# register_file_read

**register_file_read: signal wires on met2**

The bar under the picture is 100 um long.
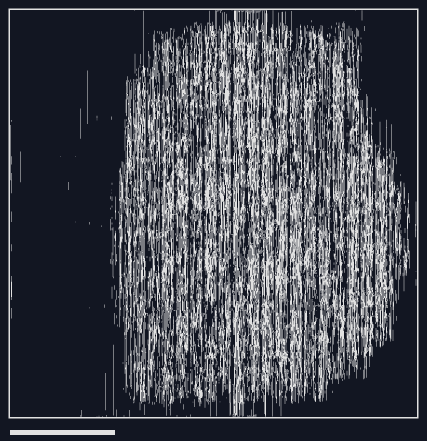

==> config.mk <==
export PLATFORM = sky130hd
export DESIGN_NAME = register_file_read
export DESIGN_NICKNAME = d
export VERILOG_FILES = /design/src/rtl/register_file_read.sv
export SDC_FILE = /design/constraint.sdc
export NUM_CORES = 2
export LEC_CHECK = 0
export CAP_MARGIN = 20
export CORE_MARGIN = 8
export CORE_UTILIZATION = 40
export DETAILED_ROUTE_END_ITERATION = 6
export DONT_BUFFER_PORTS = 1
export PLACE_DENSITY = 0.65
export SYNTH_ARGS = -nofsm -noshare
export SYNTH_HDL_FRONTEND = slang
export SYNTH_SLANG_ARGS = --single-unit
==> constraint.sdc <==
create_clock -name clk -period 3.1 [get_ports clk]
set_clock_uncertainty 0.05 [all_clocks]
set_input_delay 0.31 -clock clk [delete_from_list [all_inputs] [get_ports clk]]
set_output_delay 0.31 -clock clk [all_outputs]
set_load 0.01 [all_outputs]
==> src/rtl/register_file_read.sv <==
// Decode-stage 32x32 register file with write-first bypass, load-use hazard
// detection and the decode->execute operand pipeline register.
module register_file_read #(
  parameter int                 DATA_W       = 32,
  parameter logic [DATA_W-1:0]  RF_RESET_VAL = '0
) (
  input  logic              clk,
  input  logic              rst,
  input  logic              keep,
  input  logic              nop,
  input  logic [4:0]        rs_addr,
  input  logic [4:0]        rt_addr,
  input  logic              rs_used,
  input  logic              rt_used,
  input  logic              Regwrite,
  input  logic [4:0]        write_reg_address,
  input  logic [DATA_W-1:0] write_reg_data,
  input  logic              ex_load_pype2,
  input  logic [4:0]        ex_wreg_pype2,
  output logic [DATA_W-1:0] rs_data_pype2,
  output logic [DATA_W-1:0] rt_data_pype2,
  output logic [4:0]        rs_addr_pype2,
  output logic [4:0]        rt_addr_pype2,
  output logic              valid_pype2,
  output logic              load_use_stall
);

  logic [DATA_W-1:0] regs_q [32];
  logic [DATA_W-1:0] regs_d [32];
  logic [DATA_W-1:0] rd_rs, rd_rt;

  logic [DATA_W-1:0] rs_data_q, rs_data_d;
  logic [DATA_W-1:0] rt_data_q, rt_data_d;
  logic [4:0]        rs_addr_q, rs_addr_d;
  logic [4:0]        rt_addr_q, rt_addr_d;
  logic              valid_q, valid_d;

  always_comb begin
    regs_d = regs_q;
    if (Regwrite && (write_reg_address != 5'd0))
      regs_d[write_reg_address] = write_reg_data;
    regs_d[0] = '0;
  end

  // Write-first: a same-cycle writeback to the read address wins over storage.
  always_comb begin
    rd_rs = regs_q[rs_addr];
    if (rs_addr == 5'd0)
      rd_rs = '0;
    else if (Regwrite && (write_reg_address == rs_addr))
      rd_rs = write_reg_data;

    rd_rt = regs_q[rt_addr];
    if (rt_addr == 5'd0)
      rd_rt = '0;
    else if (Regwrite && (write_reg_address == rt_addr))
      rd_rt = write_reg_data;
  end

  always_comb begin
    load_use_stall = ex_load_pype2 && (ex_wreg_pype2 != 5'd0) &&
                     ((rs_used && (rs_addr == ex_wreg_pype2)) ||
                      (rt_used && (rt_addr == ex_wreg_pype2)));
  end

  // Bubbles carry zero addresses so downstream forwarding never matches them.
  always_comb begin
    rs_data_d = rs_data_q;
    rt_data_d = rt_data_q;
    rs_addr_d = rs_addr_q;
    rt_addr_d = rt_addr_q;
    valid_d   = valid_q;
    if (!keep) begin
      if (nop || load_use_stall) begin
        rs_data_d = '0;
        rt_data_d = '0;
        rs_addr_d = 5'd0;
        rt_addr_d = 5'd0;
        valid_d   = 1'b0;
      end else begin
        rs_data_d = rd_rs;
        rt_data_d = rd_rt;
        rs_addr_d = rs_addr;
        rt_addr_d = rt_addr;
        valid_d   = 1'b1;
      end
    end
  end

  always_ff @(posedge clk or negedge rst) begin
    if (!rst) begin
      for (int i = 0; i < 32; i++)
        regs_q[i] <= (i == 0) ? '0 : RF_RESET_VAL;
      rs_data_q <= '0;
      rt_data_q <= '0;
      rs_addr_q <= 5'd0;
      rt_addr_q <= 5'd0;
      valid_q   <= 1'b0;
    end else begin
      regs_q    <= regs_d;
      rs_data_q <= rs_data_d;
      rt_data_q <= rt_data_d;
      rs_addr_q <= rs_addr_d;
      rt_addr_q <= rt_addr_d;
      valid_q   <= valid_d;
    end
  end

  assign rs_data_pype2 = rs_data_q;
  assign rt_data_pype2 = rt_data_q;
  assign rs_addr_pype2 = rs_addr_q;
  assign rt_addr_pype2 = rt_addr_q;
  assign valid_pype2   = valid_q;

endmodule

# layer_sequencer

--- src/rtl/layer_sequencer_pkg.sv ---
// ============================================================================
// layer_sequencer_pkg : shared state encoding and cfg beat type codes
// Revision 1.0 : initial release
// ============================================================================
`default_nettype none

package layer_sequencer_pkg;

    localparam int STATE_W = 2;

    typedef enum logic [STATE_W-1:0] {
        IDLE   = 2'd0,
        STREAM = 2'd1,
        DRAIN  = 2'd2,
        OUTPUT = 2'd3
    } state_t;

    localparam logic CFG_WEIGHT = 1'b0;
    localparam logic CFG_BIAS   = 1'b1;

endpackage

`default_nettype wire

--- src/rtl/layer_sequencer_result_buffer.sv ---
// ============================================================================
// result_buffer : per-neuron result capture with indexed serialising read
// Revision 1.0 : initial release
// ============================================================================
`default_nettype none

module result_buffer
    import layer_sequencer_pkg::*;
#(
    parameter int NUM_ENTRIES = 30,
    parameter int DATA_WIDTH  = 16,
    parameter int IDX_W       = 5
) (
    input  logic                              clk,
    input  logic                              rst,
    input  logic [NUM_ENTRIES-1:0]            wr_en,
    input  logic [NUM_ENTRIES*DATA_WIDTH-1:0] wr_data,
    input  logic [IDX_W-1:0]                  rd_idx,
    output logic [DATA_WIDTH-1:0]             rd_data
);

    logic [DATA_WIDTH-1:0] mem [NUM_ENTRIES];

    // Each entry has its own enable so simultaneous neuron results all land.
    for (genvar k = 0; k < NUM_ENTRIES; k++) begin : g_entry
        always_ff @(posedge clk or negedge rst) begin
            if (!rst) begin
                mem[k] <= '0;
            end else if (wr_en[k]) begin
                mem[k] <= wr_data[k*DATA_WIDTH +: DATA_WIDTH];
            end
        end
    end

    assign rd_data = mem[rd_idx];

endmodule

`default_nettype wire

--- src/rtl/layer_sequencer.sv ---
// ============================================================================
// layer_sequencer : loads neuron weights/biases, streams activations to a
//                   neuron layer, gathers its results and serialises them out
// Revision 1.0 : initial release
// ============================================================================
`default_nettype none

module layer_sequencer
    import layer_sequencer_pkg::*;
#(
    parameter int NUM_INPUTS    = 784,
    parameter int NUM_NEURONS   = 30,
    parameter int DATA_WIDTH    = 16,
    parameter int LAYER_NO      = 1,
    parameter int DRAIN_TIMEOUT = 64
) (
    input  logic                              clk,
    input  logic                              rst,
    input  logic                              cfg_valid,
    output logic                              cfg_ready,
    input  logic                              cfg_is_bias,
    input  logic [31:0]                       cfg_neuron,
    input  logic [31:0]                       cfg_data,
    input  logic                              s_valid,
    output logic                              s_ready,
    input  logic [DATA_WIDTH-1:0]             s_data,
    output logic [DATA_WIDTH-1:0]             neuron_in,
    output logic                              neuron_in_valid,
    output logic                              weightValid,
    output logic                              biasValid,
    output logic [31:0]                       weightValue,
    output logic [31:0]                       biasValue,
    output logic [31:0]                       config_layer_num,
    output logic [31:0]                       config_neuron_num,
    input  logic [NUM_NEURONS*DATA_WIDTH-1:0] neuron_out,
    input  logic [NUM_NEURONS-1:0]            neuron_outvalid,
    output logic                              m_valid,
    input  logic                              m_ready,
    output logic [DATA_WIDTH-1:0]             m_data,
    output logic                              busy,
    output logic                              err
);

    localparam int CNT_W = $clog2(NUM_INPUTS + 1);
    localparam int TMO_W = $clog2(DRAIN_TIMEOUT + 1);
    localparam int IDX_W = (NUM_NEURONS > 1) ? $clog2(NUM_NEURONS) : 1;

    state_t                 state, next_state;
    logic [CNT_W-1:0]       beat_cnt;
    logic [TMO_W-1:0]       tmo_cnt;
    logic [IDX_W-1:0]       out_idx;
    logic [NUM_NEURONS-1:0] done_mask, merged_mask, cap_we;
    logic                   cfg_fire, s_fire, m_fire, drain_tmo;
    logic                   last_beat, last_out;

    assign last_beat = (beat_cnt == CNT_W'(NUM_INPUTS - 1));
    assign last_out  = (out_idx == IDX_W'(NUM_NEURONS - 1));
    assign busy      = (state != IDLE);

    always_ff @(posedge clk or negedge rst) begin
        if (!rst) state <= IDLE;
        else      state <= next_state;
    end

    // Ready outputs in IDLE are gated by rst so every output reads 0 in reset.
    always_comb begin
        next_state  = state;
        cfg_ready   = 1'b0;
        s_ready     = 1'b0;
        m_valid     = 1'b0;
        cfg_fire    = 1'b0;
        s_fire      = 1'b0;
        m_fire      = 1'b0;
        drain_tmo   = 1'b0;
        cap_we      = '0;
        merged_mask = done_mask;
        case (state)
            IDLE: begin
                cfg_ready = rst;
                s_ready   = rst & ~cfg_valid;
                cfg_fire  = cfg_valid & rst;
                s_fire    = s_valid & rst & ~cfg_valid;
                if (s_fire) next_state = last_beat ? DRAIN : STREAM;
            end
            STREAM: begin
                s_ready = 1'b1;
                s_fire  = s_valid;
                if (s_fire && last_beat) next_state = DRAIN;
            end
            DRAIN: begin
                cap_we      = neuron_outvalid;
                merged_mask = done_mask | neuron_outvalid;
                if (&merged_mask) begin
                    next_state = OUTPUT;
                end else if (tmo_cnt == TMO_W'(DRAIN_TIMEOUT - 1)) begin
                    drain_tmo  = 1'b1;
                    next_state = IDLE;
                end
            end
            OUTPUT: begin
                m_valid = 1'b1;
                m_fire  = m_ready;
                if (m_ready && last_out) next_state = IDLE;
            end
            default: next_state = IDLE;
        endcase
    end

    always_ff @(posedge clk or negedge rst) begin
        if (!rst) begin
            beat_cnt          <= '0;
            tmo_cnt           <= '0;
            out_idx           <= '0;
            done_mask         <= '0;
            err               <= 1'b0;
            neuron_in         <= '0;
            neuron_in_valid   <= 1'b0;
            weightValid       <= 1'b0;
            biasValid         <= 1'b0;
            weightValue       <= '0;
            biasValue         <= '0;
            config_layer_num  <= '0;
            config_neuron_num <= '0;
        end else begin
            weightValid     <= cfg_fire & (cfg_is_bias == CFG_WEIGHT);
            biasValid       <= cfg_fire & (cfg_is_bias == CFG_BIAS);
            neuron_in_valid <= s_fire;
            if (cfg_fire) begin
                if (cfg_is_bias == CFG_BIAS) biasValue   <= cfg_data;
                else                         weightValue <= cfg_data;
                config_neuron_num <= cfg_neuron;
                config_layer_num  <= 32'(LAYER_NO);
            end
            if (s_fire) begin
                neuron_in <= s_data;
                beat_cnt  <= last_beat ? '0 : beat_cnt + 1'b1;
            end
            if (state == DRAIN) begin
                if (next_state != DRAIN) begin
                    done_mask <= '0;
                    tmo_cnt   <= '0;
                end else begin
                    done_mask <= merged_mask;
                    tmo_cnt   <= tmo_cnt + 1'b1;
                end
            end
            if (drain_tmo) err <= 1'b1;
            if (m_fire) out_idx <= last_out ? '0 : out_idx + 1'b1;
        end
    end

    result_buffer #(
        .NUM_ENTRIES (NUM_NEURONS),
        .DATA_WIDTH  (DATA_WIDTH),
        .IDX_W       (IDX_W)
    ) u_result_buffer (
        .clk     (clk),
        .rst     (rst),
        .wr_en   (cap_we),
        .wr_data (neuron_out),
        .rd_idx  (out_idx),
        .rd_data (m_data)
    );

endmodule

`default_nettype wire

--- config.mk ---
export PLATFORM = sky130hd
export DESIGN_NAME = layer_sequencer
export DESIGN_NICKNAME = d
export VERILOG_FILES = /design/src/rtl/layer_sequencer_pkg.sv /design/src/rtl/layer_sequencer_result_buffer.sv /design/src/rtl/layer_sequencer.sv
export SDC_FILE = /design/constraint.sdc
export NUM_CORES = 1
export LEC_CHECK = 0
export CAP_MARGIN = 5
export CORE_AREA = 2 2 298 300
export DETAILED_ROUTE_END_ITERATION = 7
export DIE_AREA = 0 0 300 302
export SYNTH_ARGS = -nofsm -noshare
export SYNTH_HDL_FRONTEND = slang
export SYNTH_SLANG_ARGS = --single-unit
--- constraint.sdc ---
create_clock -name clk -period 5.05 [get_ports clk]
set_input_delay 1.01 -clock clk [delete_from_list [all_inputs] [get_ports clk]]
set_output_delay 1.01 -clock clk [all_outputs]
set_load 0.005 [all_outputs]
# hazard_scoreboard

File: src/rtl/hazard_scoreboard_pkg.sv
// Shared definitions for the hazard scoreboard: register-index sizing and write-latency classes.
package hazard_scoreboard_pkg;

    localparam int unsigned REG_IDX_W = 5;
    localparam int unsigned NUM_REGS  = 32;

    localparam logic [REG_IDX_W-1:0] REG_X0 = '0;

    typedef enum logic {
        LatAlu,
        LatLoad
    } lat_e;

endpackage

File: src/rtl/hazard_scoreboard_entry.sv
// One architectural register's in-flight write count and forwardability countdown.
module scoreboardEntry
    import hazard_scoreboard_pkg::*;
#(
    parameter int unsigned LOAD_LAT = 2,
    parameter int unsigned CNT_W    = 2
) (
    input  logic             clk,
    input  logic             reset,
    input  logic             flush,
    input  logic             acc_hit,
    input  lat_e             lat,
    input  logic             wb_hit,
    output logic [CNT_W-1:0] pend_cnt,
    output logic [2:0]       rdy_cnt
);

    logic [CNT_W-1:0] pend_q, pend_d;
    logic [2:0]       rdy_q, rdy_d;

    always_comb begin
        pend_d = pend_q;
        rdy_d  = rdy_q;
        // An issue and a writeback to the same register cancel each other out.
        if (acc_hit && !wb_hit) begin
            pend_d = pend_q + 1'b1;
        end else if (wb_hit && !acc_hit && pend_q != '0) begin
            pend_d = pend_q - 1'b1;
        end
        if (acc_hit) begin
            rdy_d = (lat == LatLoad) ? 3'(LOAD_LAT - 1) : 3'd0;
        end else if (rdy_q != 3'd0) begin
            rdy_d = rdy_q - 3'd1;
        end
    end

    always_ff @(posedge clk) begin
        if (reset || flush) begin
            pend_q <= '0;
            rdy_q  <= '0;
        end else begin
            pend_q <= pend_d;
            rdy_q  <= rdy_d;
        end
    end

    assign pend_cnt = pend_q;
    assign rdy_cnt  = rdy_q;

endmodule

File: src/rtl/hazard_scoreboard.sv
// Tracks in-flight register writes, stalls issue on unforwardable sources and flags forwarding.
module hazard_scoreboard
    import hazard_scoreboard_pkg::*;
#(
    parameter int unsigned LOAD_LAT = 2,
    parameter int unsigned CNT_W    = 2
) (
    input  logic                 clk,
    input  logic                 reset,
    input  logic                 flush,
    input  logic                 issue_valid,
    input  logic [REG_IDX_W-1:0] issue_rd,
    input  logic [REG_IDX_W-1:0] issue_rs1,
    input  logic [REG_IDX_W-1:0] issue_rs2,
    input  logic                 issue_uses_rs1,
    input  logic                 issue_uses_rs2,
    input  logic                 issue_is_load,
    input  logic                 wb_valid,
    input  logic [REG_IDX_W-1:0] wb_rd,
    output logic                 stall,
    output logic                 rs1_pending,
    output logic                 rs2_pending,
    output logic [6:0]           inflight,
    output logic                 wb_error
);

    localparam logic [CNT_W-1:0] PEND_MAX = '1;

    logic [CNT_W-1:0] pend_cnt [NUM_REGS];
    logic [2:0]       rdy_cnt  [NUM_REGS];

    logic busy1, busy2, rd_full;
    logic accept, acc_rd, wb_hit, same_rd, wb_zero, inc, dec;
    logic [6:0] inflight_q;
    logic       wb_error_q;

    assign pend_cnt[0] = '0;
    assign rdy_cnt[0]  = '0;

    always_comb begin
        busy1       = issue_uses_rs1 && issue_rs1 != REG_X0 && rdy_cnt[issue_rs1] != 3'd0;
        busy2       = issue_uses_rs2 && issue_rs2 != REG_X0 && rdy_cnt[issue_rs2] != 3'd0;
        rd_full     = issue_rd != REG_X0 && pend_cnt[issue_rd] == PEND_MAX;
        stall       = issue_valid && (busy1 || busy2 || rd_full);
        rs1_pending = issue_uses_rs1 && issue_rs1 != REG_X0 && pend_cnt[issue_rs1] != '0;
        rs2_pending = issue_uses_rs2 && issue_rs2 != REG_X0 && pend_cnt[issue_rs2] != '0;
        accept      = issue_valid && !stall && !flush;
        acc_rd      = accept && issue_rd != REG_X0;
        wb_hit      = !flush && wb_valid && wb_rd != REG_X0;
        same_rd     = acc_rd && wb_hit && issue_rd == wb_rd;
        wb_zero     = wb_hit && pend_cnt[wb_rd] == '0;
        // Mirrors the per-entry count update so the total stays equal to the sum.
        inc         = acc_rd && !same_rd;
        dec         = wb_hit && !same_rd && !wb_zero;
    end

    for (genvar r = 1; r < NUM_REGS; r++) begin : g_entry
        scoreboardEntry #(
            .LOAD_LAT (LOAD_LAT),
            .CNT_W    (CNT_W)
        ) u_entry (
            .clk      (clk),
            .reset    (reset),
            .flush    (flush),
            .acc_hit  (acc_rd && issue_rd == REG_IDX_W'(r)),
            .lat      (issue_is_load ? LatLoad : LatAlu),
            .wb_hit   (wb_hit && wb_rd == REG_IDX_W'(r)),
            .pend_cnt (pend_cnt[r]),
            .rdy_cnt  (rdy_cnt[r])
        );
    end

    always_ff @(posedge clk) begin
        if (reset || flush) begin
            inflight_q <= '0;
        end else if (inc && !dec) begin
            inflight_q <= inflight_q + 7'd1;
        end else if (dec && !inc) begin
            inflight_q <= inflight_q - 7'd1;
        end
    end

    always_ff @(posedge clk) begin
        if (reset) begin
            wb_error_q <= 1'b0;
        end else if (wb_zero) begin
            wb_error_q <= 1'b1;
        end
    end

    assign inflight = inflight_q;
    assign wb_error = wb_error_q;

endmodule

File: config.mk
export PLATFORM = sky130hd
export DESIGN_NAME = hazard_scoreboard
export DESIGN_NICKNAME = d
export VERILOG_FILES = /design/src/rtl/hazard_scoreboard_pkg.sv /design/src/rtl/hazard_scoreboard_entry.sv /design/src/rtl/hazard_scoreboard.sv
export SDC_FILE = /design/constraint.sdc
export NUM_CORES = 1
export LEC_CHECK = 0
export CAP_MARGIN = 5
export CELL_PAD_IN_SITES_DETAIL_PLACEMENT = 1
export CELL_PAD_IN_SITES_GLOBAL_PLACEMENT = 1
export CORE_MARGIN = 4
export CORE_UTILIZATION = 40
export DETAILED_ROUTE_END_ITERATION = 10
export PLACE_DENSITY = 0.69
export SLEW_MARGIN = 5
export SYNTH_ARGS = -nofsm -noshare
export SYNTH_HDL_FRONTEND = slang
export SYNTH_HIERARCHICAL = 1
export SYNTH_SLANG_ARGS = --single-unit
File: constraint.sdc
create_clock -name clk -period 5.55 [get_ports clk]
set_input_delay 0.555 -clock clk [delete_from_list [all_inputs] [get_ports clk]]
set_output_delay 0.555 -clock clk [all_outputs]
set_load 0.03 [all_outputs]
# rgb_pwm_multi_ctrl

$ cat src/rtl/pwm_pkg.sv
// pwm_pkg: shared defaults, LMAX and duty scale derivation for the RGB PWM controller.
package pwm_pkg;

    localparam int N_CH_DEF    = 3;
    localparam int LVL_W_DEF   = 3;
    localparam int PWM_W_DEF   = 8;
    localparam int PRESC_DEF   = 1;
    localparam int RST_LVL_DEF = 0;

    function automatic int lmax(input int lvl_w);
        return (1 << lvl_w) - 1;
    endfunction

    // Largest K such that LMAX*K still fits in one PWM period.
    function automatic int duty_k(input int pwm_w, input int lvl_w);
        return ((1 << pwm_w) - 1) / lmax(lvl_w);
    endfunction

    localparam int LMAX_DEF = lmax(LVL_W_DEF);

endpackage

$ cat src/rtl/pwm_chan.sv
// pwm_chan: per-channel shadow level/duty, period compare and registered output.
module pwm_chan
    import pwm_pkg::*;
#(
    parameter int LVL_W = LVL_W_DEF,
    parameter int PWM_W = PWM_W_DEF
) (
    input  logic             clk_i,
    input  logic             rst_i,
    input  logic             load_i,
    input  logic [LVL_W-1:0] eff_i,
    input  logic [PWM_W-1:0] cnt_i,
    output logic             pwm_o
);

    localparam logic [PWM_W-1:0] K = PWM_W'(duty_k(PWM_W, LVL_W));

    logic [LVL_W-1:0] lvl_q, lvl_d;
    logic [PWM_W-1:0] duty_q, duty_d;
    logic             pwm_q, pwm_d;

    // Full level forces a constant high; level 0 gives duty 0 and never compares true.
    always_comb begin
        lvl_d  = load_i ? eff_i : lvl_q;
        duty_d = load_i ? PWM_W'(eff_i) * K : duty_q;
        pwm_d  = (&lvl_q) | (cnt_i < duty_q);
    end

    always_ff @(posedge clk_i) begin
        if (rst_i) begin
            lvl_q  <= '0;
            duty_q <= '0;
            pwm_q  <= 1'b0;
        end else begin
            lvl_q  <= lvl_d;
            duty_q <= duty_d;
            pwm_q  <= pwm_d;
        end
    end

    assign pwm_o = pwm_q;

endmodule

$ cat src/rtl/rgb_pwm_multi_ctrl.sv
// rgb_pwm_multi_ctrl: stepped multi-channel PWM brightness controller.
// Define PWM_FADE_EN to add the shared breathing (fade) level.
module rgb_pwm_multi_ctrl
    import pwm_pkg::*;
#(
    parameter int N_CH    = N_CH_DEF,
    parameter int LVL_W   = LVL_W_DEF,
    parameter int PWM_W   = PWM_W_DEF,
    parameter int PRESC   = PRESC_DEF,
    parameter int RST_LVL = RST_LVL_DEF
) (
    input  logic                  main_Clk50Mhz,
    input  logic                  main_rst,
    input  logic                  step_up,
    input  logic                  step_down,
    input  logic [N_CH-1:0]       ch_sel,
    input  logic                  fade_mode,
    output logic [N_CH-1:0]       pwm_out,
    output logic [N_CH*LVL_W-1:0] level_flat,
    output logic                  sat_flag
);

    localparam int               PSW       = (PRESC > 1) ? $clog2(PRESC) : 1;
    localparam logic [PSW-1:0]   PRESC_TOP = PSW'(PRESC - 1);
    localparam logic [LVL_W-1:0] LVL_RST   = LVL_W'(RST_LVL);

    logic [PSW-1:0]               presc_q, presc_d;
    logic [PWM_W-1:0]             cnt_q, cnt_d;
    logic [N_CH-1:0][LVL_W-1:0]   lvl_q, lvl_d, eff;
    logic                         sat_q, sat_d;
    logic                         tick, wrap, step;

    always_comb begin
        tick    = presc_q == PRESC_TOP;
        presc_d = tick ? '0 : presc_q + 1'b1;
        cnt_d   = tick ? cnt_q + 1'b1 : cnt_q;
        wrap    = tick && (&cnt_q);
        step    = (step_up ^ step_down) && (|ch_sel);
        lvl_d   = lvl_q;
        sat_d   = 1'b0;
        for (int i = 0; i < N_CH; i++) begin
            if (step && ch_sel[i]) begin
                if (step_up ? (&lvl_q[i]) : (lvl_q[i] == '0))
                    sat_d = 1'b1;
                else
                    lvl_d[i] = step_up ? lvl_q[i] + 1'b1 : lvl_q[i] - 1'b1;
            end
        end
    end

    always_ff @(posedge main_Clk50Mhz) begin
        if (main_rst) begin
            presc_q <= '0;
            cnt_q   <= '0;
            lvl_q   <= {N_CH{LVL_RST}};
            sat_q   <= 1'b0;
        end else begin
            presc_q <= presc_d;
            cnt_q   <= cnt_d;
            lvl_q   <= lvl_d;
            sat_q   <= sat_d;
        end
    end

`ifdef PWM_FADE_EN
    logic [LVL_W-1:0] fade_q, fade_d;
    logic             up_q, up_d;

    // Triangle 0..LMAX..0, advanced once per completed period.
    always_comb begin
        fade_d = fade_q;
        up_d   = up_q;
        if (!fade_mode) begin
            fade_d = '0;
            up_d   = 1'b1;
        end else if (wrap) begin
            if (up_q) begin
                fade_d = (&fade_q) ? fade_q - 1'b1 : fade_q + 1'b1;
                up_d   = ~(&fade_q);
            end else begin
                fade_d = (fade_q == '0) ? fade_q + 1'b1 : fade_q - 1'b1;
                up_d   = fade_q == '0;
            end
        end
        for (int i = 0; i < N_CH; i++)
            eff[i] = (!fade_mode || lvl_q[i] < fade_q) ? lvl_q[i] : fade_q;
    end

    always_ff @(posedge main_Clk50Mhz) begin
        if (main_rst) begin
            fade_q <= '0;
            up_q   <= 1'b1;
        end else begin
            fade_q <= fade_d;
            up_q   <= up_d;
        end
    end
`else
    logic unused_fade;
    assign unused_fade = fade_mode;
    assign eff         = lvl_q;
`endif

    for (genvar c = 0; c < N_CH; c++) begin : g_ch
        pwm_chan #(
            .LVL_W (LVL_W),
            .PWM_W (PWM_W)
        ) u_ch (
            .clk_i  (main_Clk50Mhz),
            .rst_i  (main_rst),
            .load_i (wrap),
            .eff_i  (eff[c]),
            .cnt_i  (cnt_q),
            .pwm_o  (pwm_out[c])
        );
    end

    assign level_flat = lvl_q;
    assign sat_flag   = sat_q;

endmodule

$ cat config.mk
export PLATFORM = sky130hd
export DESIGN_NAME = rgb_pwm_multi_ctrl
export DESIGN_NICKNAME = d
export VERILOG_FILES = /design/src/rtl/pwm_pkg.sv /design/src/rtl/pwm_chan.sv /design/src/rtl/rgb_pwm_multi_ctrl.sv
export SDC_FILE = /design/constraint.sdc
export NUM_CORES = 1
export LEC_CHECK = 0
export CORE_MARGIN = 10
export CORE_UTILIZATION = 45
export CTS_CLUSTER_DIAMETER = 120
export DETAILED_ROUTE_END_ITERATION = 7
export HOLD_SLACK_MARGIN = 0.06
export PLACE_DENSITY_LB_ADDON = 0.2
export SYNTH_ARGS = -nofsm -noshare
export SYNTH_HDL_FRONTEND = slang
export SYNTH_SLANG_ARGS = --single-unit
$ cat constraint.sdc
create_clock -name main_Clk50Mhz -period 2.13 [get_ports main_Clk50Mhz]
set_clock_uncertainty 0.2 [all_clocks]
set_input_delay 0.426 -clock main_Clk50Mhz [delete_from_list [all_inputs] [get_ports main_Clk50Mhz]]
set_output_delay 0.426 -clock main_Clk50Mhz [all_outputs]
set_load 0.005 [all_outputs]
**layer_sequencer: signal wires on met2**

The bar under the picture is 100 um long.
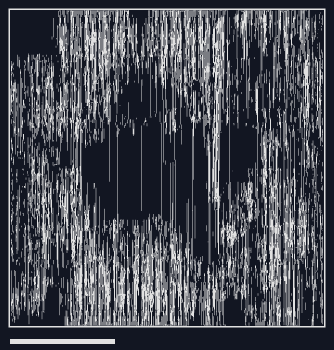
longest straight run: 153 um
nets with wire on the layer: 3091
wire length on this layer: 53.0 mm
share of all routed wire: 51%

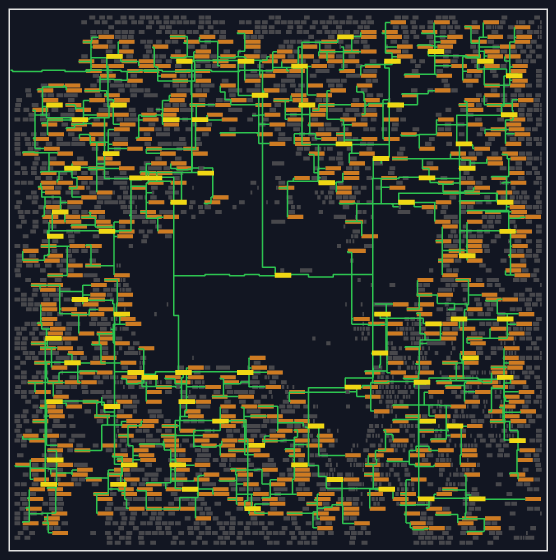
**Above:** layer_sequencer (clock network drawn from the DEF).
[flip-flops] orange | count: 651
[clock wires] green | length: 8760 um
[cells driving clock nets] yellow | count: 76
routed clock nets: 77
flops lie: widely spread

==> results.txt, layer_sequencer <==
outcome = completed
share of cells above drive strength 1 = 31.0%
clock slew at reported path FFs = 0.06 ns
# resized after CTS = 0
Internal = 12.1 mW
Area Growth Syn to Fin = 39.2%
Largest cells by area = dfrtp_1, mux2_2, mux4_2
WL/cell = 26.6 um
kind of cell adding the most delay to the critical path = flip-flops
worst skew pair latency = 0.61 ns
RD Place Congestion = 0.838
Worst EP required = 4.04 ns
initial drt markers = 1035
invs w/o clock = 25
kind of start point of the critical path = flop
maximum VDD drop = 0.287 mV
Tapcells = 1165
Finish-stage setup viols = 0
M1 GR Usage = 26.6%
r2r worst-path depth = 4
fin. max-slew vios = 0
OpenROAD warning count = 36
final count of hold timing violations = 0
simple share = 3.81%
via count = 19.7k
final core utilization = 45.5%
worst hold margin = 0.304 ns
area reported by Yosys stat = 28600 um2
Gate Count Post-Synth = 1942
Switching Power = 4.76 mW
==> layer_sequencer: cells in the final DEF (no fill, tap or decap), drive strengths merged, types with 4 or more instances in the layout <==
cell type,n
clkdlybuf4s50,731
dfrtp,651
mux2,576
clkbuf,107
mux4,104
nand2,98
nor2,93
mux2i,69
buf,51
o22ai,47
a21oi,40
conb,31
inv,28
o21ai,24
clkinv,18
diode,16
nand3,14
a2111oi,12
nand2b,6
nor3,6
xnor2,5
bufinv,5
nor2b,5
nand4,4
a31oi,4
ha,4
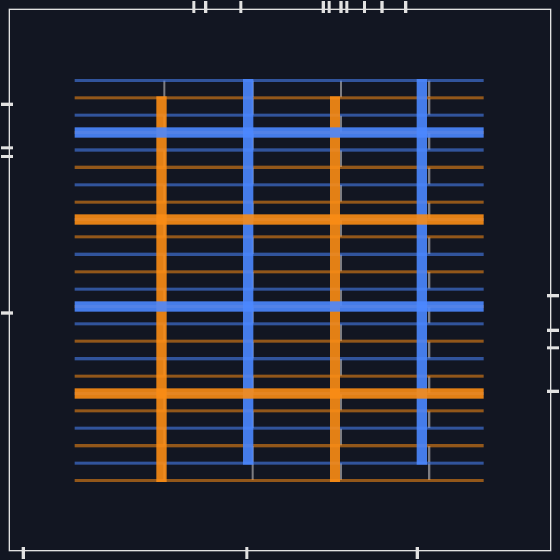
**Above:** rgb_pwm_multi_ctrl (power grid).
Pins as bars on the die edge. Tap cells in gray.
| net | color |
|---|---|
| VDD | blue |
| VSS | orange |
met5 straps: 4
signal pins: 21
met1 rails: 24
rows: 23

==> results.txt, rgb_pwm_multi_ctrl <==
worst skew pair latency = 0.28 ns
clkbuf count = 6
post-layout min period = 1.98 ns
Worst Setup EP = level_flat[3]
Post-DP Area = 2180 um2
area reported by Yosys stat = 1870 um2
gr usage total = 11.6%
sum of negative setup slack = 0 ns
RR Startpoint = level_flat[6]$_SDFFE_PP0P_
Comb gates = 149
CTS max path bufs = 2
DRT Pass-1 Iters = 4
number of non-clock buffers = 37
max reg flops = 9
Top Layer Used = met4
Worst EP required = 1.50 ns
Sinks on Clock Net = 31
outcome = completed
Registers, synthesis = 31
Netlist Area Pre-Place = 1870 um2
r2r worst-path depth = 5
maximum clock rate = 0.506 GHz
final core utilization = 57.6%
met2 Resource Use GR = 18.0%
CORE AREA = 4000 um2
pre-CTS setup slack = -0.398 ns
Net Sw Frac = 23.3%
Reg area = 621 um2
die width = 84.5 um
Signal buf overhead = 14.1%
[rgb_pwm_multi_ctrl: logic make-up after synthesis]
family | count (synthesis) | share of synthesized area (%)
AND-OR/OR-AND | 40 | 15.6
adder cells (fa/ha/maj) | 19 | 13.9
multiplexers | 14 | 7.50
flip-flops | 31 | 33.2
buffers and inverters | 26 | 6.96
XOR/XNOR | 8 | 3.75
AND/OR/NAND/NOR | 67 | 18.9
other | 1 | 0.201
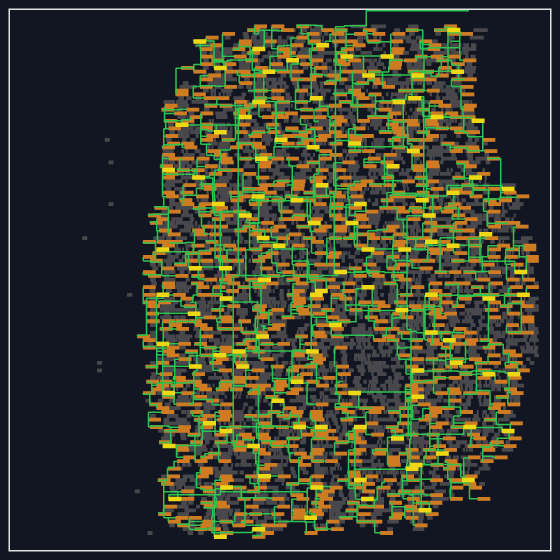
**Above:** register_file_read (clock network drawn from the DEF).
[flip-flops] orange | count: 1067
[clock wires] green | length: 13500 um
[cells driving clock nets] yellow | count: 108
routed clock nets: 109

Notes on 'signal wires on met2' of register_file_read above:
main direction: vertical
longest straight run: 123 um
share of all routed wire: 45%
wire length on this layer: 83.7 mm
nets with wire on the layer: 3597

==> results.txt, register_file_read <==
area reported by Yosys stat = 55500 um2
Yosys top cell by instances = dfrtp_1
PD cells = 634 nW/um2
WL/cell = 30.5 um
via count = 39.0k
non-filler cells, final = 6150
first-pass GRT wire length = 275 mm
Sinks on Clock Net = 1067
Worst Setup EP = rs_data_pype2[20]$_DFFE_PN0N_
Largest cells by area = dfrtp_1, mux4_2, mux2_2
Setup CP Type = flop to flop
worst hold margin = -0.268 ns
maximum VDD drop = 0.476 mV
final count of hold timing violations = 158
Worst Path Arrival = 3.11 ns
Net Count, Synth = 4469
worst-margin pin slew = 1.02 ns
outcome = complete, but fails checks
fin. max-slew vios = 0
CP startpoint = regs_q[788]$_DFFE_PN0P_
ClkCell Share = 5.70%
ys async rst share = 100%
gr usage total = 24.3%
Max power group = sequential cells
worst skew pair latency = 0.72 ns
failing checks = negative hold slack
DRT Pass-1 Iters = 6
flop count = 1067
[register_file_read: worst max-delay path, stage by stage (launching register included)]
cell and delay (ns):
dfrtp_1 0.39, mux4_2 0.46, nor2_1 0.10, nor3_1 0.08, o32a_1 0.35, a21oi_1 0.35
o21ai_1 0.09, dlygate4sd3_1 0.57
[register_file_read: registers in the layout, indices dropped and copies added, names as in the netlist]
| register | cells |
|---|---|
| regs_q | 992 |
| rs_addr_pype2 | 5 |
| rs_data_pype2 | 32 |
| rt_addr_pype2 | 5 |
| rt_data_pype2 | 32 |
| valid_pype2 | 1 |
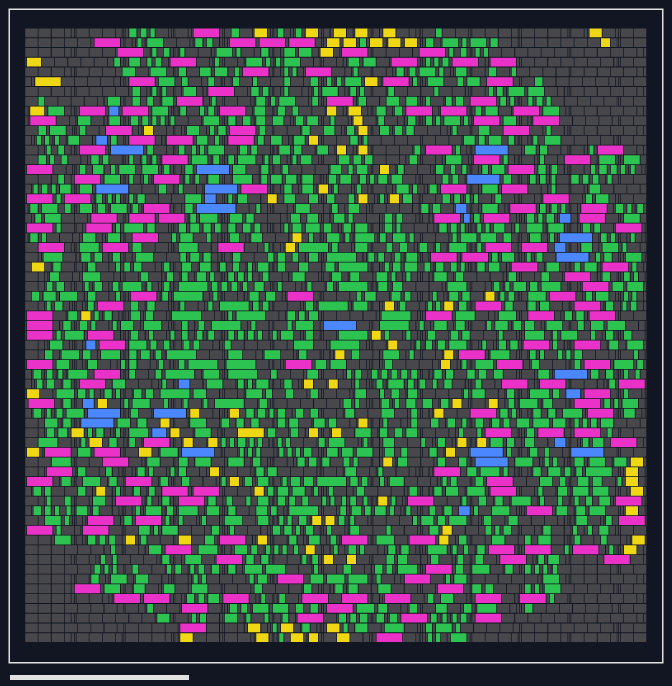
**Above:** hazard_scoreboard (placed cells, one color a class).
The bar under the picture is 50 um long. Fill, decap, tap and diode cells in gray.
| class | color | cells |
|---|---|---|
| flip-flops | magenta | 163 |
| all other logic | green | 1230 |
| clock drivers and dummy loads | blue | 32 |
| other buffers and delay cells | yellow | 97 |

==> results.txt, hazard_scoreboard <==
post-layout min period = 4.67 ns
maximum clock rate = 0.214 GHz
fin. max-slew vios = 0
Setup CP Type = input pin to flop
OpenROAD warning count = 26
# rows = 63
Yosys top cell area share = 27.0%
RR Startpoint = g_entry[4].u_entry/rdy_cnt[0]$_SDFFE_PP0P_
simple share = 30.4%
worst skew pair latency = 0.46 ns
layout net count = 1606
Yosys top cell by instances = dfxtp_1
Hold WC Path Type = flop to flop
outcome = completed
sum of negative setup slack = 0 ns
non-filler cells, final = 1912
Pleak = 4.34 nW
Final Cell Area = 13800 um2
cts bufs inserted = 17
kind of start point of the critical path = input pin
Worst EP required = 5.93 ns
Sinks on Clock Net = 163
Adder Area Share = 7.21%
==> hazard_scoreboard: power groups by stage <==
stage / Sequential (mW) / Combinational [mW] / Clock [mW]
floorplan: 1.29 / 0.550 / 0
global placement: 1.30 / 0.787 / 0
detailed placement: 1.30 / 0.817 / 0
CTS: 1.28 / 0.828 / 1.24
global route: 1.29 / 0.928 / 1.28
finish: 1.28 / 0.826 / 1.20
==> hazard_scoreboard: layout make-up <==
type,count,share of cell area [%]
inverters,104,2.83
multi-input cells,1126,59.6
repair buffers,97,6.15
flip-flops and latches,163,23.7
clock buffers,17,3.08
clock inverters,15,1.10
well taps,390,3.54

==> layout pictures side by side <==
Placed standard cells.
picture 1
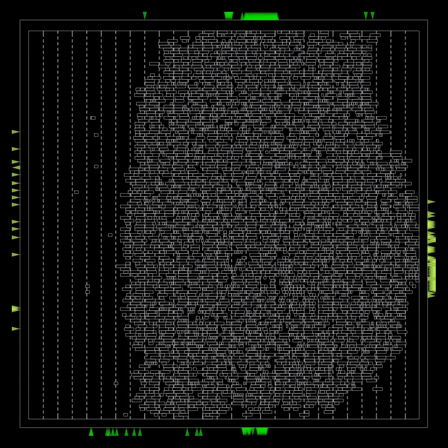
picture 2
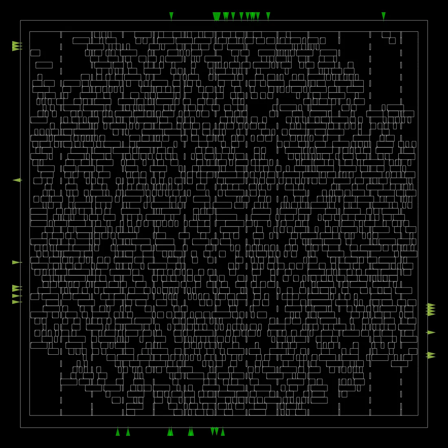
picture 3
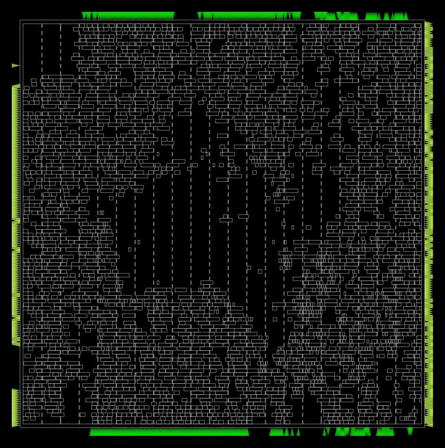
picture 4
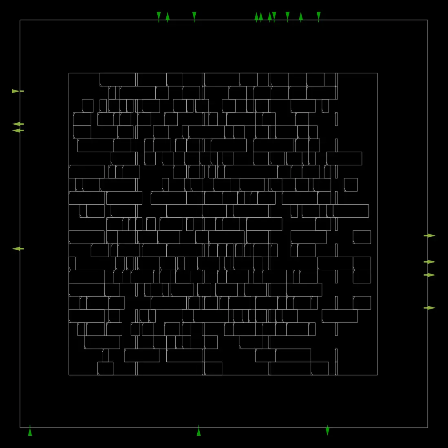
For register_file_read, see picture 1.
For hazard_scoreboard, see picture 2.
For rgb_pwm_multi_ctrl, see picture 4.
For layer_sequencer, see picture 3.
- most sequential cells: picture 1
- highest utilization: picture 4


# load_size_unit_flat

**load_size_unit_flat: clock network drawn from the DEF**

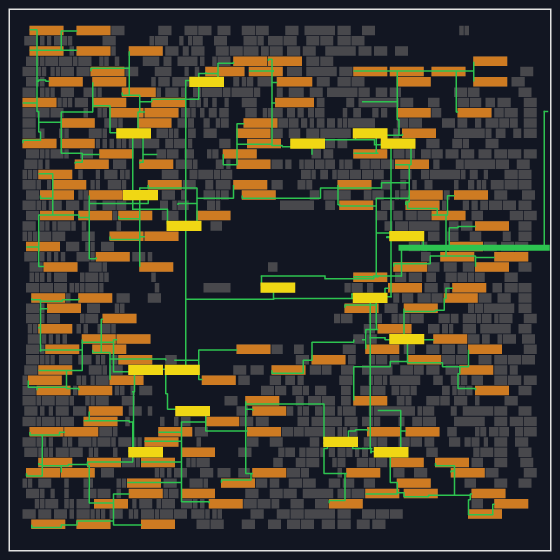

**src/rtl/load_size_pkg.sv**
```systemverilog
// Shared types for the load size unit: RV64 load funct3 encodings, FSM states
// and the natural-alignment test used when MISALIGN_CHECK_EN is defined.
package load_size_pkg;

  localparam int OFF_W = 3;

  typedef enum logic [2:0] {LB, LH, LW, LD, LBU, LHU, LWU, LILL} load_f3_e;

  typedef enum logic [1:0] {S_IDLE, S_READ, S_RESP} ls_state_e;

  function automatic logic is_misaligned(input load_f3_e f3, input logic [OFF_W-1:0] off);
    logic mis;
    mis = 1'b0;
    case (f3)
      LH, LHU: mis = off[0];
      LW, LWU: mis = |off[1:0];
      LD:      mis = |off;
      default: mis = 1'b0;
    endcase
    return mis;
  endfunction

endpackage

```
**src/rtl/load_size_unit_if.sv**
```systemverilog
// Request, memory and response handshake bundle of the load size unit.
// The slave modport is the unit's view; master is the surrounding pipeline/memory.
interface load_size_unit_if #(
  parameter int XLEN = 64
) ();

  logic            req_valid;
  logic            req_ready;
  logic [2:0]      req_funct3;
  logic [XLEN-1:0] req_addr;
  logic            mem_rd_en;
  logic [XLEN-1:0] mem_addr;
  logic [XLEN-1:0] mem_rdata;
  logic            mem_rvalid;
  logic            rsp_valid;
  logic            rsp_ready;
  logic [XLEN-1:0] rsp_data;
  logic            rsp_err;

  modport slave (
    input  req_valid, req_funct3, req_addr, mem_rdata, mem_rvalid, rsp_ready,
    output req_ready, mem_rd_en, mem_addr, rsp_valid, rsp_data, rsp_err
  );

  modport master (
    output req_valid, req_funct3, req_addr, mem_rdata, mem_rvalid, rsp_ready,
    input  req_ready, mem_rd_en, mem_addr, rsp_valid, rsp_data, rsp_err
  );

endinterface

```
**src/rtl/load_extract.sv**
```systemverilog
// Combinational byte/half/word/double extraction with sign or zero extension.
// Bytes shifted beyond the top of the doubleword read as zero.
module load_extract
  import load_size_pkg::*;
#(
  parameter int XLEN = 64
) (
  input  load_f3_e         funct3,
  input  logic [OFF_W-1:0] offset,
  input  logic [XLEN-1:0]  rdata,
  output logic [XLEN-1:0]  data
);

  logic [XLEN-1:0] sh;

  assign sh = rdata >> {offset, 3'b000};

  always_comb begin
    data = '0;
    case (funct3)
      LB:      data = {{(XLEN-8){sh[7]}}, sh[7:0]};
      LH:      data = {{(XLEN-16){sh[15]}}, sh[15:0]};
      LW:      data = {{(XLEN-32){sh[31]}}, sh[31:0]};
      LD:      data = sh;
      LBU:     data = {{(XLEN-8){1'b0}}, sh[7:0]};
      LHU:     data = {{(XLEN-16){1'b0}}, sh[15:0]};
      LWU:     data = {{(XLEN-32){1'b0}}, sh[31:0]};
      default: data = '0;
    endcase
  end

endmodule

```
**src/rtl/load_size_unit.sv**
```systemverilog
// Load size unit: one doubleword read per load, bounded wait, extended result.
// Define MISALIGN_CHECK_EN to reject loads that are not naturally aligned.
module load_size_unit
  import load_size_pkg::*;
#(
  parameter int XLEN        = 64,
  parameter int TIMEOUT_CYC = 255
) (
  input  logic             clk,
  input  logic             reset,
  load_size_unit_if.slave  bus
);

  localparam int CNT_W = $clog2(TIMEOUT_CYC + 1);

  ls_state_e        state_q, state_d;
  load_f3_e         f3_q, f3_d;
  logic [OFF_W-1:0] off_q, off_d;
  logic [CNT_W-1:0] cnt_q, cnt_d;
  logic             mem_rd_en_q, mem_rd_en_d;
  logic [XLEN-1:0]  mem_addr_q, mem_addr_d;
  logic             rsp_valid_q, rsp_valid_d;
  logic [XLEN-1:0]  rsp_data_q, rsp_data_d;
  logic             rsp_err_q, rsp_err_d;

  load_f3_e         req_f3;
  logic             reject;
  logic [CNT_W-1:0] cnt_inc;
  logic [XLEN-1:0]  ext_data;

  assign req_f3  = load_f3_e'(bus.req_funct3);
  assign cnt_inc = cnt_q + 1'b1;

  // Requests that never touch memory and go straight to an error response
  always_comb begin
`ifdef MISALIGN_CHECK_EN
    reject = (req_f3 == LILL) || is_misaligned(req_f3, bus.req_addr[OFF_W-1:0]);
`else
    reject = (req_f3 == LILL);
`endif
  end

  load_extract #(.XLEN(XLEN)) u_extract (
    .funct3 (f3_q),
    .offset (off_q),
    .rdata  (bus.mem_rdata),
    .data   (ext_data)
  );

  always_comb begin
    state_d     = state_q;
    f3_d        = f3_q;
    off_d       = off_q;
    cnt_d       = cnt_q;
    mem_rd_en_d = 1'b0;
    mem_addr_d  = mem_addr_q;
    rsp_valid_d = rsp_valid_q;
    rsp_data_d  = rsp_data_q;
    rsp_err_d   = rsp_err_q;
    case (state_q)
      S_IDLE: begin
        if (bus.req_valid) begin
          f3_d  = req_f3;
          off_d = bus.req_addr[OFF_W-1:0];
          if (reject) begin
            state_d     = S_RESP;
            rsp_valid_d = 1'b1;
            rsp_data_d  = '0;
            rsp_err_d   = 1'b1;
          end else begin
            state_d     = S_READ;
            mem_rd_en_d = 1'b1;
            mem_addr_d  = {bus.req_addr[XLEN-1:OFF_W], {OFF_W{1'b0}}};
            cnt_d       = '0;
          end
        end
      end
      S_READ: begin
        // Data arriving on the timeout cycle still counts as a good read
        if (bus.mem_rvalid) begin
          state_d     = S_RESP;
          rsp_valid_d = 1'b1;
          rsp_data_d  = ext_data;
          rsp_err_d   = 1'b0;
        end else if (cnt_inc == CNT_W'(TIMEOUT_CYC)) begin
          state_d     = S_RESP;
          rsp_valid_d = 1'b1;
          rsp_data_d  = '0;
          rsp_err_d   = 1'b1;
        end else begin
          cnt_d = cnt_inc;
        end
      end
      S_RESP: begin
        if (bus.rsp_ready) begin
          state_d     = S_IDLE;
          rsp_valid_d = 1'b0;
        end
      end
      default: state_d = S_IDLE;
    endcase
  end

  always_ff @(posedge clk or posedge reset) begin
    if (reset) begin
      state_q     <= S_IDLE;
      f3_q        <= LB;
      off_q       <= '0;
      cnt_q       <= '0;
      mem_rd_en_q <= 1'b0;
      mem_addr_q  <= '0;
      rsp_valid_q <= 1'b0;
      rsp_data_q  <= '0;
      rsp_err_q   <= 1'b0;
    end else begin
      state_q     <= state_d;
      f3_q        <= f3_d;
      off_q       <= off_d;
      cnt_q       <= cnt_d;
      mem_rd_en_q <= mem_rd_en_d;
      mem_addr_q  <= mem_addr_d;
      rsp_valid_q <= rsp_valid_d;
      rsp_data_q  <= rsp_data_d;
      rsp_err_q   <= rsp_err_d;
    end
  end

  assign bus.req_ready = (state_q == S_IDLE);
  assign bus.mem_rd_en = mem_rd_en_q;
  assign bus.mem_addr  = mem_addr_q;
  assign bus.rsp_valid = rsp_valid_q;
  assign bus.rsp_data  = rsp_data_q;
  assign bus.rsp_err   = rsp_err_q;

endmodule

```
**src/flat_wrapper.sv**
```systemverilog
// flat-port wrapper written by rule: the top's interface ports become plain ports
module load_size_unit_flat import load_size_pkg::*;
#(
  parameter int XLEN        = 64,
  parameter int TIMEOUT_CYC = 255
)
  (clk, reset, bus_req_valid, bus_req_funct3, bus_req_addr, bus_mem_rdata, bus_mem_rvalid, bus_rsp_ready, bus_req_ready, bus_mem_rd_en, bus_mem_addr, bus_rsp_valid, bus_rsp_data, bus_rsp_err);
  load_size_unit_if #(.XLEN(XLEN)) bus_i ();
  input  logic clk;
  input  logic reset;
  input wire logic [$bits(bus_i.req_valid)-1:0] bus_req_valid;
  input wire logic [$bits(bus_i.req_funct3)-1:0] bus_req_funct3;
  input wire logic [$bits(bus_i.req_addr)-1:0] bus_req_addr;
  input wire logic [$bits(bus_i.mem_rdata)-1:0] bus_mem_rdata;
  input wire logic [$bits(bus_i.mem_rvalid)-1:0] bus_mem_rvalid;
  input wire logic [$bits(bus_i.rsp_ready)-1:0] bus_rsp_ready;
  output wire logic [$bits(bus_i.req_ready)-1:0] bus_req_ready;
  output wire logic [$bits(bus_i.mem_rd_en)-1:0] bus_mem_rd_en;
  output wire logic [$bits(bus_i.mem_addr)-1:0] bus_mem_addr;
  output wire logic [$bits(bus_i.rsp_valid)-1:0] bus_rsp_valid;
  output wire logic [$bits(bus_i.rsp_data)-1:0] bus_rsp_data;
  output wire logic [$bits(bus_i.rsp_err)-1:0] bus_rsp_err;
  assign bus_i.req_valid = bus_req_valid;
  assign bus_i.req_funct3 = bus_req_funct3;
  assign bus_i.req_addr = bus_req_addr;
  assign bus_i.mem_rdata = bus_mem_rdata;
  assign bus_i.mem_rvalid = bus_mem_rvalid;
  assign bus_i.rsp_ready = bus_rsp_ready;
  assign bus_req_ready = bus_i.req_ready;
  assign bus_mem_rd_en = bus_i.mem_rd_en;
  assign bus_mem_addr = bus_i.mem_addr;
  assign bus_rsp_valid = bus_i.rsp_valid;
  assign bus_rsp_data = bus_i.rsp_data;
  assign bus_rsp_err = bus_i.rsp_err;
  load_size_unit #(.XLEN(XLEN), .TIMEOUT_CYC(TIMEOUT_CYC)) u_core (.clk(clk), .reset(reset), .bus(bus_i));
endmodule
```
**config.mk**
```make
export PLATFORM = sky130hd
export DESIGN_NAME = load_size_unit_flat
export DESIGN_NICKNAME = d
export VERILOG_FILES = /design/src/rtl/load_size_pkg.sv /design/src/rtl/load_size_unit_if.sv /design/src/rtl/load_extract.sv /design/src/rtl/load_size_unit.sv /design/src/flat_wrapper.sv
export SDC_FILE = /design/constraint.sdc
export NUM_CORES = 1
export LEC_CHECK = 0
export CORE_MARGIN = 3
export CORE_UTILIZATION = 42
export DETAILED_ROUTE_END_ITERATION = 8
export PLACE_DENSITY = 0.79
export REMOVE_ABC_BUFFERS = 1
export SLEW_MARGIN = 20
export SYNTH_ARGS = -nofsm -noshare
export SYNTH_HDL_FRONTEND = slang
export SYNTH_SLANG_ARGS = --single-unit
export TNS_END_PERCENT = 5
```
**constraint.sdc**
```tcl
create_clock -name clk -period 4 [get_ports clk]
set_input_delay 0.4 -clock clk [delete_from_list [all_inputs] [get_ports clk]]
set_output_delay 0.4 -clock clk [all_outputs]
set_load 0.01 [all_outputs]
```
# sd_mem_reader

<file path="src/rtl/sdlib_mem_pkg.sv">
// Shared definitions for the sdlib memory reader: FSM state encoding and
// output buffer sizing.
package sdlib_mem_pkg;

  typedef logic [1:0] state_t;

  localparam state_t IDLE  = 2'd0;
  localparam state_t READ  = 2'd1;
  localparam state_t DRAIN = 2'd2;

  localparam int unsigned BUF_DEPTH = 2;
  localparam logic [1:0]  BUF_FULL  = 2'd2;

endpackage

</file>
<file path="src/rtl/sd_mem_reader_buf.sv">
// Two-entry output FIFO for sd_mem_reader; W carries the data word plus the
// optional last tag.
module sd_mem_reader_buf
  import sdlib_mem_pkg::*;
#(
  parameter int W = 8
) (
  input  logic         clk,
  input  logic         reset_n,
  input  logic         push,
  input  logic [W-1:0] push_data,
  input  logic         pop,
  output logic [W-1:0] head,
  output logic [1:0]   occ
);

  logic [W-1:0] entry_r [BUF_DEPTH];
  logic         wr_ptr_r;
  logic         rd_ptr_r;
  logic [1:0]   occ_r;

  // Entry storage, pointers and occupancy; push and pop together leave occ unchanged.
  always_ff @(posedge clk or negedge reset_n) begin
    if (!reset_n) begin
      for (int i = 0; i < int'(BUF_DEPTH); i++) begin
        entry_r[i] <= {W{1'b0}};
      end
      wr_ptr_r <= 1'b0;
      rd_ptr_r <= 1'b0;
      occ_r    <= 2'd0;
    end else begin
      if (push) begin
        entry_r[wr_ptr_r] <= push_data;
        wr_ptr_r          <= ~wr_ptr_r;
      end
      if (pop) begin
        rd_ptr_r <= ~rd_ptr_r;
      end
      occ_r <= occ_r + {1'b0, push} - {1'b0, pop};
    end
  end

  assign head = entry_r[rd_ptr_r];
  assign occ  = occ_r;

endmodule

</file>
<file path="src/rtl/sd_mem_reader.sv">
// Burst read controller for the registered-address memory read port.
// Optional feature macro: SDLIB_MEM_READER_LAST_EN adds the p_last port.
module sd_mem_reader
  import sdlib_mem_pkg::*;
#(
  parameter int width   = 8,
  parameter int depth   = 256,
  parameter int addr_sz = $clog2(depth),
  parameter int len_sz  = 8
) (
  input  logic               clk,
  input  logic               reset_n,
  input  logic               c_srdy,
  output logic               c_drdy,
  input  logic [addr_sz-1:0] c_addr,
  input  logic [len_sz-1:0]  c_len,
  output logic               rd_en,
  output logic [addr_sz-1:0] rd_addr,
  input  logic [width-1:0]   mem_d_out,
  output logic               p_srdy,
  input  logic               p_drdy,
  output logic [width-1:0]   p_data,
`ifdef SDLIB_MEM_READER_LAST_EN
  output logic               p_last,
`endif
  output logic               idle
);

`ifdef SDLIB_MEM_READER_LAST_EN
  localparam int BUF_W = width + 1;
`else
  localparam int BUF_W = width;
`endif

  state_t             state_r;
  state_t             state_nxt_s;
  logic [addr_sz-1:0] addr_r;
  logic [len_sz-1:0]  rem_r;
  logic               rd_en_r;
  logic [addr_sz-1:0] rd_addr_r;
  logic               mem_vld_r;
  logic               accept_s;
  logic               issue_s;
  logic               c_drdy_s;
  logic               idle_s;
  logic               pop_s;
  logic               push_s;
  logic [1:0]         occ_s;
  logic [1:0]         occ_nxt_s;
  logic               memword_nxt_s;
  logic               credit_ok_s;
  logic [addr_sz-1:0] base_addr_s;
  logic [len_sz-1:0]  base_rem_s;
  logic [BUF_W-1:0]   push_data_s;
  logic [BUF_W-1:0]   head_s;

  function automatic logic [addr_sz-1:0] addr_inc(input logic [addr_sz-1:0] a);
    if (a == addr_sz'(depth - 1)) begin
      return {addr_sz{1'b0}};
    end else begin
      return a + addr_sz'(1);
    end
  endfunction

  assign accept_s  = c_srdy & c_drdy_s;
  assign pop_s     = p_srdy & p_drdy;
  // The memory holds its output until the next read, so a word can wait
  // there while the buffer is full; it is pushed as soon as a slot opens.
  assign push_s        = mem_vld_r & ((occ_s != BUF_FULL) | pop_s);
  assign occ_nxt_s     = occ_s + {1'b0, push_s} - {1'b0, pop_s};
  assign memword_nxt_s = rd_en_r | (mem_vld_r & ~push_s);
  // A new read may overwrite the memory output only once that word is sure to leave it.
  assign credit_ok_s   = ~memword_nxt_s | (occ_nxt_s != BUF_FULL);
  assign base_addr_s   = (state_r == IDLE) ? c_addr : addr_r;
  assign base_rem_s    = (state_r == IDLE) ? c_len  : rem_r;

  // FSM state register.
  always_ff @(posedge clk or negedge reset_n) begin
    if (!reset_n) begin
      state_r <= IDLE;
    end else begin
      state_r <= state_nxt_s;
    end
  end

  // FSM next-state logic.
  always_comb begin
    state_nxt_s = state_r;
    case (state_r)
      IDLE: begin
        if (accept_s && (c_len != {len_sz{1'b0}})) begin
          state_nxt_s = READ;
        end else begin
          state_nxt_s = IDLE;
        end
      end
      READ: begin
        if ((rem_r == {len_sz{1'b0}}) || (issue_s && (rem_r == len_sz'(1)))) begin
          state_nxt_s = DRAIN;
        end else begin
          state_nxt_s = READ;
        end
      end
      DRAIN: begin
        if (!rd_en_r && !mem_vld_r && (occ_nxt_s == 2'd0)) begin
          state_nxt_s = IDLE;
        end else begin
          state_nxt_s = DRAIN;
        end
      end
      default: state_nxt_s = IDLE;
    endcase
  end

  // FSM outputs; the first read is launched in the accept cycle itself.
  always_comb begin
    c_drdy_s = 1'b0;
    idle_s   = 1'b0;
    issue_s  = 1'b0;
    case (state_r)
      IDLE: begin
        c_drdy_s = 1'b1;
        idle_s   = (occ_s == 2'd0);
        issue_s  = accept_s & (c_len != {len_sz{1'b0}}) & credit_ok_s;
      end
      READ: begin
        issue_s = (rem_r != {len_sz{1'b0}}) & credit_ok_s;
      end
      DRAIN: begin
        issue_s = 1'b0;
      end
      default: begin
        issue_s = 1'b0;
      end
    endcase
  end

  // Read issue datapath: registered read port, burst address and remaining count.
  always_ff @(posedge clk or negedge reset_n) begin
    if (!reset_n) begin
      addr_r    <= {addr_sz{1'b0}};
      rem_r     <= {len_sz{1'b0}};
      rd_en_r   <= 1'b0;
      rd_addr_r <= {addr_sz{1'b0}};
      mem_vld_r <= 1'b0;
    end else begin
      rd_en_r   <= issue_s;
      mem_vld_r <= memword_nxt_s;
      if (issue_s) begin
        rd_addr_r <= base_addr_s;
        addr_r    <= addr_inc(base_addr_s);
        rem_r     <= base_rem_s - len_sz'(1);
      end else if (accept_s) begin
        addr_r <= c_addr;
        rem_r  <= c_len;
      end
    end
  end

`ifdef SDLIB_MEM_READER_LAST_EN
  logic last_rd_r;
  logic last_mem_r;

  // Last-word tag follows its read through the memory output stage.
  always_ff @(posedge clk or negedge reset_n) begin
    if (!reset_n) begin
      last_rd_r  <= 1'b0;
      last_mem_r <= 1'b0;
    end else begin
      if (issue_s) begin
        last_rd_r <= (base_rem_s == len_sz'(1));
      end
      if (rd_en_r) begin
        last_mem_r <= last_rd_r;
      end
    end
  end

  assign push_data_s      = {last_mem_r, mem_d_out};
  assign {p_last, p_data} = head_s;
`else
  assign push_data_s = mem_d_out;
  assign p_data      = head_s;
`endif

  sd_mem_reader_buf #(
    .W (BUF_W)
  ) u_buf (
    .clk       (clk),
    .reset_n   (reset_n),
    .push      (push_s),
    .push_data (push_data_s),
    .pop       (pop_s),
    .head      (head_s),
    .occ       (occ_s)
  );

  assign c_drdy  = c_drdy_s;
  assign idle    = idle_s;
  assign rd_en   = rd_en_r;
  assign rd_addr = rd_addr_r;
  assign p_srdy  = (occ_s != 2'd0);

endmodule
</file>
<file path="config.mk">
export PLATFORM = sky130hd
export DESIGN_NAME = sd_mem_reader
export DESIGN_NICKNAME = d
export VERILOG_FILES = /design/src/rtl/sdlib_mem_pkg.sv /design/src/rtl/sd_mem_reader_buf.sv /design/src/rtl/sd_mem_reader.sv
export SDC_FILE = /design/constraint.sdc
export NUM_CORES = 1
export LEC_CHECK = 0
export CORE_ASPECT_RATIO = 0.5
export CORE_MARGIN = 4
export CORE_UTILIZATION = 48
export CTS_CLUSTER_DIAMETER = 50
export DETAILED_ROUTE_END_ITERATION = 10
export GPL_TIMING_DRIVEN = 0
export HOLD_SLACK_MARGIN = 0.06
export MAX_ROUTING_LAYER = met4
export PLACE_DENSITY_LB_ADDON = 0.05
export SLEW_MARGIN = 15
export SYNTH_ARGS = -nofsm -noshare
export SYNTH_HDL_FRONTEND = slang
export SYNTH_HIERARCHICAL = 1
export SYNTH_SLANG_ARGS = --single-unit
</file>
<file path="constraint.sdc">
create_clock -name clk -period 5 [get_ports clk]
set_input_delay 0.75 -clock clk [delete_from_list [all_inputs] [get_ports clk]]
set_output_delay 0.75 -clock clk [all_outputs]
set_load 0.01 [all_outputs]
</file>
# adder32_registered

**config.mk**
```make
export PLATFORM = sky130hd
export DESIGN_NAME = adder32_registered
export DESIGN_NICKNAME = d
export VERILOG_FILES = /design/src/rtl/adder32_registered.sv
export SDC_FILE = /design/constraint.sdc
export NUM_CORES = 1
export LEC_CHECK = 0
export ABC_CLOCK_PERIOD_IN_PS = 800
export CAP_MARGIN = 30
export CORE_AREA = 2 2 75 77
export DETAILED_ROUTE_END_ITERATION = 10
export DIE_AREA = 0 0 77 79
export PLACE_DENSITY_LB_ADDON = 0.1
export SKIP_CTS_REPAIR_TIMING = 1
export SLEW_MARGIN = 20
export SYNTH_ARGS = -nofsm -noshare
export SYNTH_HDL_FRONTEND = slang
export SYNTH_SLANG_ARGS = --single-unit
```
**constraint.sdc**
```tcl
create_clock -name i_clk -period 0.8 [get_ports i_clk]
set_input_delay 0.2 -clock i_clk [delete_from_list [all_inputs] [get_ports i_clk]]
set_output_delay 0.2 -clock i_clk [all_outputs]
set_load 0.01 [all_outputs]
```
**src/rtl/adder32_registered.sv**
```systemverilog
`default_nettype none
// ============================================================================
// Module   : adder32_registered
// Brief    : Registered unsigned adder with a selectable carry network.
//            Supports two-level carry-lookahead or a ripple chain of full adders.
// Revision : 1.0  initial release
// ============================================================================
module adder32_registered #(
  parameter int WIDTH   = 32,
  parameter bit USE_CLA = 1'b1
) (
  input  logic             i_clk,
  input  logic             i_rst_n,
  input  logic [WIDTH-1:0] i_a,
  input  logic [WIDTH-1:0] i_b,
  output logic [WIDTH-1:0] o_sum,
  output logic             o_cout
);

  localparam int NUM_GROUPS = WIDTH / 4;

  logic [WIDTH-1:0] add_sum;
  logic             add_cout;
  logic [WIDTH-1:0] sum_d, sum_q;
  logic             cout_d, cout_q;

  generate
    if (USE_CLA) begin : g_cla
      logic [WIDTH-1:0]      g, p;
      logic [NUM_GROUPS-1:0] grp_g, grp_p;
      logic [NUM_GROUPS:0]   grp_c;
      logic                  term, acc;

      assign g = i_a & i_b;
      assign p = i_a ^ i_b;

      for (genvar k = 0; k < NUM_GROUPS; k++) begin : g_group
        logic [3:0] gl, pl, cl;
        assign gl = g[4*k +: 4];
        assign pl = p[4*k +: 4];
        assign cl[0] = grp_c[k];
        assign cl[1] = gl[0] | (pl[0] & grp_c[k]);
        assign cl[2] = gl[1] | (pl[1] & gl[0]) | (pl[1] & pl[0] & grp_c[k]);
        assign cl[3] = gl[2] | (pl[2] & gl[1]) | (pl[2] & pl[1] & gl[0])
                     | (pl[2] & pl[1] & pl[0] & grp_c[k]);
        assign grp_g[k] = gl[3] | (pl[3] & gl[2]) | (pl[3] & pl[2] & gl[1])
                        | (pl[3] & pl[2] & pl[1] & gl[0]);
        assign grp_p[k] = &pl;
        assign add_sum[4*k +: 4] = pl ^ cl;
      end

      // Second-level lookahead: every group carry is a flat sum of products
      // over the lower groups' G/P, so no carry ripples from group to group.
      always_comb begin
        grp_c = '0;
        term  = 1'b0;
        acc   = 1'b0;
        for (int k = 1; k <= NUM_GROUPS; k++) begin
          acc = 1'b0;
          for (int m = 0; m < k; m++) begin
            acc = acc & grp_p[m];
          end
          for (int j = 0; j < k; j++) begin
            term = grp_g[j];
            for (int m = j + 1; m < k; m++) begin
              term = term & grp_p[m];
            end
            acc = acc | term;
          end
          grp_c[k] = acc;
        end
      end

      assign add_cout = grp_c[NUM_GROUPS];
    end else begin : g_ripple
      logic [WIDTH:0] c;
      assign c[0] = 1'b0;
      for (genvar i = 0; i < WIDTH; i++) begin : g_fa
        assign add_sum[i] = i_a[i] ^ i_b[i] ^ c[i];
        assign c[i+1]     = (i_a[i] & i_b[i]) | (c[i] & (i_a[i] ^ i_b[i]));
      end
      assign add_cout = c[WIDTH];
    end
  endgenerate

  always_comb begin
    sum_d  = add_sum;
    cout_d = add_cout;
  end

  always_ff @(posedge i_clk or negedge i_rst_n) begin
    if (!i_rst_n) begin
      sum_q  <= '0;
      cout_q <= 1'b0;
    end else begin
      sum_q  <= sum_d;
      cout_q <= cout_d;
    end
  end

  assign o_sum  = sum_q;
  assign o_cout = cout_q;

endmodule
`default_nettype wire

```
# alarm_time_setter

$ cat src/rtl/alarm_time_setter.sv
// alarm_time_setter: push-button editor for the alarm time.
// Four raw buttons are synchronized and debounced into one-cycle press events.
// An IDLE / SET_HR / SET_MIN state machine edits shadow hour/minute registers.
// Leaving SET_MIN with mode commits the shadow atomically. Cancel or an idle
// timeout discards the shadow. BCD digits follow the shadow while editing and
// the committed time otherwise.
// Optional feature macro: AUTO_REPEAT_EN. When defined, holding increment or
// decrement steps the value repeatedly (REPEAT_DELAY, then every REPEAT_CYCLES).
module alarm_time_setter #(
  parameter logic [15:0] DEBOUNCE_CYCLES = 16'd50000,
  parameter logic [31:0] TIMEOUT_CYCLES  = 32'd1000000000,
  parameter logic [31:0] BLINK_CYCLES    = 32'd25000000,
  parameter logic [5:0]  RST_HR          = 6'd12,
  parameter logic [5:0]  RST_MIN         = 6'd0
`ifdef AUTO_REPEAT_EN
  ,
  parameter logic [31:0] REPEAT_DELAY    = 32'd25000000,
  parameter logic [31:0] REPEAT_CYCLES   = 32'd5000000
`endif
) (
  input  logic       clk,
  input  logic       rst_n,
  input  logic [3:0] btn,
  output logic [5:0] a_hr,
  output logic [5:0] a_min,
  output logic       a_update,
  output logic       editing,
  output logic       field,
  output logic       blink,
  output logic [3:0] hr1,
  output logic [3:0] hr2,
  output logic [3:0] min1,
  output logic [3:0] min2
);

  typedef enum logic [1:0] {
    S_IDLE    = 2'd0,
    S_SET_HR  = 2'd1,
    S_SET_MIN = 2'd2
  } state_t;

  // Button bit positions
  localparam int B_MODE   = 0;
  localparam int B_INC    = 1;
  localparam int B_DEC    = 2;
  localparam int B_CANCEL = 3;

  // Input path
  logic [3:0]  r_sync1;
  logic [3:0]  r_sync2;
  logic [3:0]  r_level;
  logic [3:0]  r_press;
  logic [15:0] r_db_cnt [4];
  logic        w_any_press;

  // Control
  state_t      r_state;
  state_t      w_state_next;
  logic        w_editing;
  logic        w_load;
  logic        w_commit;
  logic        w_step_up;
  logic        w_step_dn;
  logic        w_timeout;
  logic        w_rep_step;
  logic        w_rep_up;

  // Datapath
  logic [5:0]  r_sh_hr;
  logic [5:0]  r_sh_min;
  logic [5:0]  r_a_hr;
  logic [5:0]  r_a_min;
  logic        r_a_update;
  logic [31:0] r_to_cnt;
  logic [31:0] r_blink_cnt;
  logic        r_blink;
  logic [5:0]  w_hr_up;
  logic [5:0]  w_hr_dn;
  logic [5:0]  w_min_up;
  logic [5:0]  w_min_dn;
  logic [5:0]  w_disp_hr;
  logic [5:0]  w_disp_min;

  function automatic logic [3:0] bcd_tens(input logic [5:0] v);
    logic [5:0] t;
    t = v / 6'd10;
    return t[3:0];
  endfunction

  function automatic logic [3:0] bcd_units(input logic [5:0] v);
    logic [5:0] u;
    u = v % 6'd10;
    return u[3:0];
  endfunction

  // Synchronize and debounce each button; emit a pulse on the accepted rising level
  // NOTE: the counter array is reset element by element; it is a small register
  // bank, not a RAM, so a full async reset is cheap and keeps startup deterministic.
  always_ff @(posedge clk or negedge rst_n) begin
    if (!rst_n) begin
      r_sync1 <= '0;
      r_sync2 <= '0;
      r_level <= '0;
      r_press <= '0;
      for (int i = 0; i < 4; i++) r_db_cnt[i] <= '0;
    end else begin
      // NOTE: non-blocking assignments here let r_sync2 sample the old r_sync1,
      // forming a genuine two-flop synchronizer rather than a single wire.
      r_sync1 <= btn;
      r_sync2 <= r_sync1;
      for (int i = 0; i < 4; i++) begin
        r_press[i] <= 1'b0;
        if (r_sync2[i] != r_level[i]) begin
          if (r_db_cnt[i] == DEBOUNCE_CYCLES - 16'd1) begin
            r_level[i]  <= r_sync2[i];
            r_press[i]  <= r_sync2[i];
            r_db_cnt[i] <= '0;
          end else begin
            r_db_cnt[i] <= r_db_cnt[i] + 16'd1;
          end
        end else begin
          r_db_cnt[i] <= '0;
        end
      end
    end
  end

  assign w_any_press = |r_press;
  assign w_editing   = (r_state != S_IDLE);

  // Idle timer for edit states; any press or repeat step restarts it, saturates at the limit
  always_ff @(posedge clk or negedge rst_n) begin
    if (!rst_n) begin
      r_to_cnt <= '0;
    end else if (!w_editing || w_any_press || w_rep_step) begin
      r_to_cnt <= '0;
    end else if (r_to_cnt != TIMEOUT_CYCLES - 32'd1) begin
      r_to_cnt <= r_to_cnt + 32'd1;
    end
  end

  assign w_timeout = w_editing && (r_to_cnt == TIMEOUT_CYCLES - 32'd1)
                     && !w_any_press && !w_rep_step;

`ifdef AUTO_REPEAT_EN
  logic [31:0] r_rep_cnt;
  logic        r_rep_phase;
  logic        w_rep_hold;

  assign w_rep_hold = w_editing && (r_level[B_INC] || r_level[B_DEC]);
  assign w_rep_up   = r_level[B_INC];
  assign w_rep_step = w_rep_hold && !w_any_press &&
                      (r_rep_phase ? (r_rep_cnt == REPEAT_CYCLES - 32'd1)
                                   : (r_rep_cnt == REPEAT_DELAY - 32'd1));

  // Hold timer: initial delay phase, then periodic phase; release or state change restarts
  always_ff @(posedge clk or negedge rst_n) begin
    if (!rst_n) begin
      r_rep_cnt   <= '0;
      r_rep_phase <= 1'b0;
    end else if (!w_rep_hold || w_any_press || (w_state_next != r_state)) begin
      r_rep_cnt   <= '0;
      r_rep_phase <= 1'b0;
    end else if (w_rep_step) begin
      r_rep_cnt   <= '0;
      r_rep_phase <= 1'b1;
    end else begin
      r_rep_cnt   <= r_rep_cnt + 32'd1;
    end
  end
`else
  assign w_rep_step = 1'b0;
  assign w_rep_up   = 1'b0;
`endif

  // State register
  always_ff @(posedge clk or negedge rst_n) begin
    if (!rst_n) r_state <= S_IDLE;
    else        r_state <= w_state_next;
  end

  // Next state and one action per cycle: cancel > mode > inc > dec > repeat > timeout
  always_comb begin
    // NOTE: every output of this block gets a default first so no path leaves a
    // signal unassigned, which would otherwise infer a latch.
    w_state_next = r_state;
    w_load       = 1'b0;
    w_commit     = 1'b0;
    w_step_up    = 1'b0;
    w_step_dn    = 1'b0;
    case (r_state)
      S_IDLE: begin
        if (r_press[B_MODE]) begin
          w_load       = 1'b1;
          w_state_next = S_SET_HR;
        end
      end
      S_SET_HR, S_SET_MIN: begin
        if (r_press[B_CANCEL]) begin
          w_state_next = S_IDLE;
        end else if (r_press[B_MODE]) begin
          if (r_state == S_SET_HR) begin
            w_state_next = S_SET_MIN;
          end else begin
            w_state_next = S_IDLE;
            w_commit     = 1'b1;
          end
        end else if (r_press[B_INC]) begin
          w_step_up = 1'b1;
        end else if (r_press[B_DEC]) begin
          w_step_dn = 1'b1;
        end else if (w_rep_step) begin
          w_step_up = w_rep_up;
          w_step_dn = !w_rep_up;
        end else if (w_timeout) begin
          w_state_next = S_IDLE;
        end
      end
      default: w_state_next = S_IDLE;
    endcase
  end

  assign w_hr_up  = (r_sh_hr  == 6'd23) ? 6'd0  : r_sh_hr  + 6'd1;
  assign w_hr_dn  = (r_sh_hr  == 6'd0)  ? 6'd23 : r_sh_hr  - 6'd1;
  assign w_min_up = (r_sh_min == 6'd59) ? 6'd0  : r_sh_min + 6'd1;
  assign w_min_dn = (r_sh_min == 6'd0)  ? 6'd59 : r_sh_min - 6'd1;

  // Shadow registers: load on entry, step the field selected by the state
  always_ff @(posedge clk or negedge rst_n) begin
    if (!rst_n) begin
      r_sh_hr  <= RST_HR;
      r_sh_min <= RST_MIN;
    end else if (w_load) begin
      r_sh_hr  <= r_a_hr;
      r_sh_min <= r_a_min;
    end else if (w_step_up) begin
      if (r_state == S_SET_HR) r_sh_hr  <= w_hr_up;
      else                     r_sh_min <= w_min_up;
    end else if (w_step_dn) begin
      if (r_state == S_SET_HR) r_sh_hr  <= w_hr_dn;
      else                     r_sh_min <= w_min_dn;
    end
  end

  // Committed alarm time, changed only by commit, with a matching one-cycle pulse
  always_ff @(posedge clk or negedge rst_n) begin
    if (!rst_n) begin
      r_a_hr     <= RST_HR;
      r_a_min    <= RST_MIN;
      r_a_update <= 1'b0;
    end else begin
      r_a_update <= w_commit;
      if (w_commit) begin
        r_a_hr  <= r_sh_hr;
        r_a_min <= r_sh_min;
      end
    end
  end

  // Blink generator: restarts high on SET_HR entry and field change, low in IDLE
  always_ff @(posedge clk or negedge rst_n) begin
    if (!rst_n) begin
      r_blink_cnt <= '0;
      r_blink     <= 1'b0;
    end else if (w_state_next == S_IDLE) begin
      r_blink_cnt <= '0;
      r_blink     <= 1'b0;
    end else if (w_state_next != r_state) begin
      r_blink_cnt <= '0;
      r_blink     <= 1'b1;
    end else if (r_blink_cnt == BLINK_CYCLES - 32'd1) begin
      r_blink_cnt <= '0;
      r_blink     <= ~r_blink;
    end else begin
      r_blink_cnt <= r_blink_cnt + 32'd1;
    end
  end

  assign w_disp_hr  = w_editing ? r_sh_hr  : r_a_hr;
  assign w_disp_min = w_editing ? r_sh_min : r_a_min;

  assign a_hr     = r_a_hr;
  assign a_min    = r_a_min;
  assign a_update = r_a_update;
  assign editing  = w_editing;
  assign field    = (r_state == S_SET_MIN);
  assign blink    = r_blink;
  assign hr1      = bcd_tens(w_disp_hr);
  assign hr2      = bcd_units(w_disp_hr);
  assign min1     = bcd_tens(w_disp_min);
  assign min2     = bcd_units(w_disp_min);

endmodule

$ cat config.mk
export PLATFORM = sky130hd
export DESIGN_NAME = alarm_time_setter
export DESIGN_NICKNAME = d
export VERILOG_FILES = /design/src/rtl/alarm_time_setter.sv
export SDC_FILE = /design/constraint.sdc
export NUM_CORES = 1
export LEC_CHECK = 0
export CAP_MARGIN = 10
export CORE_MARGIN = 2
export CORE_UTILIZATION = 55
export CTS_BUF_LIST = sky130_fd_sc_hd__clkbuf_4 sky130_fd_sc_hd__clkbuf_8 sky130_fd_sc_hd__clkbuf_16
export DETAILED_ROUTE_END_ITERATION = 10
export HOLD_SLACK_MARGIN = 0.02
export PLACE_DENSITY = 0.73
export SLEW_MARGIN = 30
export SYNTH_ARGS = -nofsm -noshare
export SYNTH_HDL_FRONTEND = slang
export SYNTH_SLANG_ARGS = --single-unit
$ cat constraint.sdc
create_clock -name clk -period 4.7 [get_ports clk]
set_input_delay 0.705 -clock clk [delete_from_list [all_inputs] [get_ports clk]]
set_output_delay 0.705 -clock clk [all_outputs]
set_load 0.02 [all_outputs]
**sd_mem_reader: power grid**

Pins as bars on the die edge. Tap cells in gray.
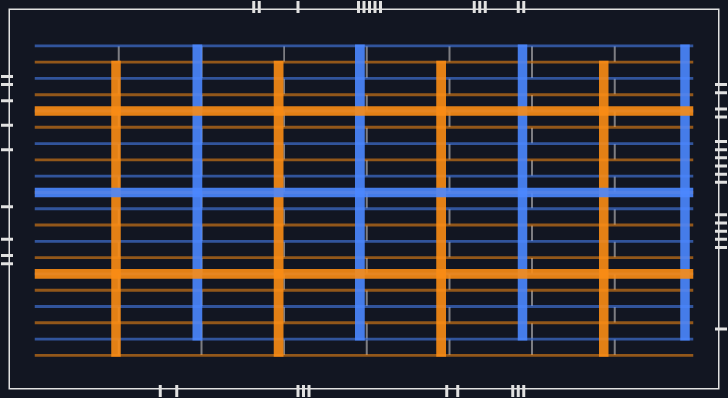
| net | color |
|---|---|
| VDD | blue |
| VSS | orange |
met4 straps: 8
met5 straps: 3

==> results.txt, sd_mem_reader <==
outcome = completed
Bufs and invs on worst path = 5
number of non-clock buffers = 64
H-tree Lvls = 2
kind of start point of the critical path = flop
Pleak = 1.59 nW
AO/OA Area Share = 14.5%
MUX share of area = 15.6%
Power Clock = 0.353 mW
WL final = 7.42 mm
total global routing overflow = 0
placed wire-length estimate = 5.26 mm
Signal buf overhead = 16.1%
invs w/o clock = 11
simple share = 17.3%
top cells by count, synth = dfrtp_1, nand2_1, o21ai_0
I/O pin count = 48
Max power group = combinational logic
DRT Pass-1 Iters = 5
==> sd_mem_reader: cell families after synthesis <==
group | after synthesis
multiplexers | 39
AND/OR/NAND/NOR | 100
XOR/XNOR | 11
AND-OR/OR-AND | 64
flip-flops | 48
adder cells (fa/ha/maj) | 6
buffers and inverters | 27
==> sd_mem_reader: routing by layer <==
| layer | up-vias | GRT usage [%] | routed length [um] |
|---|---|---|---|
| met5 | - | - | 0 |
| met4 | 0 | 5.69 | 87 |
| met3 | 12 | 4.56 | 432 |
| met2 | 91 | 32.3 | 3340 |
| met1 | 1222 | 29.1 | 3560 |
| li1 | 1173 | - | - |
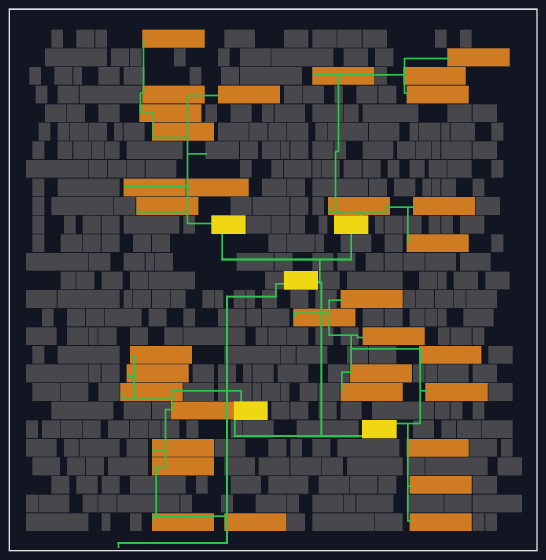
**Above:** adder32_registered (clock network drawn from the DEF).
[cells driving clock nets] yellow | count: 5
[clock wires] green | length: 423 um
[flip-flops] orange | count: 33
routed clock nets: 6

==> results.txt, adder32_registered <==
post-layout min period = 2.22 ns
Pleak = 2.11 nW
vias in the first global route = 2221
PnR worst setup slack = -1.42 ns
DRT Pass-1 Iters = 4
outcome = complete, but fails checks
syn avg cell area = 11.2 um2
placed wire-length estimate = 4.77 mm
first-pass GRT wire length = 9.78 mm
largest stage delay on the critical path = 0.33 ns
Comb gates = 156
top cells by count, synth = dfrtp_1, ha_1, a21oi_1
failing checks = negative setup slack
Largest logic family = adder cells
share of cells above drive strength 1 = 54.1%
Finish-stage setup viols = 65
fill count = 377
maximum VDD drop = 0.820 mV
cts bufs inserted = 5
non-filler cells, final = 449
adder32_registered: where the power goes:
part | total, mW | switching (mW) | internal [mW] | leakage [nW]
sequential | 2.11 | 0.0976 | 2.01 | 0.385
clock | 1.37 | 0.595 | 0.777 | 0.0542
combinational | 2.68 | 1.22 | 1.46 | 1.67
adder32_registered: registers in the layout (all words and copies together), names as in the netlist:
| name | flops |
|---|---|
| o_sum | 32 |
| o_cout | 1 |
adder32_registered: metal layers:
layer	up-vias	share of wire [%]
met2	70	55
li1	1061	-
met4	0	1.8
met3	10	5.4
met5	-	0
met1	1049	38
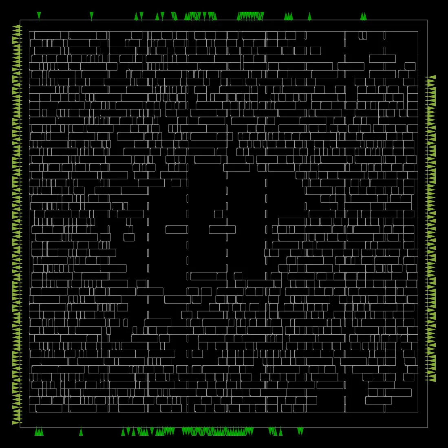
**Above:** load_size_unit_flat (placed standard cells).
fill count: 1543
CORE AREA: 18100 um2
sequential share of cell area: 32.4%

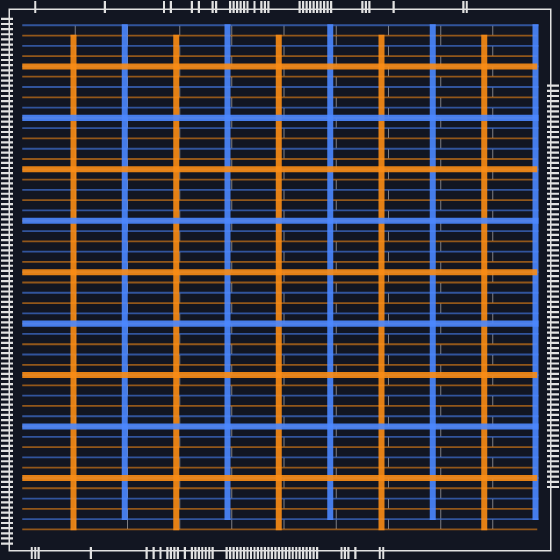
**Above:** load_size_unit_flat (power grid).
Pins as bars on the die edge. Tap cells in gray.
| net | color |
|---|---|
| VSS | orange |
| VDD | blue |
rows: 49
met5 straps: 9
tap cells: 229
met1 rails: 50

About 'clock network drawn from the DEF' of load_size_unit_flat:
[clock wires] green | length: 2050 um
[flip-flops] orange | count: 144
[cells driving clock nets] yellow | count: 17
routed clock nets: 18

==> results.txt, load_size_unit_flat <==
outcome = completed
Clk network pwr share = 18.4%
RR Startpoint = u_core.state_q[1]$_DFFE_PP0P_
Largest logic family = AND-OR/OR-AND gates
simple share = 14.7%
largest net degree at the start of global routing = 81
cts bufs inserted = 17
gr usage total = 24.3%
layout net count = 1171
combinational power share = 52.3%
Pleak = 4.80 nW
yosys warns = 0
Hold WC Path Type = flop to flop
Netlist Area Pre-Place = 7860 um2
Slowest-stage cell, CP = o21ai_4
Routed Antenna Nets = 0
met2 Resource Use GR = 38.6%
Tapcells = 229
TritonCTS clock tree = built
yosys cell count = 804
wire length on met3 = 2.68 mm
most frequent cells in the layout = clkdlybuf4s50_1, nand2_1, dfrtp_1
wl on met1 = 10.1 mm
load_size_unit_flat: cell usage after synthesis (3+ instances only):
library cell	count
a22o_1	8
ha_1	5
buf_1	8
o21ai_1	3
inv_1	31
clkbuf_1	28
or3_1	3
buf_2	18
o22ai_1	19
a21oi_1	33
buf_4	8
xnor2_1	3
dfrtp_1	144
nor2_1	15
nor3_1	8
nand2_1	202
mux4_2	19
buf_6	9
mux2_2	7
nor2b_1	18
nand3_1	6
a211oi_1	47
o21ai_0	12
o2bb2ai_1	63
mux2i_1	49
nand2b_1	4
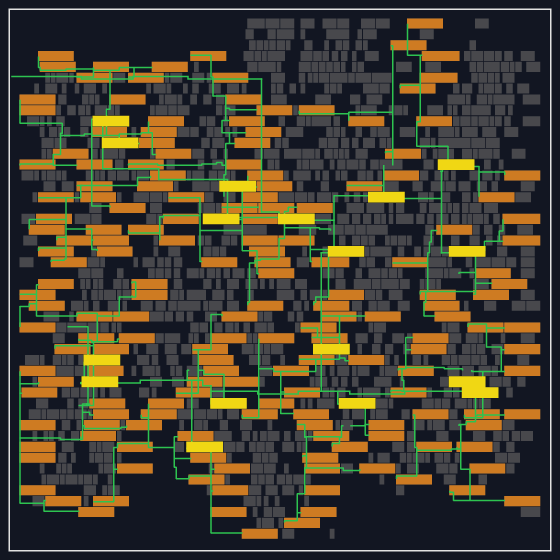
**Above:** alarm_time_setter (clock network drawn from the DEF).
[flip-flops] orange | count: 172
[cells driving clock nets] yellow | count: 17
[clock wires] green | length: 2010 um
flops lie: widely spread

==> results.txt, alarm_time_setter <==
flop count = 172
share of cells above drive strength 1 = 9.65%
combinational fraction of the cell area = 46.5%
met2 wire length = 8.99 mm
max reg flops = 64
initial antenna violation count = 0
post-layout min period = 4.29 ns
Registers, synthesis = 172
Net Sw Frac = 23.0%
cts hold-fix bufs = 0
final core utilization = 62.3%
non-filler cells, final = 1272
layout net count = 1061
clkbuf count = 18
Netlist Area Pre-Place = 9480 um2
Pleak = 4.54 nW
cts bufs inserted = 17
Comb gates = 779
initial drt markers = 373
invs w/o clock = 22
post-synthesis xor/xnor area fraction = 10.9%
outcome = completed
unrepaired setup endpoints after global routing = no
WL final = 18.6 mm
MUX share of area = 3.46%
wire length on met3 = 656 um
Setup CP Type = flop to output pin
Bufs and invs on worst path = 4
I/O pin count = 38
met2 Resource Use GR = 35.4%
-- alarm_time_setter: synth_stat cells, types with 22 or more instances --
| master | n |
|---|---|
| clkbuf_1 | 26 |
| dfrtp_1 | 168 |
| nand2_1 | 70 |
| mux2_2 | 22 |
| o21ai_0 | 30 |
| xor2_1 | 74 |
| nand4_1 | 32 |
| nand3_1 | 60 |
| nor2_1 | 165 |
| xnor2_1 | 44 |
| a21oi_1 | 35 |
| and3_1 | 32 |

==> screenshots <==
Signal wires on met2.
(a)
The bar under the picture is 50 um long.
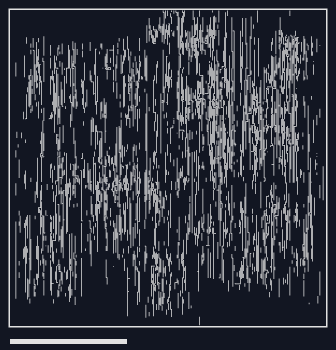
(b)
The bar under the picture is 50 um long.
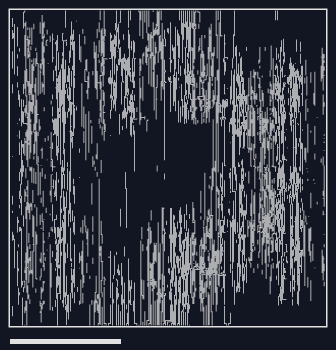
(c)
The bar under the picture is 20 um long.
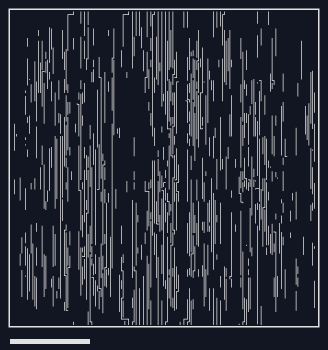
(d)
The bar under the picture is 20 um long.
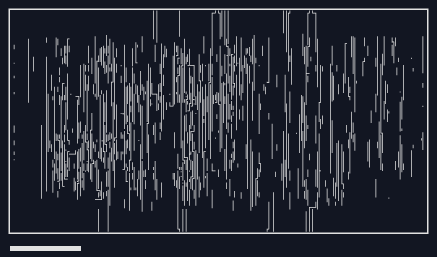
alarm_time_setter -> (a)
load_size_unit_flat -> (b)
sd_mem_reader -> (d)
adder32_registered -> (c)
Of these, smallest die: (c)

Key to (d):
share of all routed wire: 45%
longest straight run: 38.1 um
wire length on this layer: 3340 um



==> gallery <==
Clock network drawn from the DEF.
shot_01.png
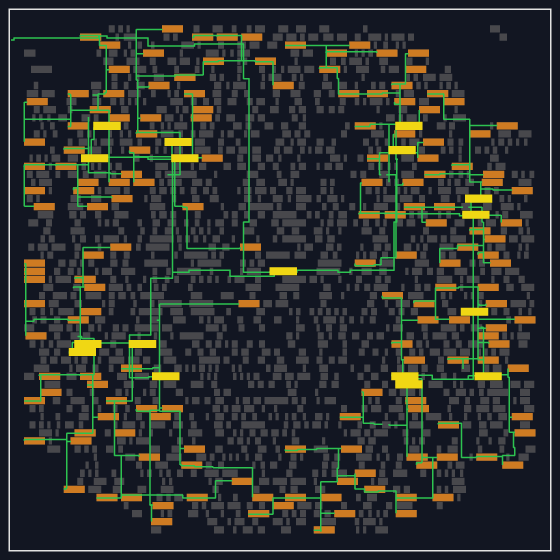
shot_02.png
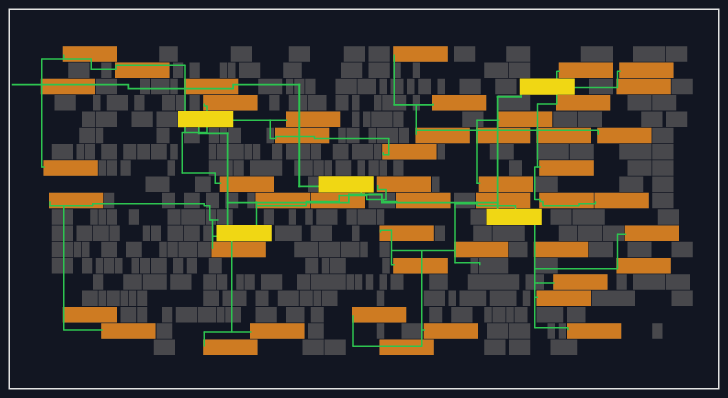
shot_03.png
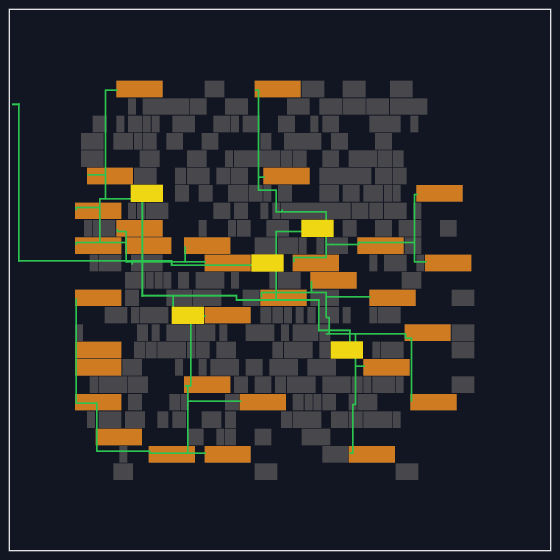
- most sequential cells: shot_01.png
- fewest sequential cells: shot_03.png
| picture | from |
|---|---|
| shot_03.png | rgb_pwm_multi_ctrl |
| shot_02.png | sd_mem_reader |
| shot_01.png | hazard_scoreboard |


## Gallery

Placed standard cells.
image #1
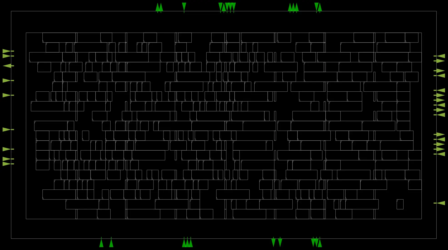
image #2
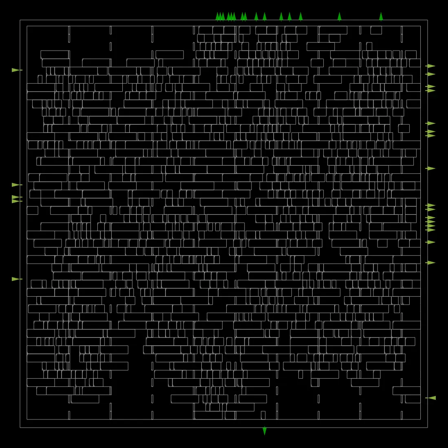
image #3
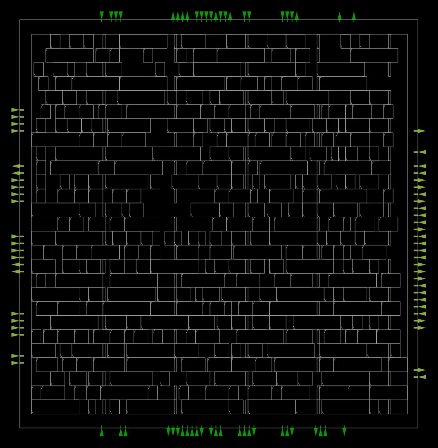
- fewest sequential cells: image #3
- highest utilization: image #3
image #2: alarm_time_setter
image #1: sd_mem_reader
image #3: adder32_registered

Power is estimated from default activity; no workload was simulated.
